=== uart_rx_ctrl ===
**uart_rx_ctrl: clock network drawn from the DEF**

Scale bar: 10 um.
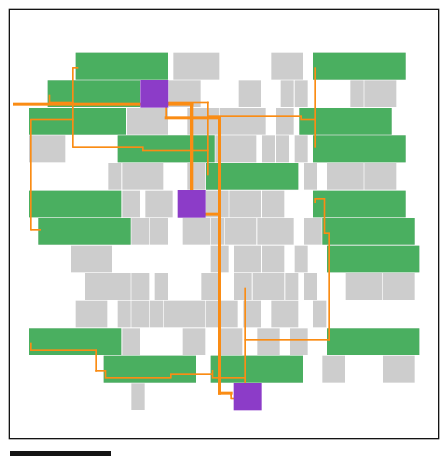

File: config.mk
export PLATFORM = sky130hd
export DESIGN_NAME = uart_rx_ctrl
export DESIGN_NICKNAME = d
export VERILOG_FILES = /design/src/rtl/uart_rx_ctrl.sv
export SDC_FILE = /design/constraint.sdc
export NUM_CORES = 1
export LEC_CHECK = 0
export CORE_MARGIN = 1.5
export CORE_UTILIZATION = 52
export DETAILED_ROUTE_END_ITERATION = 8
export GPL_TIMING_DRIVEN = 0
export PLACE_DENSITY = 0.85
export SYNTH_ARGS = -nofsm -noshare
export SYNTH_HDL_FRONTEND = slang
export SYNTH_SLANG_ARGS = --single-unit
File: constraint.sdc
create_clock -name clk -period 2.02 [get_ports clk]
set_input_delay 0.606 -clock clk [delete_from_list [all_inputs] [get_ports clk]]
set_output_delay 0.606 -clock clk [all_outputs]
set_load 0.05 [all_outputs]
File: src/rtl/uart_rx_ctrl.sv
// UART receive sequencer: synchronizes rx_in, qualifies the start bit, strobes each
// centred data bit out to an external SIPO register and checks the stop bit.
module uart_rx_ctrl #(
  parameter int unsigned CLKS_PER_BIT = 16,
  parameter int unsigned DATA_BITS    = 8
) (
  input  logic clk,
  input  logic reset,
  input  logic rx_in,
  input  logic enable,
  output logic shift,
  output logic shift_bit,
  output logic busy,
  output logic rx_done,
  output logic frame_err
);

  localparam int unsigned HALF  = CLKS_PER_BIT / 2;
  localparam int unsigned CNT_W = $clog2(CLKS_PER_BIT);
  localparam int unsigned IDX_W = (DATA_BITS > 1) ? $clog2(DATA_BITS) : 1;

  localparam logic [CNT_W-1:0] CNT_LAST = CNT_W'(CLKS_PER_BIT - 1);
  localparam logic [CNT_W-1:0] CNT_HALF = CNT_W'(HALF - 1);
  localparam logic [IDX_W-1:0] IDX_LAST = IDX_W'(DATA_BITS - 1);

  typedef enum logic [2:0] {
    S_IDLE,
    S_START,
    S_DATA,
    S_STOP,
    S_BREAK
  } state_t;

  state_t           state, state_n;
  logic [CNT_W-1:0] cnt, cnt_n;
  logic [IDX_W-1:0] bit_idx, bit_idx_n;
  logic             rx_m, rx_s;
  logic             shift_n, shift_bit_n, busy_n, rx_done_n, frame_err_n;

  // Two-flop synchronizer; idles high so reset never looks like a start edge.
  always_ff @(posedge clk or posedge reset) begin
    if (reset) begin
      rx_m <= 1'b1;
      rx_s <= 1'b1;
    end else begin
      rx_m <= rx_in;
      rx_s <= rx_m;
    end
  end

  always_ff @(posedge clk or posedge reset) begin
    if (reset) begin
      state     <= S_IDLE;
      cnt       <= '0;
      bit_idx   <= '0;
      shift     <= 1'b0;
      shift_bit <= 1'b0;
      busy      <= 1'b0;
      rx_done   <= 1'b0;
      frame_err <= 1'b0;
    end else begin
      state     <= state_n;
      cnt       <= cnt_n;
      bit_idx   <= bit_idx_n;
      shift     <= shift_n;
      shift_bit <= shift_bit_n;
      busy      <= busy_n;
      rx_done   <= rx_done_n;
      frame_err <= frame_err_n;
    end
  end

  always_comb begin
    state_n     = state;
    cnt_n       = cnt;
    bit_idx_n   = bit_idx;
    shift_n     = 1'b0;
    shift_bit_n = shift_bit;
    rx_done_n   = 1'b0;
    frame_err_n = 1'b0;

    case (state)
      S_IDLE: begin
        cnt_n = '0;
        if (enable && !rx_s) state_n = S_START;
      end
      S_START: begin
        // Re-check the line at mid start bit to reject short glitches.
        if (cnt == CNT_HALF) begin
          cnt_n     = '0;
          bit_idx_n = '0;
          state_n   = rx_s ? S_IDLE : S_DATA;
        end else begin
          cnt_n = cnt + CNT_W'(1);
        end
      end
      S_DATA: begin
        if (cnt == CNT_LAST) begin
          cnt_n       = '0;
          shift_n     = 1'b1;
          shift_bit_n = rx_s;
          if (bit_idx == IDX_LAST) state_n = S_STOP;
          else bit_idx_n = bit_idx + IDX_W'(1);
        end else begin
          cnt_n = cnt + CNT_W'(1);
        end
      end
      S_STOP: begin
        if (cnt == CNT_LAST) begin
          cnt_n = '0;
          if (rx_s) begin
            rx_done_n = 1'b1;
            state_n   = S_IDLE;
          end else begin
            frame_err_n = 1'b1;
            state_n     = S_BREAK;
          end
        end else begin
          cnt_n = cnt + CNT_W'(1);
        end
      end
      S_BREAK: begin
        // Wait out a held-low line so it is not taken as a new start bit.
        if (rx_s) state_n = S_IDLE;
      end
      default: state_n = S_IDLE;
    endcase

    busy_n = (state_n != S_IDLE);
  end

endmodule

=== u_scaled_addsub_n ===
**src/rtl/u_scaled_addsub_n.sv**
```systemverilog
// u_scaled_addsub_n: N-input unary scaled adder/subtractor with residual accumulator.
// Density out is sum/NCH (mode 0) or saturating sum (mode 1); residual clamps with a sticky overflow.
module u_scaled_addsub_n #(
    parameter int NCH  = 4,
    parameter int ACCW = 4
) (
    input  logic            iClk,
    input  logic            iRstN,
    input  logic            iEn,
    input  logic            iClr,
    input  logic            iMode,
    input  logic [NCH-1:0]  iNeg,
    input  logic [NCH-1:0]  iBits,
    output logic            oC,
    output logic [ACCW-1:0] oAcc,
    output logic            oOvf
);
    localparam logic [ACCW:0] NCHW = (ACCW+1)'(NCH);
    localparam logic [ACCW:0] MAXW = {1'b0, {ACCW{1'b1}}};
    localparam logic [ACCW:0] ONE  = (ACCW+1)'(1);

    logic [NCH-1:0] x;
    logic [ACCW:0]  cnt, sum, nxt;
    logic           hit, clamp;

    always_comb begin
        x = iBits ^ iNeg;
        cnt = '0;
        for (int i = 0; i < NCH; i++)
            cnt = cnt + (ACCW+1)'(x[i]);
        sum = {1'b0, oAcc} + cnt;
        hit = iMode ? (sum != '0) : (sum >= NCHW);
        nxt = iMode ? (hit ? sum - ONE : '0) : (hit ? sum - NCHW : sum);
        clamp = nxt > MAXW;
    end

    always_ff @(posedge iClk or negedge iRstN) begin
        if (!iRstN) begin
            oC   <= 1'b0;
            oAcc <= '0;
            oOvf <= 1'b0;
        end else if (iClr) begin
            oC   <= 1'b0;
            oAcc <= '0;
            oOvf <= 1'b0;
        end else if (iEn) begin
            oC   <= hit;
            oAcc <= clamp ? MAXW[ACCW-1:0] : nxt[ACCW-1:0];
            oOvf <= oOvf | clamp;
        end else begin
            oC   <= 1'b0;
        end
    end
endmodule

```
**config.mk**
```make
export PLATFORM = sky130hd
export DESIGN_NAME = u_scaled_addsub_n
export DESIGN_NICKNAME = d
export VERILOG_FILES = /design/src/rtl/u_scaled_addsub_n.sv
export SDC_FILE = /design/constraint.sdc
export NUM_CORES = 1
export LEC_CHECK = 0
export ABC_AREA = 1
export CORE_MARGIN = 5
export CORE_UTILIZATION = 45
export CTS_BUF_LIST = sky130_fd_sc_hd__clkbuf_4
export CTS_CLUSTER_DIAMETER = 80
export CTS_CLUSTER_SIZE = 40
export DETAILED_ROUTE_END_ITERATION = 8
export GPL_ROUTABILITY_DRIVEN = 0
export PLACE_DENSITY = 0.78
export SLEW_MARGIN = 20
export SYNTH_ARGS = -nofsm -noshare
export SYNTH_HDL_FRONTEND = slang
export SYNTH_SLANG_ARGS = --single-unit
```
**constraint.sdc**
```tcl
create_clock -name iClk -period 6.97 [get_ports iClk]
set_clock_uncertainty 0.15 [all_clocks]
set_input_delay 0.697 -clock iClk [delete_from_list [all_inputs] [get_ports iClk]]
set_output_delay 0.697 -clock iClk [all_outputs]
set_load 0.02 [all_outputs]
```
=== deparser_layer ===
--- config.mk ---
export PLATFORM = sky130hd
export DESIGN_NAME = deparser_layer
export DESIGN_NICKNAME = d
export VERILOG_FILES = /design/src/rtl/deparser_pkg.sv /design/src/rtl/deparser_layer_insert_field.sv /design/src/rtl/deparser_layer.sv
export SDC_FILE = /design/constraint.sdc
export NUM_CORES = 2
export LEC_CHECK = 0
export ABC_CLOCK_PERIOD_IN_PS = 2900
export CAP_MARGIN = 15
export CORE_AREA = 2 2 460 462
export DETAILED_ROUTE_END_ITERATION = 10
export DIE_AREA = 0 0 462 464
export MAX_ROUTING_LAYER = met4
export PLACE_DENSITY = 0.51
export SLEW_MARGIN = 20
export SYNTH_ARGS = -nofsm -noshare
export SYNTH_HDL_FRONTEND = slang
export SYNTH_SLANG_ARGS = --single-unit
--- constraint.sdc ---
create_clock -name i_clk -period 2.9 [get_ports i_clk]
set_input_delay 0.87 -clock i_clk [delete_from_list [all_inputs] [get_ports i_clk]]
set_output_delay 0.87 -clock i_clk [all_outputs]
set_load 0.03 [all_outputs]
--- src/rtl/deparser_pkg.sv ---
// Shared types and constants for the per-layer deparser.
// Covers the field-config record, the config address map and the readback packing.
package deparser_pkg;

    localparam int FIELD_W   = 16;
    localparam int FIELD_NUM = 4;
    localparam int CANDI_NUM = 32;

    localparam logic [3:0] ADDR_PKT_CNT = 4'd8;
    localparam logic [3:0] ADDR_OOR_CNT = 4'd9;

    typedef struct packed {
        logic       en;
        logic [7:0] off;
    } field_cfg_t;

    function automatic logic [31:0] cfg_to_word(input field_cfg_t c);
        return {c.en, 23'd0, c.off};
    endfunction

endpackage

--- src/rtl/deparser_layer_insert_field.sv ---
// Combinational overwrite of one 16-bit candidate slot with a key field.
// Slot 0 sits at the MSBs; offsets past the last slot leave the header untouched.
module insert_field
    import deparser_pkg::*;
#(
    parameter int HEAD_WIDTH = 512,
    parameter int SLOT_W     = 16,
    parameter int SLOT_NUM   = 32
) (
    input  logic [HEAD_WIDTH-1:0] i_head,
    input  logic [SLOT_W-1:0]     i_field,
    input  logic [7:0]            i_off,
    input  logic                  i_en,
    output logic [HEAD_WIDTH-1:0] o_head
);

    always_comb begin
        o_head = i_head;
        for (int s = 0; s < SLOT_NUM; s++) begin
            if (i_en && (int'(i_off) == s)) begin
                o_head[(SLOT_NUM-1-s)*SLOT_W +: SLOT_W] = i_field;
            end
        end
    end

endmodule

--- src/rtl/deparser_layer.sv ---
// Per-layer deparser: writes metadata key fields back into header slots.
// Two-stage valid/ready pipeline, per-field rule registers and packet/out-of-range counters.
module deparser_layer #(
    parameter int HEAD_WIDTH = 512,
    parameter int FIELD_W    = deparser_pkg::FIELD_W,
    parameter int FIELD_NUM  = deparser_pkg::FIELD_NUM,
    parameter int CANDI_NUM  = HEAD_WIDTH / FIELD_W,
    parameter int META_WIDTH = FIELD_NUM * FIELD_W
) (
    input  logic                  i_clk,
    input  logic                  i_rst_n,
    input  logic                  i_rule_wren,
    input  logic                  i_rule_rden,
    input  logic [31:0]           i_rule_addr,
    input  logic [31:0]           i_rule_wdata,
    output logic                  o_rule_rdata_valid,
    output logic [31:0]           o_rule_rdata,
    input  logic                  i_head_valid,
    output logic                  o_head_ready,
    input  logic [HEAD_WIDTH-1:0] i_head,
    input  logic [META_WIDTH-1:0] i_meta,
    output logic                  o_head_valid,
    input  logic                  i_head_ready,
    output logic [HEAD_WIDTH-1:0] o_head
);
    import deparser_pkg::*;

    field_cfg_t            r_cfg    [FIELD_NUM];
    field_cfg_t            r_s1_cfg [FIELD_NUM];
    logic                  r_s1_valid;
    logic [HEAD_WIDTH-1:0] r_s1_head;
    logic [META_WIDTH-1:0] r_s1_meta;
    logic                  r_s2_valid;
    logic [HEAD_WIDTH-1:0] r_s2_head;
    logic [31:0]           r_pkt_cnt;
    logic [15:0]           r_oor_cnt;
    logic                  r_rdata_valid;
    logic [31:0]           r_rdata;

    logic [3:0]            w_addr;
    logic                  w_unused_bits;
    logic                  w_accept;
    logic                  w_s1_advance;
    logic                  w_s2_fire;
    logic                  w_oor_any;
    logic [31:0]           w_rd_word;
    logic [HEAD_WIDTH-1:0] w_chain [FIELD_NUM+1];

    assign w_addr        = i_rule_addr[3:0];
    assign w_unused_bits = ^{i_rule_addr[31:4], i_rule_wdata[30:8]};

    assign w_s1_advance = r_s1_valid && (!r_s2_valid || i_head_ready);
    assign o_head_ready = !r_s1_valid || w_s1_advance;
    assign w_accept     = i_head_valid && o_head_ready;
    assign w_s2_fire    = r_s2_valid && i_head_ready;

    assign o_head_valid       = r_s2_valid;
    assign o_head             = r_s2_head;
    assign o_rule_rdata_valid = r_rdata_valid;
    assign o_rule_rdata       = r_rdata;

    // Rewrite chain: later instances override earlier ones on overlapping slots.
    assign w_chain[0] = r_s1_head;
    for (genvar k = 0; k < FIELD_NUM; k++) begin : g_insert
        insert_field #(
            .HEAD_WIDTH (HEAD_WIDTH),
            .SLOT_W     (FIELD_W),
            .SLOT_NUM   (CANDI_NUM)
        ) u_insert (
            .i_head  (w_chain[k]),
            .i_field (r_s1_meta[META_WIDTH-1-k*FIELD_W -: FIELD_W]),
            .i_off   (r_s1_cfg[k].off),
            .i_en    (r_s1_cfg[k].en),
            .o_head  (w_chain[k+1])
        );
    end

    always_comb begin
        w_oor_any = 1'b0;
        for (int k = 0; k < FIELD_NUM; k++) begin
            if (r_s1_cfg[k].en && (int'(r_s1_cfg[k].off) >= CANDI_NUM)) begin
                w_oor_any = 1'b1;
            end
        end
    end

    always_comb begin
        w_rd_word = 32'd0;
        for (int k = 0; k < FIELD_NUM; k++) begin
            if (w_addr == 4'(k)) begin
                w_rd_word = cfg_to_word(r_cfg[k]);
            end
        end
        if (w_addr == ADDR_PKT_CNT) begin
            w_rd_word = r_pkt_cnt;
        end
        if (w_addr == ADDR_OOR_CNT) begin
            w_rd_word = {16'd0, r_oor_cnt};
        end
    end

    // Rule registers and readback; a read sees the value before a same-cycle write.
    always_ff @(posedge i_clk or negedge i_rst_n) begin
        if (!i_rst_n) begin
            for (int k = 0; k < FIELD_NUM; k++) begin
                r_cfg[k] <= '0;
            end
            r_rdata_valid <= 1'b0;
            r_rdata       <= 32'd0;
        end else begin
            if (i_rule_wren) begin
                for (int k = 0; k < FIELD_NUM; k++) begin
                    if (w_addr == 4'(k)) begin
                        r_cfg[k] <= {i_rule_wdata[31], i_rule_wdata[7:0]};
                    end
                end
            end
            r_rdata_valid <= i_rule_rden;
            if (i_rule_rden) begin
                r_rdata <= w_rd_word;
            end
        end
    end

    // Stage 1: capture header, metadata and a snapshot of the rule set.
    always_ff @(posedge i_clk or negedge i_rst_n) begin
        if (!i_rst_n) begin
            r_s1_valid <= 1'b0;
            r_s1_head  <= '0;
            r_s1_meta  <= '0;
            for (int k = 0; k < FIELD_NUM; k++) begin
                r_s1_cfg[k] <= '0;
            end
        end else if (w_accept) begin
            r_s1_valid <= 1'b1;
            r_s1_head  <= i_head;
            r_s1_meta  <= i_meta;
            r_s1_cfg   <= r_cfg;
        end else if (w_s1_advance) begin
            r_s1_valid <= 1'b0;
        end
    end

    // Stage 2: output register, held while downstream stalls.
    always_ff @(posedge i_clk or negedge i_rst_n) begin
        if (!i_rst_n) begin
            r_s2_valid <= 1'b0;
            r_s2_head  <= '0;
        end else if (w_s1_advance) begin
            r_s2_valid <= 1'b1;
            r_s2_head  <= w_chain[FIELD_NUM];
        end else if (w_s2_fire) begin
            r_s2_valid <= 1'b0;
        end
    end

    always_ff @(posedge i_clk or negedge i_rst_n) begin
        if (!i_rst_n) begin
            r_pkt_cnt <= 32'd0;
            r_oor_cnt <= 16'd0;
        end else begin
            if (w_s2_fire) begin
                r_pkt_cnt <= r_pkt_cnt + 32'd1;
            end
            // A software clear takes priority over a same-cycle increment.
            if (i_rule_wren && (w_addr == ADDR_OOR_CNT)) begin
                r_oor_cnt <= 16'd0;
            end else if (w_s1_advance && w_oor_any && (r_oor_cnt != 16'hFFFF)) begin
                r_oor_cnt <= r_oor_cnt + 16'd1;
            end
        end
    end

endmodule
=== fir_dec_fifo ===
<file path="src/rtl/fir_dec_fifo.sv">
// FIR output post-processor: drops pipeline-fill samples, decimates (pick or saturating sum), buffers results.
// Result is visible on Dout one cycle after its last sample; if the FIFO is full and not popping, the result is dropped and Ovf latches.

module fir_dec_fifo_buf #(
   parameter int W     = 16,
   parameter int DEPTH = 4
) (
   input  logic                     clk,
   input  logic                     rst_n,
   input  logic                     clr,
   input  logic                     push_vld,
   input  logic [W-1:0]             push_dat,
   input  logic                     pop_rdy,
   output logic                     out_vld,
   output logic [W-1:0]             out_dat,
   output logic [$clog2(DEPTH):0]   count,
   output logic                     drop
);
   localparam int AW = $clog2(DEPTH);
   localparam logic [AW:0] FULL_CNT = DEPTH[AW:0];

   logic [W-1:0]  mem_q [DEPTH];
   logic [W-1:0]  mem_d [DEPTH];
   logic [AW-1:0] wr_ptr_q, wr_ptr_d, rd_ptr_q, rd_ptr_d;
   logic [AW:0]   cnt_q, cnt_d;
   logic          push, pop;

   always_comb begin
      mem_d    = mem_q;
      wr_ptr_d = wr_ptr_q;
      rd_ptr_d = rd_ptr_q;
      cnt_d    = cnt_q;
      push     = 1'b0;
      pop      = 1'b0;
      drop     = 1'b0;
      if (clr) begin
         wr_ptr_d = '0;
         rd_ptr_d = '0;
         cnt_d    = '0;
      end else begin
         pop  = (cnt_q != '0) && pop_rdy;
         // A pop in the same cycle frees the slot, so a full FIFO still accepts.
         push = push_vld && ((cnt_q != FULL_CNT) || pop);
         drop = push_vld && !push;
         if (push) begin
            mem_d[wr_ptr_q] = push_dat;
            wr_ptr_d        = wr_ptr_q + 1'b1;
         end
         if (pop) rd_ptr_d = rd_ptr_q + 1'b1;
         if (push && !pop)      cnt_d = cnt_q + 1'b1;
         else if (pop && !push) cnt_d = cnt_q - 1'b1;
      end
   end

   always_ff @(posedge clk or negedge rst_n) begin
      if (!rst_n) begin
         for (int i = 0; i < DEPTH; i++) mem_q[i] <= '0;
         wr_ptr_q <= '0;
         rd_ptr_q <= '0;
         cnt_q    <= '0;
      end else begin
         mem_q    <= mem_d;
         wr_ptr_q <= wr_ptr_d;
         rd_ptr_q <= rd_ptr_d;
         cnt_q    <= cnt_d;
      end
   end

   assign out_vld = (cnt_q != '0);
   assign out_dat = out_vld ? mem_q[rd_ptr_q] : '0;
   assign count   = cnt_q;
endmodule

module fir_dec_fifo #(
   parameter int FILL  = 7,
   parameter int DECIM = 4,
   parameter int MODE  = 0,
   parameter int DEPTH = 4
) (
   input  logic                     Clk,
   input  logic                     Rst_n,
   input  logic                     En,
   input  logic [15:0]              Yin,
   input  logic                     Clr,
   input  logic                     Dout_ready,
   output logic                     Dout_valid,
   output logic [15:0]              Dout,
   output logic [$clog2(DEPTH):0]   Count,
   output logic                     Ovf
);
   typedef enum logic {WARM, RUN} state_t;
   localparam state_t     START     = (FILL == 0) ? RUN : WARM;
   localparam logic [7:0] FILL_LAST = 8'(FILL - 1);
   localparam logic [3:0] PH_LAST   = 4'(DECIM - 1);

   state_t      state_q, state_d;
   logic [7:0]  fill_q, fill_d;
   logic [3:0]  phase_q, phase_d;
   logic [16:0] acc_q, acc_d;
   logic        ovf_q, ovf_d;
   logic [16:0] sum;
   logic        res_vld;
   logic [15:0] res_dat;
   logic        drop;

   always_comb begin
      state_d = state_q;
      fill_d  = fill_q;
      phase_d = phase_q;
      acc_d   = acc_q;
      sum     = '0;
      res_vld = 1'b0;
      res_dat = '0;
      if (Clr) begin
         state_d = START;
         fill_d  = '0;
         phase_d = '0;
         acc_d   = '0;
      end else if (En) begin
         case (state_q)
            WARM: begin
               if (fill_q == FILL_LAST) begin
                  state_d = RUN;
                  fill_d  = '0;
               end else begin
                  fill_d = fill_q + 1'b1;
               end
            end
            RUN: begin
               sum     = ((phase_q == '0) ? 17'd0 : acc_q) + {1'b0, Yin};
               // Clamp the running sum so later adds can never wrap 17 bits.
               acc_d   = sum[16] ? 17'h10000 : sum;
               phase_d = (phase_q == PH_LAST) ? 4'd0 : phase_q + 1'b1;
               if (MODE == 0) begin
                  res_vld = (phase_q == '0);
                  res_dat = Yin;
               end else begin
                  res_vld = (phase_q == PH_LAST);
                  res_dat = sum[16] ? 16'hFFFF : sum[15:0];
               end
            end
            default: state_d = START;
         endcase
      end
   end

   always_comb begin
      ovf_d = Clr ? 1'b0 : (ovf_q | drop);
   end

   always_ff @(posedge Clk or negedge Rst_n) begin
      if (!Rst_n) begin
         state_q <= START;
         fill_q  <= '0;
         phase_q <= '0;
         acc_q   <= '0;
         ovf_q   <= 1'b0;
      end else begin
         state_q <= state_d;
         fill_q  <= fill_d;
         phase_q <= phase_d;
         acc_q   <= acc_d;
         ovf_q   <= ovf_d;
      end
   end

   fir_dec_fifo_buf #(.W(16), .DEPTH(DEPTH)) u_buf (
      .clk      (Clk),
      .rst_n    (Rst_n),
      .clr      (Clr),
      .push_vld (res_vld),
      .push_dat (res_dat),
      .pop_rdy  (Dout_ready),
      .out_vld  (Dout_valid),
      .out_dat  (Dout),
      .count    (Count),
      .drop     (drop)
   );

   assign Ovf = ovf_q;
endmodule

</file>
<file path="config.mk">
export PLATFORM = sky130hd
export DESIGN_NAME = fir_dec_fifo
export DESIGN_NICKNAME = d
export VERILOG_FILES = /design/src/rtl/fir_dec_fifo.sv
export SDC_FILE = /design/constraint.sdc
export NUM_CORES = 1
export LEC_CHECK = 0
export CORE_MARGIN = 5
export CORE_UTILIZATION = 30
export CTS_BUF_LIST = sky130_fd_sc_hd__clkbuf_16
export DETAILED_ROUTE_END_ITERATION = 8
export PLACE_DENSITY = 0.5
export SYNTH_ARGS = -nofsm -noshare
export SYNTH_HDL_FRONTEND = slang
export SYNTH_SLANG_ARGS = --single-unit
</file>
<file path="constraint.sdc">
create_clock -name Clk -period 2.43 [get_ports Clk]
set_clock_uncertainty 0.05 [all_clocks]
set_input_delay 0.486 -clock Clk [delete_from_list [all_inputs] [get_ports Clk]]
set_output_delay 0.486 -clock Clk [all_outputs]
set_load 0.02 [all_outputs]
</file>

==> layout pictures side by side <==
Gate families picked out.
(a)
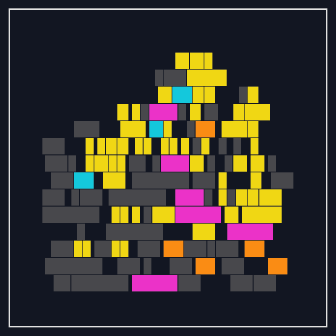
(b)
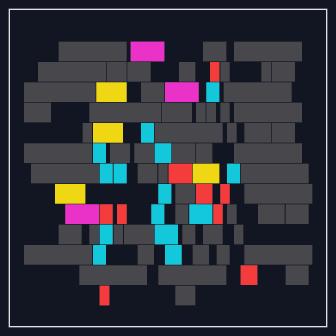
(c)
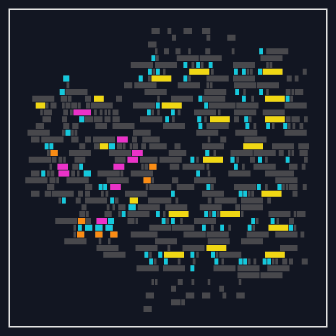
The one with the most cells is (c).
- u_scaled_addsub_n = (a)
- uart_rx_ctrl = (b)
- fir_dec_fifo = (c)

Key to (c):
Key: cyan = inverting AOI/OAI gates [cells 85, most used o21ai_0]; magenta = adder and majority cells [cells 9, most used ha_1]; orange = XOR/XNOR gates [cells 7, most used xor2_1]; yellow = multiplexers [cells 20, most used mux4_2]

**uart_rx_ctrl: sequential cells grouped by signal name**

Other sequential cells in the stronger gray, the rest of the logic in the fainter gray.
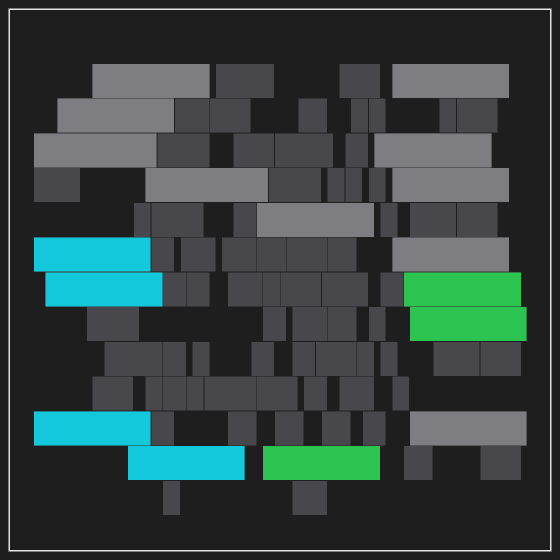
Key: cyan = `cnt` [placed flops 4]; green = `state` [placed flops 3]
Another 10 sequential cells are not colored.
Core Util, Final: 67.49%
FF/Latch Area: 427.9 um^2
Sequential Power: 0.000461 W
flop share of the area: 46.40%

Notes on 'clock network drawn from the DEF' of uart_rx_ctrl above:
Key: orange = clock wires [length 204 um]; green = flip-flops [count 17]; purple = cells driving clock nets [count 3]
There are 4 routed clock nets. Position of the flops: widely spread.
Clk pwr share: 18.7%
Fin Clk Skew: 1.225 ps
later-pin clock latency in the skew report: 300 ps

==> flow_summary_export.csv, uart_rx_ctrl <==
group,metric,value,unit
run_status,status,"completed",
routing,dr_wl_met2,623,um
final_timing,rsz0062_at_grt,"no",
yosys,post_synth.cell_area_avg,10.69,um^2
critical_path,path_class,"reg2reg",
final_layout,bufAreaShareNonClock,9.362,%
clocking,cts_max_level,1,
global_route,grt_use_total,19.12,%
final_timing,worst_pin_slew,616.8,ps
routing,vias,602,
power,power,0.0009808,W
final_layout,largest_cell_class,"flip-flops and latches",
critical_path,endpoint,"busy",
run,max_cap_viol_count,0,
clocking,clk_pin_slew_worst_paths,100,ps
critical_path,cp-start-kind,"flop",
yosys,adder_share,4.680,%
critical_path,cp.arrival,2080,ps
final_layout,ff_count,17,
run,warnings,26,
==> uart_rx_ctrl: report_power, final <==
part           internal, W  switching [W]  total [W]
Sequential        0.000407      0.0000535   0.000461
Combinational     0.000139       0.000197   0.000336
Clock            0.0000739       0.000110   0.000184
==> uart_rx_ctrl: synth_stat cells, types with 3 or more instances <==
library cell	n	area (um^2)
mux2_2	3	33.78
ha_1	3	37.54
o21ai_0	6	30.03
a21oi_1	3	15.01
nand2_1	5	18.77
a22o_1	3	26.28
nor2_1	6	22.52
dfrtp_1	15	375.4
inv_1	4	15.01
==> uart_rx_ctrl: worst max-delay path: stages, from the launching register on <==
cell	delay, ps
dfrtp_1	400
ha_1	200
ha_1	210
nor2b_1	140
mux2i_1	130
o221ai_1	160
or4_1	540
==> uart_rx_ctrl: flip-flops by register name, summed over array words and instances (netlist names) <==
| signal | flops |
|---|---|
| rx_m | 1 |
| rx_s | 1 |
| cnt | 4 |
| rx_done | 1 |
| bit_idx | 3 |
| shift | 1 |
| busy | 1 |
| frame_err | 1 |
| state | 3 |
| shift_bit | 1 |
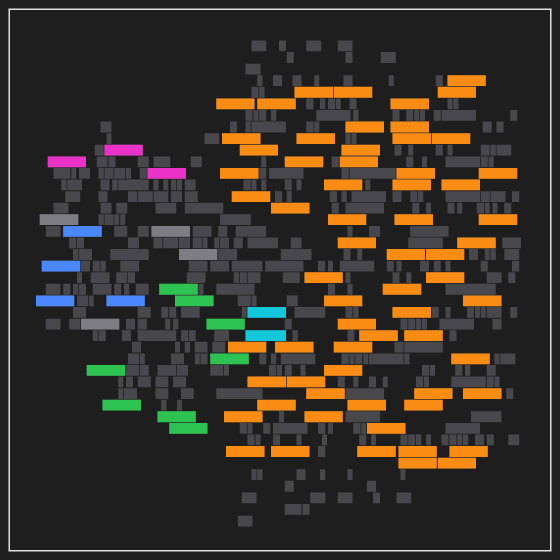
**Above:** fir_dec_fifo (sequential cells grouped by signal name).
Other sequential cells in the stronger gray, the rest of the logic in the fainter gray.
Key: cyan = `u_buf.rd_ptr_q` [placed flops 2]; magenta = `u_buf.count` [placed flops 3]; orange = `u_buf.mem_q` [placed flops 64]; blue = `phase_q` [placed flops 4, where middle left]; green = `fill_q` [placed flops 8]

==> flow_summary_export.csv, fir_dec_fifo <==
group,metric,value,unit
floorplan,coreArea,13300,um^2
global_route,grt_pass1_wl,15.53,mm
yosys,post_synth.cell_area_avg,10.27,um^2
routing,drc_errors,0,
global_route,use_met3,3.153,%
final_layout,layout_top_cell,"nand2_1",
placement,placed_area,4826,um^2
final_timing,worst_pin_slew,505.8,ps
yosys,top_cell_area_share,52.02,%
clocking,clock_latency,330,ps
power,pwr-share-comb,22.0,%
clocking,post_cts_buffers,0,
clocking,clock_sinks,85,
critical_path,reg2reg_depth,8,
critical_path,required,1890,ps
global_route,grtUsageMet1,15.51,%
final_layout,fin_area,5120,um^2
routing,dr_wl_met3,396,um
power,pwr-share-clk,39.1,%
final_layout,regMostFlops,"u_buf.mem_q",
yosys,common_cells,"nand2_1, dfrtp_1, o21ai_0",
final_layout,drive_above_1_share,17.88,%
routing,dr.max_layer_used,"met4",
power,leakagePower,2.233,nW
power,p_sw,0.001053,W
final_layout,mostFrequentLayoutCells,"nand2_1, dfrtp_1, o21ai_0",
critical_path,rr_endpoint,"u_buf.count[2]",
run,warnings,33,
critical_path,path_class,"reg2out",
clocking,cts-buffers-inserted,9,
routing,post_drt_wl_per_cell,14.56,um
final_timing,fin_crit,2381,ps
run_status,status,"completed",
power,p_int,0.002725,W
routing,viasPerCell,4.741,
yosys,yosys.area.top_type,"dfrtp_1",
## fir_dec_fifo: worst max path at each step
stage	endpoint	slack, ps
floorplan	Dout[10]	290
global placement	u_buf.count[2]	-40
detailed placement	u_buf.count[2]	-40
CTS	Dout[14]	-70
global route	Dout[10]	-30
finish	Dout[7]	50
## fir_dec_fifo: cells by family after synthesis
kind of cell | count (synthesis) | synth area share [%]
DFF | 85 | 52.02
xor gates and xnor gates | 7 | 1.499
muxes | 20 | 9.853
buffers and inverters | 33 | 4.070
AOI/OAI and AO/OA | 89 | 12.00
and+or+nand+nor | 155 | 17.63
adders and majority gates | 9 | 2.938
## fir_dec_fifo: worst max-delay path: stages (launching register included)
cell and delay [ps]:
dfrtp_2 420, bufbuf_16 290, mux4_2 480, and2_1 170, buf_2 150
## fir_dec_fifo: area by class of cell
| class | instances | area [um^2] | area share [%] |
|---|---|---|---|
| Sequential cell | 85 | 2128 | 41.57 |
| Tap cell | 176 | 220.2 | 4.301 |
| Multi-Input combinational cell | 280 | 1795 | 35.07 |
| Inverter | 8 | 30.03 | 0.5865 |
| Clock inverter | 7 | 95.09 | 1.857 |
| Timing Repair Buffer | 64 | 625.6 | 12.22 |
| Clock buffer | 9 | 225.2 | 4.399 |
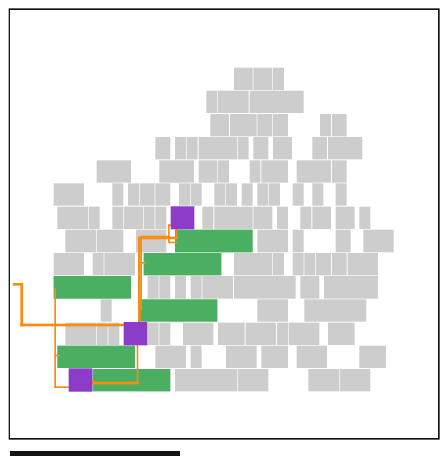
**Above:** u_scaled_addsub_n (clock network drawn from the DEF).
Scale bar: 20 um.
Key: purple = cells driving clock nets [count 3]; orange = clock wires [length 84.2 um]; green = flip-flops [count 6]
There are 4 routed clock nets.
Clk pwr share: 7.5%
clk pwr: 0.0000310 W
later-pin clock latency in the skew report: 240 ps

==> flow_summary_export.csv, u_scaled_addsub_n <==
group,metric,value,unit
run_status,status,"completed",
power,p_int,0.0001982,W
final_layout,n_clock_buffer,3,
critical_path,required,6990,ps
final_timing,timing.hold.ws,371.1,ps
clocking,cts_root_buf,"clkbuf_4",
floorplan,ioPinCount,19,
final_timing,setup_violations,0,
critical_path,rr_endpoint,"oOvf",
final_timing,slew_violations,0,
critical_path,reg2reg_depth,16,
final_timing,relSlewSlack,69.55,%
global_route,grt_start_max_net_pins,10,
clocking,clock_sinks,6,
yosys,yosysCellCount,96,
final_layout,fill_cells,140,
run,max_cap_viol_count,0,
critical_path,endpoint,"oOvf",
critical_path,r2r_slack,3720,ps
critical_path,crit_path_start,"iBits[0]",
yosys,post_synth.cell_area_avg,7.585,um^2
yosys,synth_area,728.2,um^2
routing,wirelength,1.499,mm
final_layout,signal_buffers,18,
yosys,edf_count,0,
final_layout,num-nonclk-inverters,17,
critical_path,end_kind,"flop",
hold_path,hold_end,"oAcc[0]",
final_layout,sh_seq_area,15.98,%
global_route,grt_pass1_vias,702,
clocking,cts_tree,"built",
clocking,clockBufferDepth,2,
final_layout,register_area,150.1,um^2
final_timing,finalSetupTns,0,ps
power,p_sw_share,51.81,%
hold_path,holdPathStages,2,
critical_path,cp_common_cell,"fa_1",
yosys,numSynthFlops,6,
[u_scaled_addsub_n: per-layer routing]
| metal | vias to the layer above | GRT usage, % | part of all wire (%) |
|---|---|---|---|
| li1 | 342 | - | - |
| met1 | 313 | 14.67 | 40 |
| met2 | 19 | 24.06 | 53 |
| met3 | 6 | 2.663 | 3.9 |
| met4 | 0 | 6.550 | 2.3 |
| met5 | - | 0 | 0 |
[u_scaled_addsub_n: kinds of logic (layout without fill, tap and decap cells)]
kind of cell	count (synthesis)	in the layout	share of synthesized area (%)
adder cells (fa/ha/maj)	6	6	13.40
flip-flops	6	6	20.62
buffers and inverters	18	38	10.65
AND-OR/OR-AND	3	3	3.266
AND/OR/NAND/NOR	58	58	46.05
XOR/XNOR	5	5	6.015
[u_scaled_addsub_n: power by group through the flow]
stage	sequential [W]	clock (W)	combinational (W)
2_1_floorplan	0.0000752	0	0.000232
3_3_place_gp	0.0000654	0	0.000306
3_5_place_dp	0.0000657	0	0.000316
5_1_grt	0.0000686	0.0000344	0.000353
6_report	0.0000655	0.0000310	0.000315
4_1_cts	0.0000655	0.0000325	0.000318
[u_scaled_addsub_n: state kept, by name, summed over array words and instances, names as in the netlist]
register  count
oAcc          4
oC            1
oOvf          1
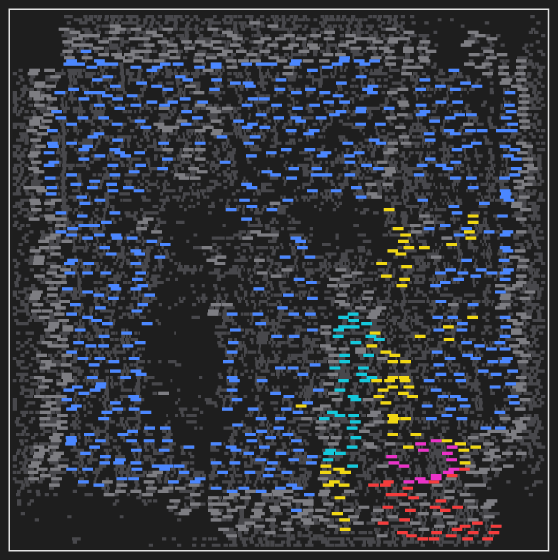
**Above:** deparser_layer (sequential cells grouped by signal name).
Other sequential cells in the stronger gray, the rest of the logic in the fainter gray.
Key: blue = `o_head` [placed flops 512, where widely spread]; cyan = `r_cfg` [placed flops 36]; yellow = `r_s1_meta` [placed flops 64]; red = `o_rule_rdata` [placed flops 32, where lower right]; magenta = `r_oor_cnt` [placed flops 16, where lower right]
Another 583 sequential cells are not colored.
FF/Latch Area: 31110 um^2
Core Util, Final: 42.43%
flop share of the area: 35.06%
Sequential Power: 0.0249 W

==> flow_summary_export.csv, deparser_layer <==
group,metric,value,unit
run_status,status,"finished with violations",
run_status,violations,"negative setup slack",
critical_path,slowest_delay,720,ps
yosys,yosysCellCount,6079,
critical_path,crit_path_start,"o_head[174]",
floorplan,num_tap_cells,2805,
global_route,grt_pass1_wl,597.2,mm
final_layout,mi_logic_area,30310,um^2
clocking,cts_root_buf,"clkbuf_16",
routing,drtIter0Drc,10820,
final_layout,ff_count,1243,
final_layout,n_clock_buffer,228,
power,power,0.07145,W
global_route,use_met3,13.55,%
critical_path,r2r_start,"r_s1_cfg[15]",
hold_path,hp-start,"r_pkt_cnt[28]",
yosys,top_cell_area_share,48.04,%
hold_path,worstHoldPathType,"reg2reg",
yosys,post_synth.cell_area_avg,10.65,um^2
routing,wirelength,454.7,mm
final_timing,setup_violations,1,
floorplan,coreArea,209200,um^2
floorplan,die_w,462,um
global_route,overflow,0,
clocking,cts_tree,"built",
placement,dp_slack,-193.0,ps
power,power_density,805.1,nW/um^2
yosys,ys_seq_share,48.04,%
placement,dp_cells,9946,
global_route,grt_start_max_net_pins,119,
final_timing,worst_slack,-1.772,ps
yosys,yosys_warnings,0,
global_route,grt_use_total,42.16,%
## deparser_layer: worst max-delay path by stage
stage          slack, ps       endpoint  depth (start not counted)
5_1_grt               -8     o_head[75]                          8
3_3_place_gp        -190    o_head[166]                          8
3_5_place_dp        -190    o_head[166]                          8
4_1_cts              0.3    o_head[314]                          1
2_1_floorplan        190  r_s1_head[66]                          8
6_report              -2    o_head[174]                          1
## deparser_layer: Yosys cell counts, types with 10 or more instances
master and instances:
o21ai_1 28, o311ai_1 125, buf_6 20, nor3_4 20, nor2b_1 25, nor2_1 66
o22ai_1 518, nor3_2 15, nor4_1 10, nor3_1 12, a31oi_1 162, dfrtp_1 1243
inv_1 24, and2_0 29, nand3_1 142, xnor2_1 38, clkbuf_2 13, and3_1 40
a221o_1 512, buf_2 137, o311ai_0 222, or3_1 21, nand4_1 18, buf_1 102
a21oi_1 812, nor4_4 10, clkbuf_1 511, o21ai_0 28, nand2b_1 14, mux2_2 649
buf_4 13, nand2_1 216, and2_1 81, o211ai_1 112
## deparser_layer: power breakdown
part	internal, W	switching [W]
Sequential	0.0205	0.00442
Clock	0.0115	0.00841
Combinational	0.00938	0.0172

=== clk_div_ctrl ===
**clk_div_ctrl: gate families picked out**

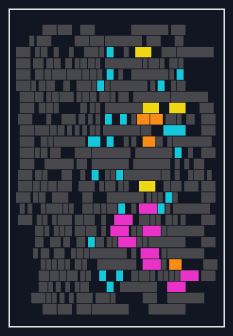

$ cat src/rtl/clk_div_ctrl.sv
// clk_div_ctrl: round-robin owner of a shared clock divider's factor input; acks each requester once its factor is in effect.
// Optional settle timeout is compiled in when CLK_DIV_CTRL_TIMEOUT_EN is defined.
module clk_div_ctrl #(
    parameter int DIV_FACTOR_WIDTH = 8,
    parameter int NUM_REQ = 4,
    parameter int TIMEOUT_CYCLES = 1024
) (
    input  logic                                clk_i,
    input  logic                                rst_i,
    input  logic [NUM_REQ-1:0]                  req_i,
    input  logic [NUM_REQ*DIV_FACTOR_WIDTH-1:0] factor_i,
    output logic [NUM_REQ-1:0]                  ack_o,
    output logic                                busy_o,
    output logic [$clog2(NUM_REQ)-1:0]          owner_o,
    output logic [DIV_FACTOR_WIDTH-1:0]         div_factor_o,
    input  logic                                clk_div_i,
    output logic                                timeout_o
);
    localparam int W = DIV_FACTOR_WIDTH;
    localparam int IW = $clog2(NUM_REQ);
    typedef enum logic [1:0] {IDLE, APPLY, SETTLE, ACK} state_t;
    state_t state;
    logic [IW-1:0] ptr, win, cand;
    logic any_req, clk_div_q, toggle, seen_toggle;
    logic [W-1:0] fac [NUM_REQ];
    logic [W-1:0] norm, n_q;
    if (NUM_REQ < 2 || NUM_REQ > 16 || TIMEOUT_CYCLES < 1) begin : g_bad_param
        $error("clk_div_ctrl: parameter out of range");
    end
    for (genvar g = 0; g < NUM_REQ; g++) begin : g_fac
        assign fac[g] = factor_i[g*W +: W];
    end
    // Scan downward so the candidate closest to the pointer is the last one written.
    always_comb begin
        win = ptr;
        cand = ptr;
        any_req = 1'b0;
        for (int i = NUM_REQ - 1; i >= 0; i--) begin
            cand = IW'((int'(ptr) + i) % NUM_REQ);
            if (req_i[cand]) begin
                win = cand;
                any_req = 1'b1;
            end
        end
    end
    assign norm = (fac[win] < W'(2)) ? W'(2) : {fac[win][W-1:1], 1'b0};
    assign toggle = clk_div_i ^ clk_div_q;
`ifdef CLK_DIV_CTRL_TIMEOUT_EN
    localparam int TW = $clog2(TIMEOUT_CYCLES + 1);
    logic [TW-1:0] to_cnt;
`else
    assign timeout_o = 1'b0;
`endif
    always_ff @(posedge clk_i or posedge rst_i) begin
        if (rst_i) begin
            state <= IDLE;
            ptr <= '0;
            owner_o <= '0;
            n_q <= W'(2);
            div_factor_o <= W'(2);
            ack_o <= '0;
            busy_o <= 1'b0;
            clk_div_q <= 1'b0;
            seen_toggle <= 1'b0;
`ifdef CLK_DIV_CTRL_TIMEOUT_EN
            to_cnt <= '0;
            timeout_o <= 1'b0;
`endif
        end else begin
            clk_div_q <= clk_div_i;
            ack_o <= '0;
`ifdef CLK_DIV_CTRL_TIMEOUT_EN
            timeout_o <= 1'b0;
`endif
            case (state)
                IDLE: begin
                    if (any_req) begin
                        owner_o <= win;
                        n_q <= norm;
                        busy_o <= 1'b1;
                        state <= APPLY;
                    end
                end
                APPLY: begin
                    if (n_q == div_factor_o) begin
                        ack_o <= NUM_REQ'(1) << owner_o;
                        state <= ACK;
                    end else begin
                        div_factor_o <= n_q;
                        seen_toggle <= 1'b0;
`ifdef CLK_DIV_CTRL_TIMEOUT_EN
                        to_cnt <= '0;
`endif
                        state <= SETTLE;
                    end
                end
                SETTLE: begin
                    if (toggle) seen_toggle <= 1'b1;
                    // Second edge proves a full half-period has run under the new factor.
                    if (toggle && seen_toggle) begin
                        ack_o <= NUM_REQ'(1) << owner_o;
                        state <= ACK;
                    end
`ifdef CLK_DIV_CTRL_TIMEOUT_EN
                    else if (to_cnt == TW'(TIMEOUT_CYCLES - 1)) begin
                        ack_o <= NUM_REQ'(1) << owner_o;
                        timeout_o <= 1'b1;
                        state <= ACK;
                    end else begin
                        to_cnt <= to_cnt + 1'b1;
                    end
`endif
                end
                ACK: begin
                    ptr <= (owner_o == IW'(NUM_REQ - 1)) ? '0 : owner_o + 1'b1;
                    busy_o <= 1'b0;
                    state <= IDLE;
                end
                default: state <= IDLE;
            endcase
        end
    end
endmodule

$ cat config.mk
export PLATFORM = sky130hd
export DESIGN_NAME = clk_div_ctrl
export DESIGN_NICKNAME = d
export VERILOG_FILES = /design/src/rtl/clk_div_ctrl.sv
export SDC_FILE = /design/constraint.sdc
export NUM_CORES = 1
export LEC_CHECK = 0
export ABC_AREA = 1
export CAP_MARGIN = 40
export CORE_ASPECT_RATIO = 1.5
export CORE_UTILIZATION = 49
export CTS_BUF_LIST = sky130_fd_sc_hd__clkbuf_4
export DETAILED_ROUTE_END_ITERATION = 10
export PLACE_DENSITY = 0.8
export SYNTH_ARGS = -nofsm -noshare
export SYNTH_HDL_FRONTEND = slang
export SYNTH_SLANG_ARGS = --single-unit
export TNS_END_PERCENT = 1
$ cat constraint.sdc
create_clock -name clk_i -period 2.1 [get_ports clk_i]
set_input_delay 0.21 -clock clk_i [delete_from_list [all_inputs] [get_ports clk_i]]
set_output_delay 0.21 -clock clk_i [all_outputs]
set_load 0.005 [all_outputs]
=== dcp_pkt_switch ===
`config.mk`:
```
export PLATFORM = sky130hd
export DESIGN_NAME = dcp_pkt_switch
export DESIGN_NICKNAME = d
export VERILOG_FILES = /design/src/rtl/dcp_pkt_switch.sv
export SDC_FILE = /design/constraint.sdc
export NUM_CORES = 1
export LEC_CHECK = 0
export ABC_AREA = 0
export CORE_MARGIN = 2
export CORE_UTILIZATION = 35
export DETAILED_ROUTE_END_ITERATION = 7
export PLACE_DENSITY = 0.65
export RECOVER_POWER = 100
export SYNTH_ARGS = -nofsm -noshare
export SYNTH_HDL_FRONTEND = slang
export SYNTH_SLANG_ARGS = --single-unit
export TNS_END_PERCENT = 5
```
`constraint.sdc`:
```
create_clock -name iClk -period 3.1 [get_ports iClk]
set_clock_uncertainty 0.2 [all_clocks]
set_input_delay 0.62 -clock iClk [delete_from_list [all_inputs] [get_ports iClk]]
set_output_delay 0.62 -clock iClk [all_outputs]
set_load 0.05 [all_outputs]
```
`src/rtl/dcp_pkt_switch.sv`:
```
// dcp_pkt_switch: SNUM-to-1 packet switch with round-robin or fixed-priority arbitration and a 2-entry output skid buffer; define DCP_SWITCH_STAT_EN to add per-channel packet counters on oPktCnt
module dcp_pkt_switch #(
    parameter int DW   = 8,
    parameter int SNUM = 4,
    parameter int MODE = 0
) (
    input  logic                      iClk,
    input  logic                      iRst,
    input  logic [SNUM-1:0]           iInVld,
    input  logic [SNUM*DW-1:0]        iInData,
    input  logic [SNUM-1:0]           iInLast,
    output logic [SNUM-1:0]           oInRdy,
    output logic                      oOutVld,
    output logic [DW-1:0]             oOutData,
    output logic                      oOutLast,
    input  logic                      iOutRdy,
    output logic [$clog2(SNUM)-1:0]   oOutSel
`ifdef DCP_SWITCH_STAT_EN
    ,
    output logic [SNUM*16-1:0]        oPktCnt
`endif
);
    localparam int SW = $clog2(SNUM);
    localparam logic [0:0] IDLE = 1'b0;
    localparam logic [0:0] LOCK = 1'b1;

    logic [0:0]      state, state_n;
    logic [SW-1:0]   ptr, ptr_n, gnt, gnt_n, gnt_inc, arb_idx;
    logic            arb_hit, acc, acc_last, pop;
    logic [1:0]      occ, occ_n;
    logic [SNUM-1:0] rdy_n;
    logic [DW-1:0]   buf_data [2];
    logic            buf_last [2];
    logic [SW-1:0]   buf_sel  [2];
    logic            wp, rp;

    function automatic logic [SW-1:0] wrap_idx(input int v);
        return SW'(v >= SNUM ? v - SNUM : v);
    endfunction

    // pick the requester closest above the search base: the pointer for round-robin, index 0 for fixed priority
    always_comb begin
        arb_hit = |iInVld;
        arb_idx = '0;
        for (int k = SNUM - 1; k >= 0; k--)
            if (iInVld[wrap_idx((MODE == 1 ? 0 : int'(ptr)) + k)])
                arb_idx = wrap_idx((MODE == 1 ? 0 : int'(ptr)) + k);
    end

    // handshakes, FSM transitions and the next registered ready, which looks at next-cycle occupancy
    always_comb begin
        acc      = state == LOCK && iInVld[gnt] && oInRdy[gnt];
        acc_last = acc && iInLast[gnt];
        pop      = oOutVld && iOutRdy;
        occ_n    = occ + {1'b0, acc} - {1'b0, pop};
        gnt_inc  = gnt == SW'(SNUM - 1) ? '0 : gnt + 1'b1;
        state_n  = state == IDLE ? (arb_hit ? LOCK : IDLE) : (acc_last ? IDLE : LOCK);
        gnt_n    = state == IDLE && arb_hit ? arb_idx : gnt;
        ptr_n    = acc_last ? gnt_inc : ptr;
        rdy_n    = state_n == LOCK && occ_n < 2'd2 ? SNUM'(1) << gnt_n : '0;
    end

    // control registers: FSM, grant, round-robin pointer, occupancy and input ready
    always_ff @(posedge iClk) begin
        if (iRst) begin
            state  <= IDLE;
            ptr    <= '0;
            gnt    <= '0;
            occ    <= '0;
            oInRdy <= '0;
        end else begin
            state  <= state_n;
            ptr    <= ptr_n;
            gnt    <= gnt_n;
            occ    <= occ_n;
            oInRdy <= rdy_n;
        end
    end

    // skid buffer storage: a push fills the write slot, a pop moves the read slot on
    always_ff @(posedge iClk) begin
        if (iRst) begin
            wp       <= 1'b0;
            rp       <= 1'b0;
            buf_data <= '{'0, '0};
            buf_last <= '{1'b0, 1'b0};
            buf_sel  <= '{'0, '0};
        end else begin
            if (acc) begin
                buf_data[wp] <= iInData[int'(gnt)*DW +: DW];
                buf_last[wp] <= iInLast[gnt];
                buf_sel[wp]  <= gnt;
                wp           <= ~wp;
            end
            if (pop)
                rp <= ~rp;
        end
    end

    assign oOutVld  = occ != 2'd0;
    assign oOutData = buf_data[rp];
    assign oOutLast = buf_last[rp];
    assign oOutSel  = buf_sel[rp];

`ifdef DCP_SWITCH_STAT_EN
    // count a packet for its source when its last beat leaves the buffer
    always_ff @(posedge iClk) begin
        if (iRst)
            oPktCnt <= '0;
        else if (pop && oOutLast)
            oPktCnt[int'(oOutSel)*16 +: 16] <= oPktCnt[int'(oOutSel)*16 +: 16] + 16'd1;
    end
`endif
endmodule

```
=== i2c_master_arbiter ===
### src/rtl/i2c_master_arbiter.sv
`default_nettype none
// ============================================================================
// Module   : i2c_master_arbiter
// Brief    : Round-robin sharing of one I2C master engine between NUM_REQ
//            requesters; one address/rw/byte transaction per grant.
//            Optional completion watchdog under macro I2C_ARB_TIMEOUT_EN.
// Revision : 1.0 - initial release
// ============================================================================
module i2c_master_arbiter #(
  parameter int NUM_REQ        = 4,
  parameter int DATAWIDTH      = 8,
  parameter int ADDRWIDTH      = 7,
  parameter int TIMEOUT_CYCLES = 1024,
  parameter int GW             = $clog2(NUM_REQ)
) (
  input  logic                          clk,
  input  logic                          rst,
  input  logic [NUM_REQ-1:0]            req_valid,
  input  logic [NUM_REQ*ADDRWIDTH-1:0]  req_addr,
  input  logic [NUM_REQ-1:0]            req_rw,
  input  logic [NUM_REQ*DATAWIDTH-1:0]  req_wdata,
  output logic [NUM_REQ-1:0]            req_ready,
  output logic [NUM_REQ-1:0]            rsp_valid,
  output logic [DATAWIDTH-1:0]          rsp_rdata,
  output logic                          rsp_nack,
  output logic                          rsp_timeout,
  output logic                          m_start,
  output logic                          m_abort,
  output logic [ADDRWIDTH-1:0]          m_addr,
  output logic                          m_rw,
  output logic [DATAWIDTH-1:0]          m_wdata,
  input  logic                          m_done,
  input  logic                          m_nack,
  input  logic [DATAWIDTH-1:0]          m_rdata,
  output logic [GW-1:0]                 grant_id,
  output logic                          bus_busy
);

  typedef enum logic [1:0] {
    S_IDLE   = 2'd0,
    S_LAUNCH = 2'd1,
    S_WAIT   = 2'd2,
    S_RESP   = 2'd3
  } state_t;

  if (NUM_REQ < 2 || NUM_REQ > 8 || TIMEOUT_CYCLES < 1) begin : g_bad_params
    $error("i2c_master_arbiter: unsupported parameter set");
  end

  state_t                 r_state;
  state_t                 w_next_state;
  logic [GW-1:0]          r_last_grant;
  logic [GW-1:0]          r_grant_id;
  logic [GW-1:0]          w_idx;
  logic [GW-1:0]          w_winner;
  logic                   w_any;
  logic                   w_expired;
  logic [NUM_REQ-1:0]     r_req_ready;
  logic [NUM_REQ-1:0]     r_rsp_valid;
  logic [DATAWIDTH-1:0]   r_rsp_rdata;
  logic                   r_rsp_nack;
  logic                   r_m_start;
  logic [ADDRWIDTH-1:0]   r_m_addr;
  logic                   r_m_rw;
  logic [DATAWIDTH-1:0]   r_m_wdata;
  logic                   r_bus_busy;

  // Search upward from the requester after the last completed owner, wrapping.
  always_comb begin
    w_any    = 1'b0;
    w_winner = '0;
    w_idx    = r_last_grant;
    for (int off = 0; off < NUM_REQ; off++) begin
      w_idx = (w_idx == GW'(NUM_REQ - 1)) ? '0 : w_idx + 1'b1;
      if (!w_any && req_valid[w_idx]) begin
        w_any    = 1'b1;
        w_winner = w_idx;
      end
    end
  end

`ifdef I2C_ARB_TIMEOUT_EN
  localparam int c_wdog_w = $clog2(TIMEOUT_CYCLES + 1);

  logic [c_wdog_w-1:0] r_wdog;
  logic                r_m_abort;
  logic                r_rsp_timeout;

  // Abort fires the cycle after the limit is reached; that cycle then exits WAIT.
  always_ff @(posedge clk) begin
    if (rst) begin
      r_wdog        <= '0;
      r_m_abort     <= 1'b0;
      r_rsp_timeout <= 1'b0;
    end else begin
      r_m_abort <= 1'b0;
      case (r_state)
        S_LAUNCH: r_wdog <= '0;
        S_WAIT: begin
          if (r_m_abort) begin
            r_rsp_timeout <= 1'b1;
          end else if (m_done) begin
            r_rsp_timeout <= 1'b0;
          end else begin
            r_wdog <= r_wdog + 1'b1;
            if (r_wdog == c_wdog_w'(TIMEOUT_CYCLES - 1)) begin
              r_m_abort <= 1'b1;
            end
          end
        end
        default: ;
      endcase
    end
  end

  assign w_expired   = r_m_abort;
  assign m_abort     = r_m_abort;
  assign rsp_timeout = r_rsp_timeout;
`else
  assign w_expired   = 1'b0;
  assign m_abort     = 1'b0;
  assign rsp_timeout = 1'b0;
`endif

  always_ff @(posedge clk) begin
    if (rst) begin
      r_state <= S_IDLE;
    end else begin
      r_state <= w_next_state;
    end
  end

  always_comb begin
    w_next_state = r_state;
    case (r_state)
      S_IDLE:   if (w_any) w_next_state = S_LAUNCH;
      S_LAUNCH: w_next_state = S_WAIT;
      S_WAIT:   if (w_expired || m_done) w_next_state = S_RESP;
      S_RESP:   w_next_state = S_IDLE;
      default:  w_next_state = S_IDLE;
    endcase
  end

  always_ff @(posedge clk) begin
    if (rst) begin
      r_last_grant <= GW'(NUM_REQ - 1);
      r_grant_id   <= '0;
      r_req_ready  <= '0;
      r_rsp_valid  <= '0;
      r_rsp_rdata  <= '0;
      r_rsp_nack   <= 1'b0;
      r_m_start    <= 1'b0;
      r_m_addr     <= '0;
      r_m_rw       <= 1'b0;
      r_m_wdata    <= '0;
      r_bus_busy   <= 1'b0;
    end else begin
      r_req_ready <= '0;
      r_rsp_valid <= '0;
      r_m_start   <= 1'b0;
      r_bus_busy  <= (w_next_state != S_IDLE);
      case (r_state)
        S_IDLE: begin
          if (w_any) begin
            r_grant_id            <= w_winner;
            r_m_addr              <= req_addr[w_winner*ADDRWIDTH +: ADDRWIDTH];
            r_m_rw                <= req_rw[w_winner];
            r_m_wdata             <= req_wdata[w_winner*DATAWIDTH +: DATAWIDTH];
            r_req_ready[w_winner] <= 1'b1;
            r_m_start             <= 1'b1;
          end
        end
        S_WAIT: begin
          if (w_expired) begin
            r_rsp_valid[r_grant_id] <= 1'b1;
            r_rsp_rdata             <= '0;
            r_rsp_nack              <= 1'b1;
          end else if (m_done) begin
            r_rsp_valid[r_grant_id] <= 1'b1;
            r_rsp_rdata             <= r_m_rw ? m_rdata : '0;
            r_rsp_nack              <= m_nack;
          end
        end
        S_RESP:  r_last_grant <= r_grant_id;
        default: ;
      endcase
    end
  end

  assign req_ready = r_req_ready;
  assign rsp_valid = r_rsp_valid;
  assign rsp_rdata = r_rsp_rdata;
  assign rsp_nack  = r_rsp_nack;
  assign m_start   = r_m_start;
  assign m_addr    = r_m_addr;
  assign m_rw      = r_m_rw;
  assign m_wdata   = r_m_wdata;
  assign grant_id  = r_grant_id;
  assign bus_busy  = r_bus_busy;

endmodule
`default_nettype wire

### config.mk
export PLATFORM = sky130hd
export DESIGN_NAME = i2c_master_arbiter
export DESIGN_NICKNAME = d
export VERILOG_FILES = /design/src/rtl/i2c_master_arbiter.sv
export SDC_FILE = /design/constraint.sdc
export NUM_CORES = 1
export LEC_CHECK = 0
export ABC_AREA = 1
export CAP_MARGIN = 25
export CORE_MARGIN = 1.5
export CORE_UTILIZATION = 25
export DETAILED_ROUTE_END_ITERATION = 6
export SKIP_LAST_GASP = 1
export SLEW_MARGIN = 15
export SYNTH_ARGS = -nofsm -noshare
export SYNTH_HDL_FRONTEND = slang
export SYNTH_SLANG_ARGS = --single-unit
### constraint.sdc
create_clock -name clk -period 2.41 [get_ports clk]
set_input_delay 0.3615 -clock clk [delete_from_list [all_inputs] [get_ports clk]]
set_output_delay 0.3615 -clock clk [all_outputs]
set_load 0.01 [all_outputs]
=== alu_serial_seq_flat ===
--- src/rtl/alu_serial_seq_if.sv ---
// Request/response bus between a client and the bit-serial ALU sequencer.
// Flag signals exist only when ALU_SEQ_FLAGS_EN is defined.
interface alu_serial_seq_if #(
  parameter int N = 8
);
  logic         start;
  logic [N-1:0] a_in;
  logic [N-1:0] b_in;
  logic [1:0]   op_in;
  logic         busy;
  logic         done;
  logic [N-1:0] result;
  logic         cout_o;
`ifdef ALU_SEQ_FLAGS_EN
  logic         zero;
  logic         ovf;
`endif

  modport master (
    output start, a_in, b_in, op_in,
`ifdef ALU_SEQ_FLAGS_EN
    input  zero, ovf,
`endif
    input  busy, done, result, cout_o
  );

  modport slave (
    input  start, a_in, b_in, op_in,
`ifdef ALU_SEQ_FLAGS_EN
    output zero, ovf,
`endif
    output busy, done, result, cout_o
  );
endinterface

--- src/rtl/alu_serial_seq.sv ---
// Bit-serial sequencer driving an external 1-bit ALU cell LSB-first.
// Optional zero/ovf flags are built when ALU_SEQ_FLAGS_EN is defined.
module alu_serial_seq #(
  parameter int N = 8
) (
  input  logic              clk,
  input  logic              rst,
  alu_serial_seq_if.slave   bus,
  output logic              o_alu_a,
  output logic              o_alu_b,
  output logic              o_alu_cin,
  output logic [1:0]        o_alu_op,
  input  logic              i_alu_s,
  input  logic              i_alu_cout
);
  localparam int KW = (N > 2) ? $clog2(N) : 1;

  typedef enum logic [1:0] {S_IDLE, S_RUN, S_FIN} state_t;

  state_t       r_state;
  state_t       w_next;
  logic         w_accept;
  logic         w_last;
  logic         w_busy;
  logic         w_done;

  logic [N-1:0]  r_a;
  logic [N-1:0]  r_b;
  logic [1:0]    r_op;
  logic          r_carry;
  logic [KW-1:0] r_k;
  logic [N-1:0]  r_result;
  logic          r_cout;
  logic [N-1:0]  w_shifted;
`ifdef ALU_SEQ_FLAGS_EN
  logic          r_zero;
  logic          r_ovf;
`endif

  always_ff @(posedge clk) begin
    if (rst) r_state <= S_IDLE;
    else     r_state <= w_next;
  end

  always_comb begin
    w_next   = r_state;
    w_accept = 1'b0;
    w_last   = 1'b0;
    w_busy   = 1'b0;
    w_done   = 1'b0;
    case (r_state)
      S_IDLE: begin
        if (bus.start) begin
          w_accept = 1'b1;
          w_next   = S_RUN;
        end
      end
      S_RUN: begin
        w_busy = 1'b1;
        if (r_k == KW'(N-1)) begin
          w_last = 1'b1;
          w_next = S_FIN;
        end
      end
      S_FIN: begin
        w_done = 1'b1;
        w_next = S_IDLE;
      end
      default: w_next = S_IDLE;
    endcase
  end

  assign w_shifted = {i_alu_s, r_result[N-1:1]};

  // Operands shift right so the cell always sees bit k on bit 0 of a register.
  always_ff @(posedge clk) begin
    if (rst) begin
      r_a      <= '0;
      r_b      <= '0;
      r_op     <= 2'b00;
      r_carry  <= 1'b0;
      r_k      <= '0;
      r_result <= '0;
      r_cout   <= 1'b0;
`ifdef ALU_SEQ_FLAGS_EN
      r_zero   <= 1'b0;
      r_ovf    <= 1'b0;
`endif
    end else if (w_accept) begin
      r_a     <= bus.a_in;
      r_b     <= bus.b_in;
      r_op    <= bus.op_in;
      r_carry <= (bus.op_in == 2'b11);
      r_k     <= '0;
    end else if (r_state == S_RUN) begin
      r_a      <= r_a >> 1;
      r_b      <= r_b >> 1;
      r_result <= w_shifted;
      r_carry  <= i_alu_cout;
      r_k      <= r_k + KW'(1);
      if (w_last) begin
        r_cout <= i_alu_cout;
`ifdef ALU_SEQ_FLAGS_EN
        r_zero <= (w_shifted == '0);
        r_ovf  <= r_op[1] & (r_carry ^ i_alu_cout);
`endif
      end
    end
  end

  assign o_alu_a    = r_a[0];
  assign o_alu_b    = r_b[0];
  assign o_alu_cin  = r_carry;
  assign o_alu_op   = r_op;

  assign bus.busy   = w_busy;
  assign bus.done   = w_done;
  assign bus.result = r_result;
  assign bus.cout_o = r_cout;
`ifdef ALU_SEQ_FLAGS_EN
  assign bus.zero   = r_zero;
  assign bus.ovf    = r_ovf;
`endif
endmodule

--- src/flat_wrapper.sv ---
// flat-port wrapper written by rule: the top's interface ports become plain ports
module alu_serial_seq_flat 
#(
  parameter int N = 8
)
  (clk, rst, o_alu_a, o_alu_b, o_alu_cin, o_alu_op, i_alu_s, i_alu_cout, bus_start, bus_a_in, bus_b_in, bus_op_in, bus_busy, bus_done, bus_result, bus_cout_o);
  alu_serial_seq_if #(.N(N)) bus_i ();
  input  logic clk;
  input  logic rst;
  output logic o_alu_a;
  output logic o_alu_b;
  output logic o_alu_cin;
  output logic [1:0] o_alu_op;
  input  logic i_alu_s;
  input  logic i_alu_cout;
  input wire logic [$bits(bus_i.start)-1:0] bus_start;
  input wire logic [$bits(bus_i.a_in)-1:0] bus_a_in;
  input wire logic [$bits(bus_i.b_in)-1:0] bus_b_in;
  input wire logic [$bits(bus_i.op_in)-1:0] bus_op_in;
  output wire logic [$bits(bus_i.busy)-1:0] bus_busy;
  output wire logic [$bits(bus_i.done)-1:0] bus_done;
  output wire logic [$bits(bus_i.result)-1:0] bus_result;
  output wire logic [$bits(bus_i.cout_o)-1:0] bus_cout_o;
  assign bus_i.start = bus_start;
  assign bus_i.a_in = bus_a_in;
  assign bus_i.b_in = bus_b_in;
  assign bus_i.op_in = bus_op_in;
  assign bus_busy = bus_i.busy;
  assign bus_done = bus_i.done;
  assign bus_result = bus_i.result;
  assign bus_cout_o = bus_i.cout_o;
  alu_serial_seq #(.N(N)) u_core (.clk(clk), .rst(rst), .bus(bus_i), .o_alu_a(o_alu_a), .o_alu_b(o_alu_b), .o_alu_cin(o_alu_cin), .o_alu_op(o_alu_op), .i_alu_s(i_alu_s), .i_alu_cout(i_alu_cout));
endmodule
--- config.mk ---
export PLATFORM = sky130hd
export DESIGN_NAME = alu_serial_seq_flat
export DESIGN_NICKNAME = d
export VERILOG_FILES = /design/src/rtl/alu_serial_seq_if.sv /design/src/rtl/alu_serial_seq.sv /design/src/flat_wrapper.sv
export SDC_FILE = /design/constraint.sdc
export NUM_CORES = 1
export LEC_CHECK = 0
export CAP_MARGIN = 25
export CORE_MARGIN = 3
export CORE_UTILIZATION = 45
export CTS_CLUSTER_SIZE = 16
export DETAILED_ROUTE_END_ITERATION = 8
export PLACE_DENSITY = 0.74
export SYNTH_ARGS = -nofsm -noshare
export SYNTH_HDL_FRONTEND = slang
export SYNTH_SLANG_ARGS = --single-unit
--- constraint.sdc ---
create_clock -name clk -period 1.6 [get_ports clk]
set_input_delay 0.4 -clock clk [delete_from_list [all_inputs] [get_ports clk]]
set_output_delay 0.4 -clock clk [all_outputs]
set_load 0.02 [all_outputs]

==> screenshots <==
Clock routing.
picture 1
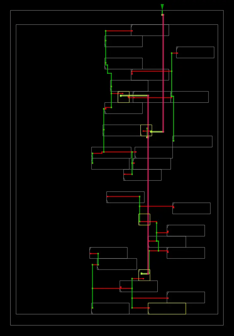
picture 2
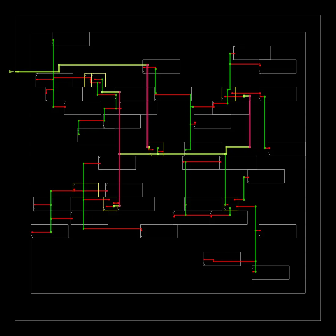
picture 3
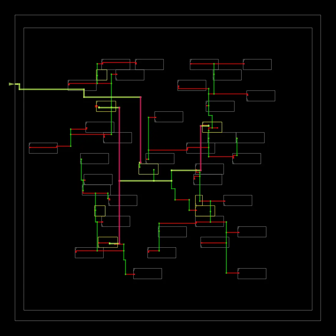
picture 4
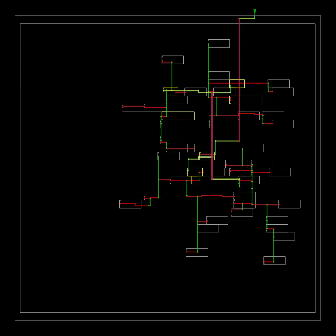
For clk_div_ctrl, see picture 1.
For alu_serial_seq_flat, see picture 2.
For dcp_pkt_switch, see picture 3.
For i2c_master_arbiter, see picture 4.

**i2c_master_arbiter: placement by cell class**

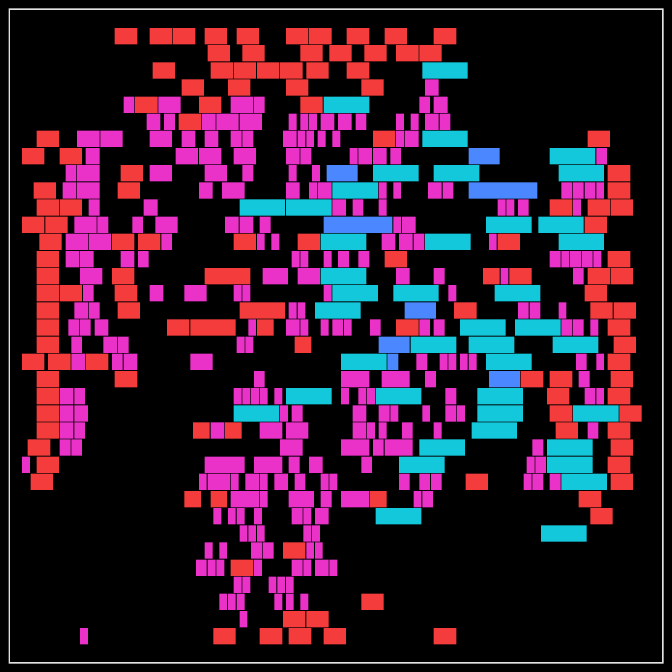
Key: red = other buffers and delay cells [cells 127, share of their area 34%]; cyan = flip-flops [cells 41, share of their area 22%]; blue = clock drivers and dummy loads [cells 8, share of their area 3.6%]; magenta = all other logic [cells 277, share of their area 41%]

==> flow_summary_export.csv, i2c_master_arbiter <==
group,metric,value,unit
final_layout,signal_buffers,127,
power,power_density,1117,nW/um^2
power,p_int,0.002429,W
run,warnings,29,
routing,wirelength,7.688,mm
clocking,cts-buffers-inserted,5,
routing,vias,2635,
final_timing,slew_violations,0,
critical_path,crit_family,"simple AND/OR/NAND/NOR gates",
yosys,synth-async-reset-ratio,0,%
critical_path,path_cells,"ha_1 > inv_1 > o21ai_1 > nand2_1 > o21ai_0 > nand2_1 > nand3_4 > inv_2 > buf_12 > nand3_1 > nand3_2 > nor2_2 > nor2_2",
yosys,syn_inst,341,
yosys,adder_share,2.481,%
final_timing,worst_slack,196.7,ps
power,peakVddDrop,489.3,uV
run_status,status,"completed",
placement,dp_cells,578,
final_layout,n_clock_buffer,5,
final_layout,fill_cells,1036,
yosys,edf_count,0,
routing,dr_wl_met3,497,um
==> i2c_master_arbiter: worst paths after layout <==
check / end / slack, ps / start
max: m_wdata[4] / 200 / r_last_grant[0]
min reg2reg: r_last_grant[1] / 480 / r_last_grant[1]
max reg2reg: m_wdata[4] / 200 / r_last_grant[0]
min: r_last_grant[1] / 480 / r_last_grant[1]
==> i2c_master_arbiter: synth_stat cells, types with 6 or more instances <==
master	count	area, um^2
dfxtp_1	41	820.8
nand3_2	27	270.3
o21ai_1	7	35.03
inv_1	16	60.06
nor2_1	19	71.32
nand2_1	65	244.0
nand4_1	23	143.9
nor3_1	6	30.03
o21ai_0	28	140.1
nand3_1	37	185.2
buf_2	8	40.04
nor2_2	22	137.6
==> i2c_master_arbiter: per-stage QoR <==
stage / power [W] / setup TNS, ps / hold slack, ps
floorplan: 0.002957 / 0 / 433.9
global placement: 0.003739 / 0 / 447.8
detailed placement: 0.003768 / -4.378 / 460.4
CTS: 0.004427 / 0 / 482.8
global route: 0.004758 / 0 / 499.4
finish: 0.004390 / 0 / 477.6
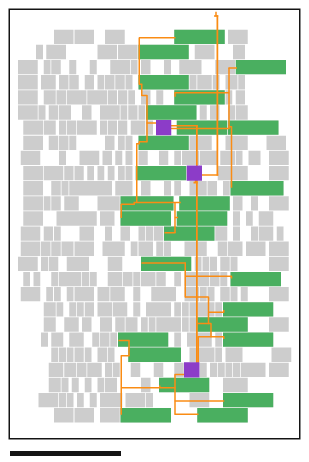
**Above:** clk_div_ctrl (clock network drawn from the DEF).
Scale bar: 20 um.
Key: purple = cells driving clock nets [count 3]; green = flip-flops [count 27]; orange = clock wires [length 296 um]
There are 4 routed clock nets.
Clk pwr share: 5.9%
Fin Clk Skew: 3.152 ps
clk pwr: 0.000234 W
later-pin clock latency in the skew report: 340 ps

About 'gate families picked out' of clk_div_ctrl:
Key: cyan = inverting AOI/OAI gates [cells 20, most used o21ai_0]; yellow = multiplexers [cells 4, most used mux2_2]; orange = XOR/XNOR gates [cells 4, most used xor2_1]; magenta = adder and majority cells [cells 9, most used ha_1]

==> flow_summary_export.csv, clk_div_ctrl <==
group,metric,value,unit
clocking,clockBufferDepth,2,
final_layout,final_nets,362,
final_timing,finalSetupTns,0,ps
routing,drtIter0Drc,21,
yosys,post_synth.cell_area_avg,7.421,um^2
final_timing,timing.hold.ws,159.0,ps
power,p_int,0.002099,W
run_status,status,"completed",
critical_path,endpoint,"n_q[1]",
yosys,top_cell_area_share,34.13,%
yosys,numSynthFlops,27,
global_route,antenna_found_initial,0,
routing,wl_met1,1.564,mm
placement,io_buffers,48,
final_layout,fin_area,2542,um^2
routing,drtPass1Iterations,4,
final_layout,largestRegisters,"div_factor_o: 7 flops, n_q: 7 flops, ack_o: 4 flops",
clocking,cts_root_buf,"clkbuf_4",
critical_path,cp-start-kind,"flop",
clocking,clk_pin_slew_worst_paths,140,ps
## clk_div_ctrl: logic make-up (layout without fill, tap and decap cells)
| group | after synthesis | after routing | share of synthesized area (%) |
|---|---|---|---|
| flip-flops | 27 | 27 | 37.00 |
| adder cells (fa/ha/maj) | 9 | 9 | 6.143 |
| buffers and inverters | 40 | 105 | 10.72 |
| AND/OR/NAND/NOR | 142 | 142 | 35.70 |
| multiplexers | 4 | 4 | 2.457 |
| AND-OR/OR-AND | 20 | 20 | 5.871 |
| other | 1 | 2 | 0.2046 |
| XOR/XNOR | 4 | 4 | 1.912 |
## clk_div_ctrl: what timing repair did
item | 4_1_cts | 5_1_grt
setup buffers | 0 | 3
gates resized | 3 | 12
endpoints found under the setup margin | 5 | 11
pin swaps | 0 | 2
gates cloned | 0 | 0
## clk_div_ctrl: critical path: cells and delay by family, from the launching register on
family	cells	cell delay (ps)
buffers and inverters	2	150
DFF	1	520
AOI/OAI and AO/OA	1	110
and+or+nand+nor	13	1220
## clk_div_ctrl: layout make-up
cell class,count,area [um^2]
fill,306,938.4
inverter,32,131.4
timing repair buffer,69,645.6
clock buffer,3,22.52
multi-input combinational,181,1003
clock inverter,1,7.507
tap,42,52.55
sequential,27,679.4
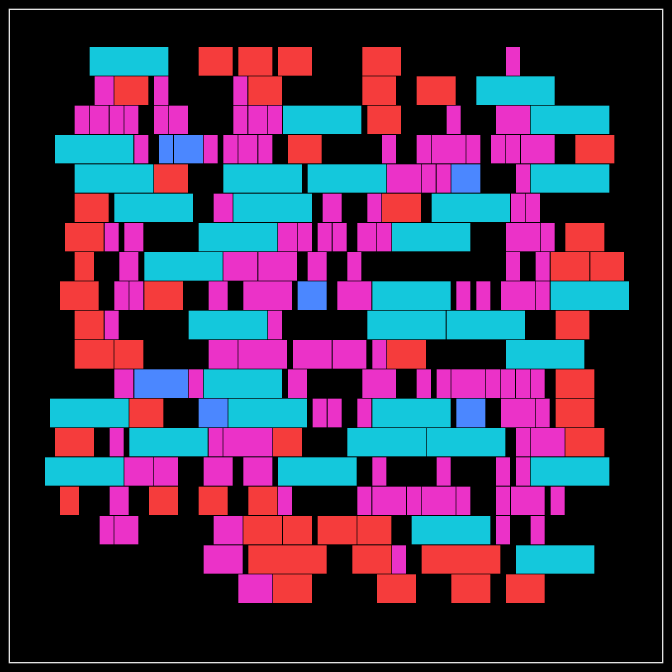
**Above:** alu_serial_seq_flat (placement by cell class).
Key: cyan = flip-flops [cells 33, share of their area 37%]; red = other buffers and delay cells [cells 47, share of their area 25%]; magenta = all other logic [cells 116, share of their area 34%]; blue = clock drivers and dummy loads [cells 7, share of their area 3.1%]
Core Util, Final: 64.50%
post-route cell area: 1809 um^2
Core Region: 2805 um^2

==> flow_summary_export.csv, alu_serial_seq_flat <==
group,metric,value,unit
final_timing,worst_pin_slew,240.6,ps
yosys,top_cell_area_share,49.39,%
critical_path,rr_endpoint,"u_core.r_a[5]",
power,p_clk,0.000471,W
critical_path,end_kind,"output pin",
global_route,grtUsageMet2,31.94,%
final_timing,worst_slack,136.4,ps
global_route,overflow,0,
routing,postRouteAntennaNets,0,
yosys,syn_inst,162,
placement,dp_hpwl,2.237,mm
final_timing,slew_violations,0,
final_layout,antenna_cells,0,
final_layout,bufAreaShareNonClock,24.62,%
floorplan,num_rows,19,
power,power_frac_seq,54.4,%
power,p_sw_share,26.25,%
run,max_cap_viol_count,0,
floorplan,die_y,60.52,um
yosys,edf_count,0,
clocking,cts_tree,"built",
hold_path,holdPathStages,2,
global_route,antenna_found_initial,0,
critical_path,crit_path_start,"u_core.r_state[1]",
hold_path,worstHoldPathType,"reg2reg",
global_route,use_met3,5.106,%
power,p_int,0.001213,W
final_timing,fin_crit_sh,91.48,%
final_layout,comb_area_share,33.47,%
critical_path,cp-start-kind,"flop",
final_timing,timing.hold.ws,469.9,ps
routing,drtIter0Drc,70,
critical_path,r2r_start,"u_core.r_state[0]",
routing,dr_wl_met2,1.515,mm
final_timing,hold_viol_final,0,
global_route,grt_start_max_net_pins,34,
final_layout,area_delta_synth_final,35.27,%
yosys,yosys_warnings,0,
run_status,status,"completed",
## alu_serial_seq_flat: placed cells by master (no fill, tap or decap), drive strengths merged, types with 3 or more instances in the layout
| cell | n |
|---|---|
| clkbuf | 8 |
| clkdlybuf4s50 | 22 |
| a21oi | 11 |
| nor3 | 3 |
| a311oi | 15 |
| dlygate4sd2 | 14 |
| dfxtp | 33 |
| nand2 | 50 |
| nor2 | 19 |
| buf | 10 |
## alu_serial_seq_flat: critical path, stage by stage (launching register included)
cell	delay (ps)
dfxtp_1	330
nand2b_1	180
inv_2	60
buf_2	160
## alu_serial_seq_flat: cell families (layout without fill, tap and decap cells)
kind of cell	count (synthesis)	in the layout	share of synthesized area, %
buffers and inverters	14	55	5.332
AOI/OAI and AO/OA	31	31	16.93
and+or+nand+nor	79	79	24.32
DFF	33	33	49.39
adders and majority gates	2	2	1.871
xor gates and xnor gates	1	1	0.6549
muxes	2	2	1.497
## alu_serial_seq_flat: timing repair
action	CTS	global route
setup endpoints to repair	16	2
resized	18	3
hold endpoints to repair	0	0
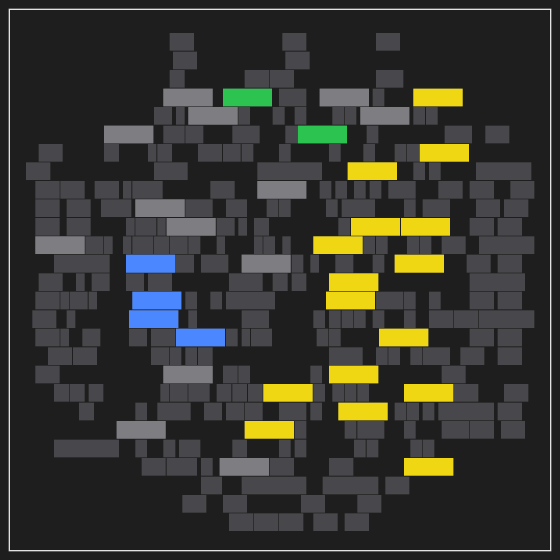
**Above:** dcp_pkt_switch (sequential cells grouped by signal name).
Other sequential cells in the stronger gray, the rest of the logic in the fainter gray.
Key: green = `buf_last` [placed flops 2]; blue = `oInRdy` [placed flops 4, where middle left]; yellow = `buf_data` [placed flops 16]
Another 13 sequential cells are not colored.
flop share of the area: 25.68%
Sequential Power: 0.000544 W
FF/Latch Area: 700.7 um^2
Core Util, Final: 49.56%

==> flow_summary_export.csv, dcp_pkt_switch <==
group,metric,value,unit
run_status,status,"completed",
final_timing,finalSetupTns,0,ps
routing,viasPerCell,5.401,
power,peakVddDrop,288.4,uV
placement,dp_slack,153.2,ps
yosys,synth-xor-area-share,1.317,%
final_timing,max_freq,336.9,MHz
yosys,ys_sh_simple,16.74,%
clocking,cts-buffers-inserted,5,
placement,dp_hpwl,3.785,mm
critical_path,cp_max_fo,12,
critical_path,path_class,"reg2out",
clocking,cts_max_level,2,
routing,drc_errors,0,
critical_path,end_kind,"output pin",
global_route,antenna_found_initial,0,
yosys,edf_count,0,
global_route,overflow,0,
yosys,synthesis.nets,257,
final_timing,setup_violations,0,
critical_path,rr_endpoint,"oInRdy[0]",
global_route,grt_pass1_vias,1801,
clocking,clockBufferDepth,2,
yosys,compound_area_share,19.69,%
floorplan,ioPinCount,59,
routing,postRouteAntennaNets,0,
run,max_cap_viol_count,0,
routing,vias,1858,
yosys,area_leaders,"dfxtp_1, mux4_2, a21oi_1",
-- dcp_pkt_switch: power by group through the flow --
stage,Clock [W],Sequential (W),Combinational [W]
after floorplan,0,0.000554,0.000334
after global placement,0,0.000557,0.000517
after detailed placement,0,0.000554,0.000519
after CTS,0.000340,0.000545,0.000521
after global routing,0.000356,0.000551,0.000544
final,0.000334,0.000544,0.000500
-- dcp_pkt_switch: area by class of cell --
type / count / area (um^2) / share of cell area [%]
clock inverters: 3 / 20.02 / 0.7336
well taps: 72 / 90.09 / 3.301
repair buffers: 69 / 653.1 / 23.93
clock buffers: 5 / 68.82 / 2.522
multi-input cells: 156 / 1181 / 43.28
inverters: 4 / 15.01 / 0.5502
flip-flops and latches: 35 / 700.7 / 25.68
-- dcp_pkt_switch: sequential cells by signal (all words and copies together), names as in the netlist --
signal and count:
buf_last 2, occ 2, oInRdy 4, gnt 2, buf_sel 4, rp 1
ptr 2, wp 1, buf_data 16, state 1
-- dcp_pkt_switch: worst max-delay path: stages, from the launching register on --
cell and delay, ps:
dfxtp_1 690, mux2_2 400, dlygate4sd3_1 760


==> gallery <==
Clock network drawn from the DEF.
image #1
Scale bar: 50 um.
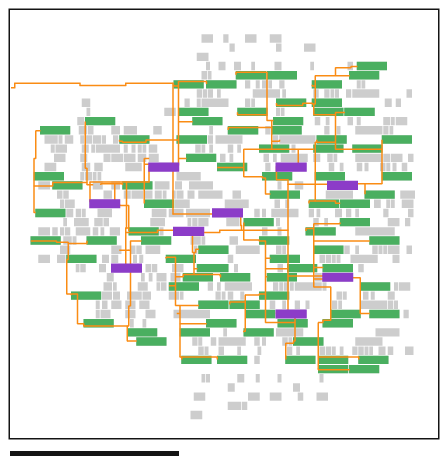
image #2
Scale bar: 20 um.
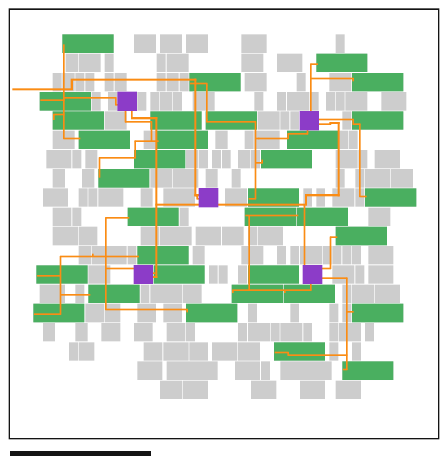
image #3
Scale bar: 100 um.
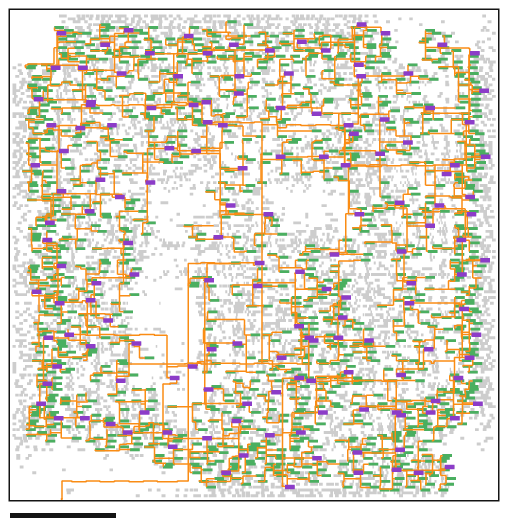
image #4
Scale bar: 20 um.
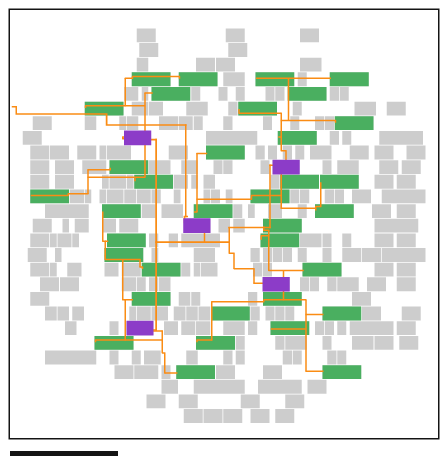
image #5
Scale bar: 20 um.
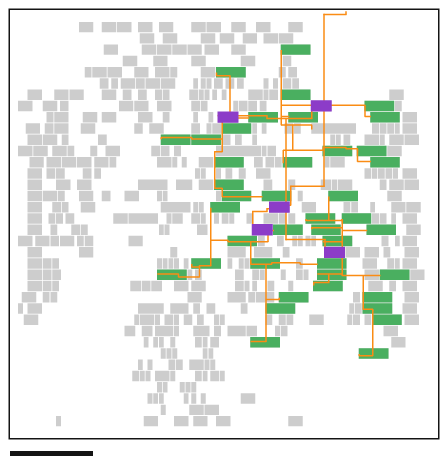
Image #1 is fir_dec_fifo.
Image #4 is dcp_pkt_switch.
Image #3 is deparser_layer.
Image #2 is alu_serial_seq_flat.
Image #5 is i2c_master_arbiter.
Of these, largest die: image #3


==> screenshots <==
Placement by cell class.
Plate I
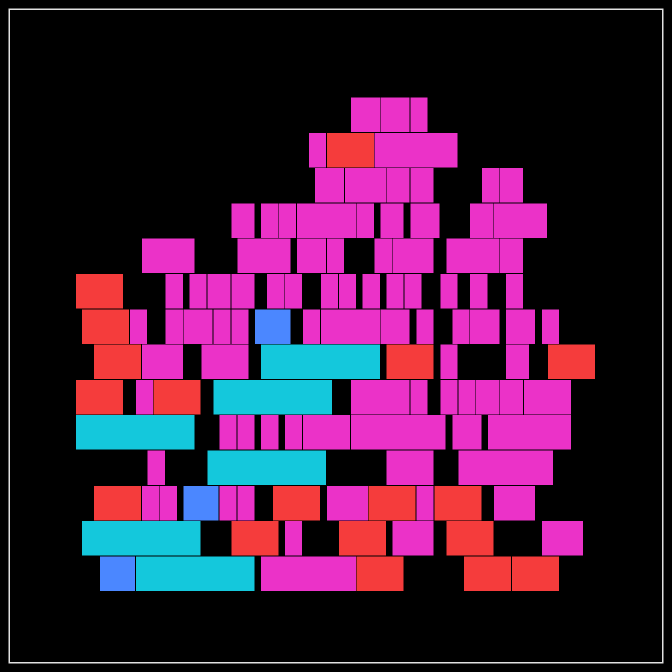
Plate II
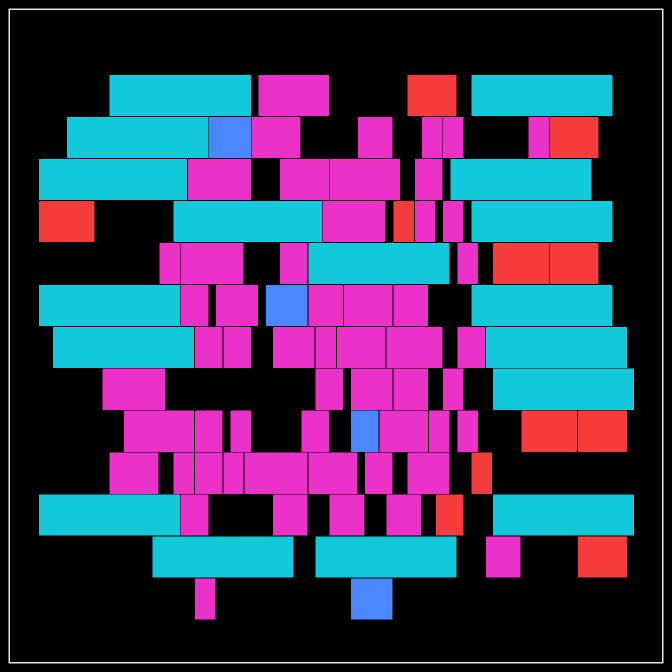
Plate III
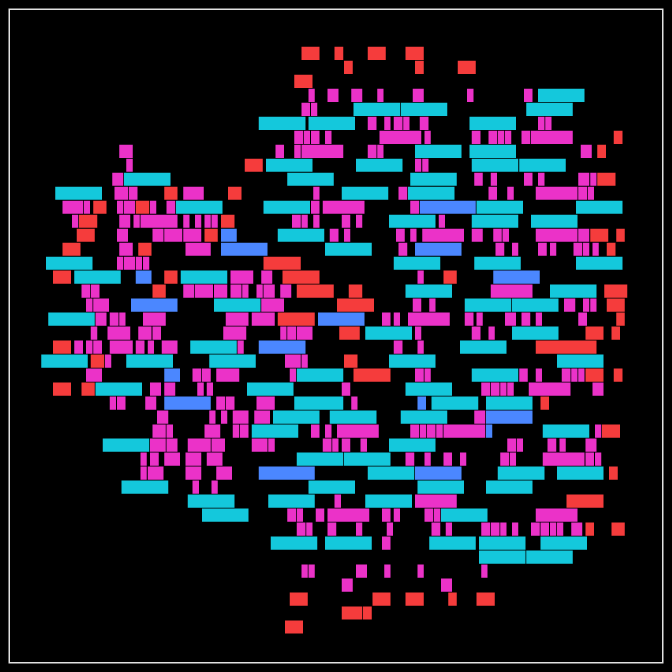
Plate IV
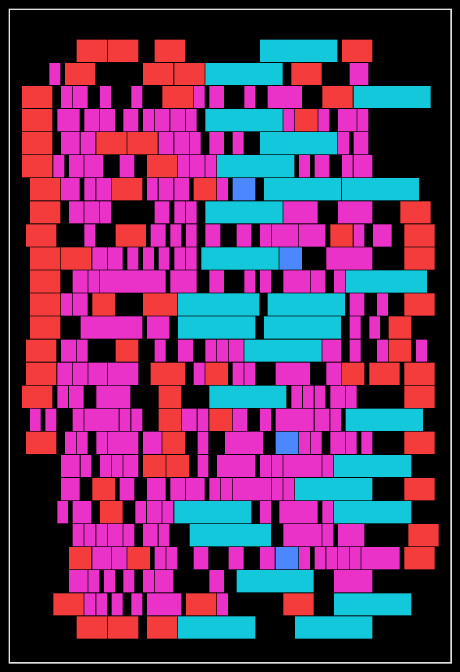
Plate V
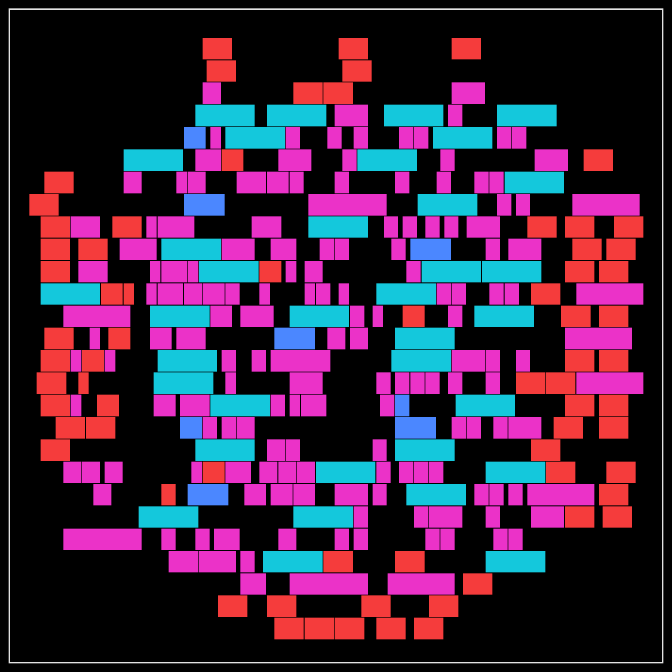
Plate VI
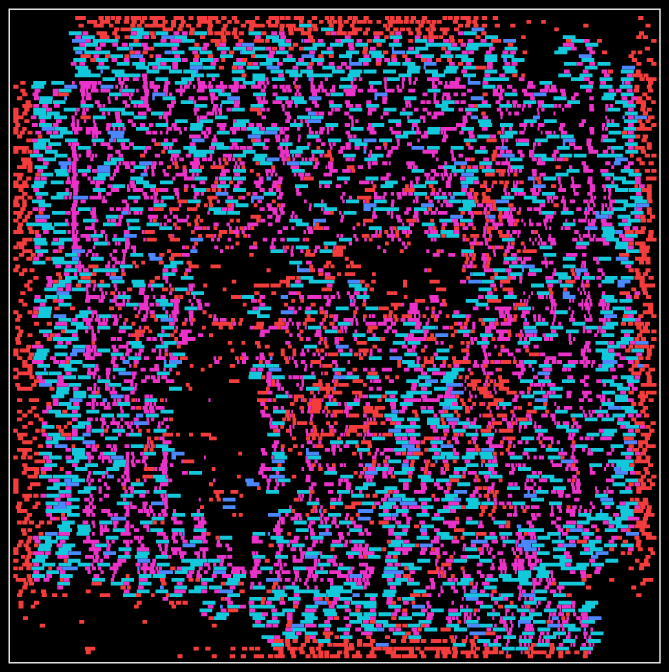
- most sequential cells: Plate VI
- fewest sequential cells: Plate I
dcp_pkt_switch is Plate V.
deparser_layer is Plate VI.
u_scaled_addsub_n is Plate I.
fir_dec_fifo is Plate III.
uart_rx_ctrl is Plate II.
clk_div_ctrl is Plate IV.

Key to Plate III:
Key: blue = clock drivers and dummy loads [cells 16, share of their area 6.5%]; red = other buffers and delay cells [cells 64, share of their area 13%]; magenta = all other logic [cells 288, share of their area 37%]; cyan = flip-flops [cells 85, share of their area 43%]

Power is estimated from default activity; no workload was simulated.
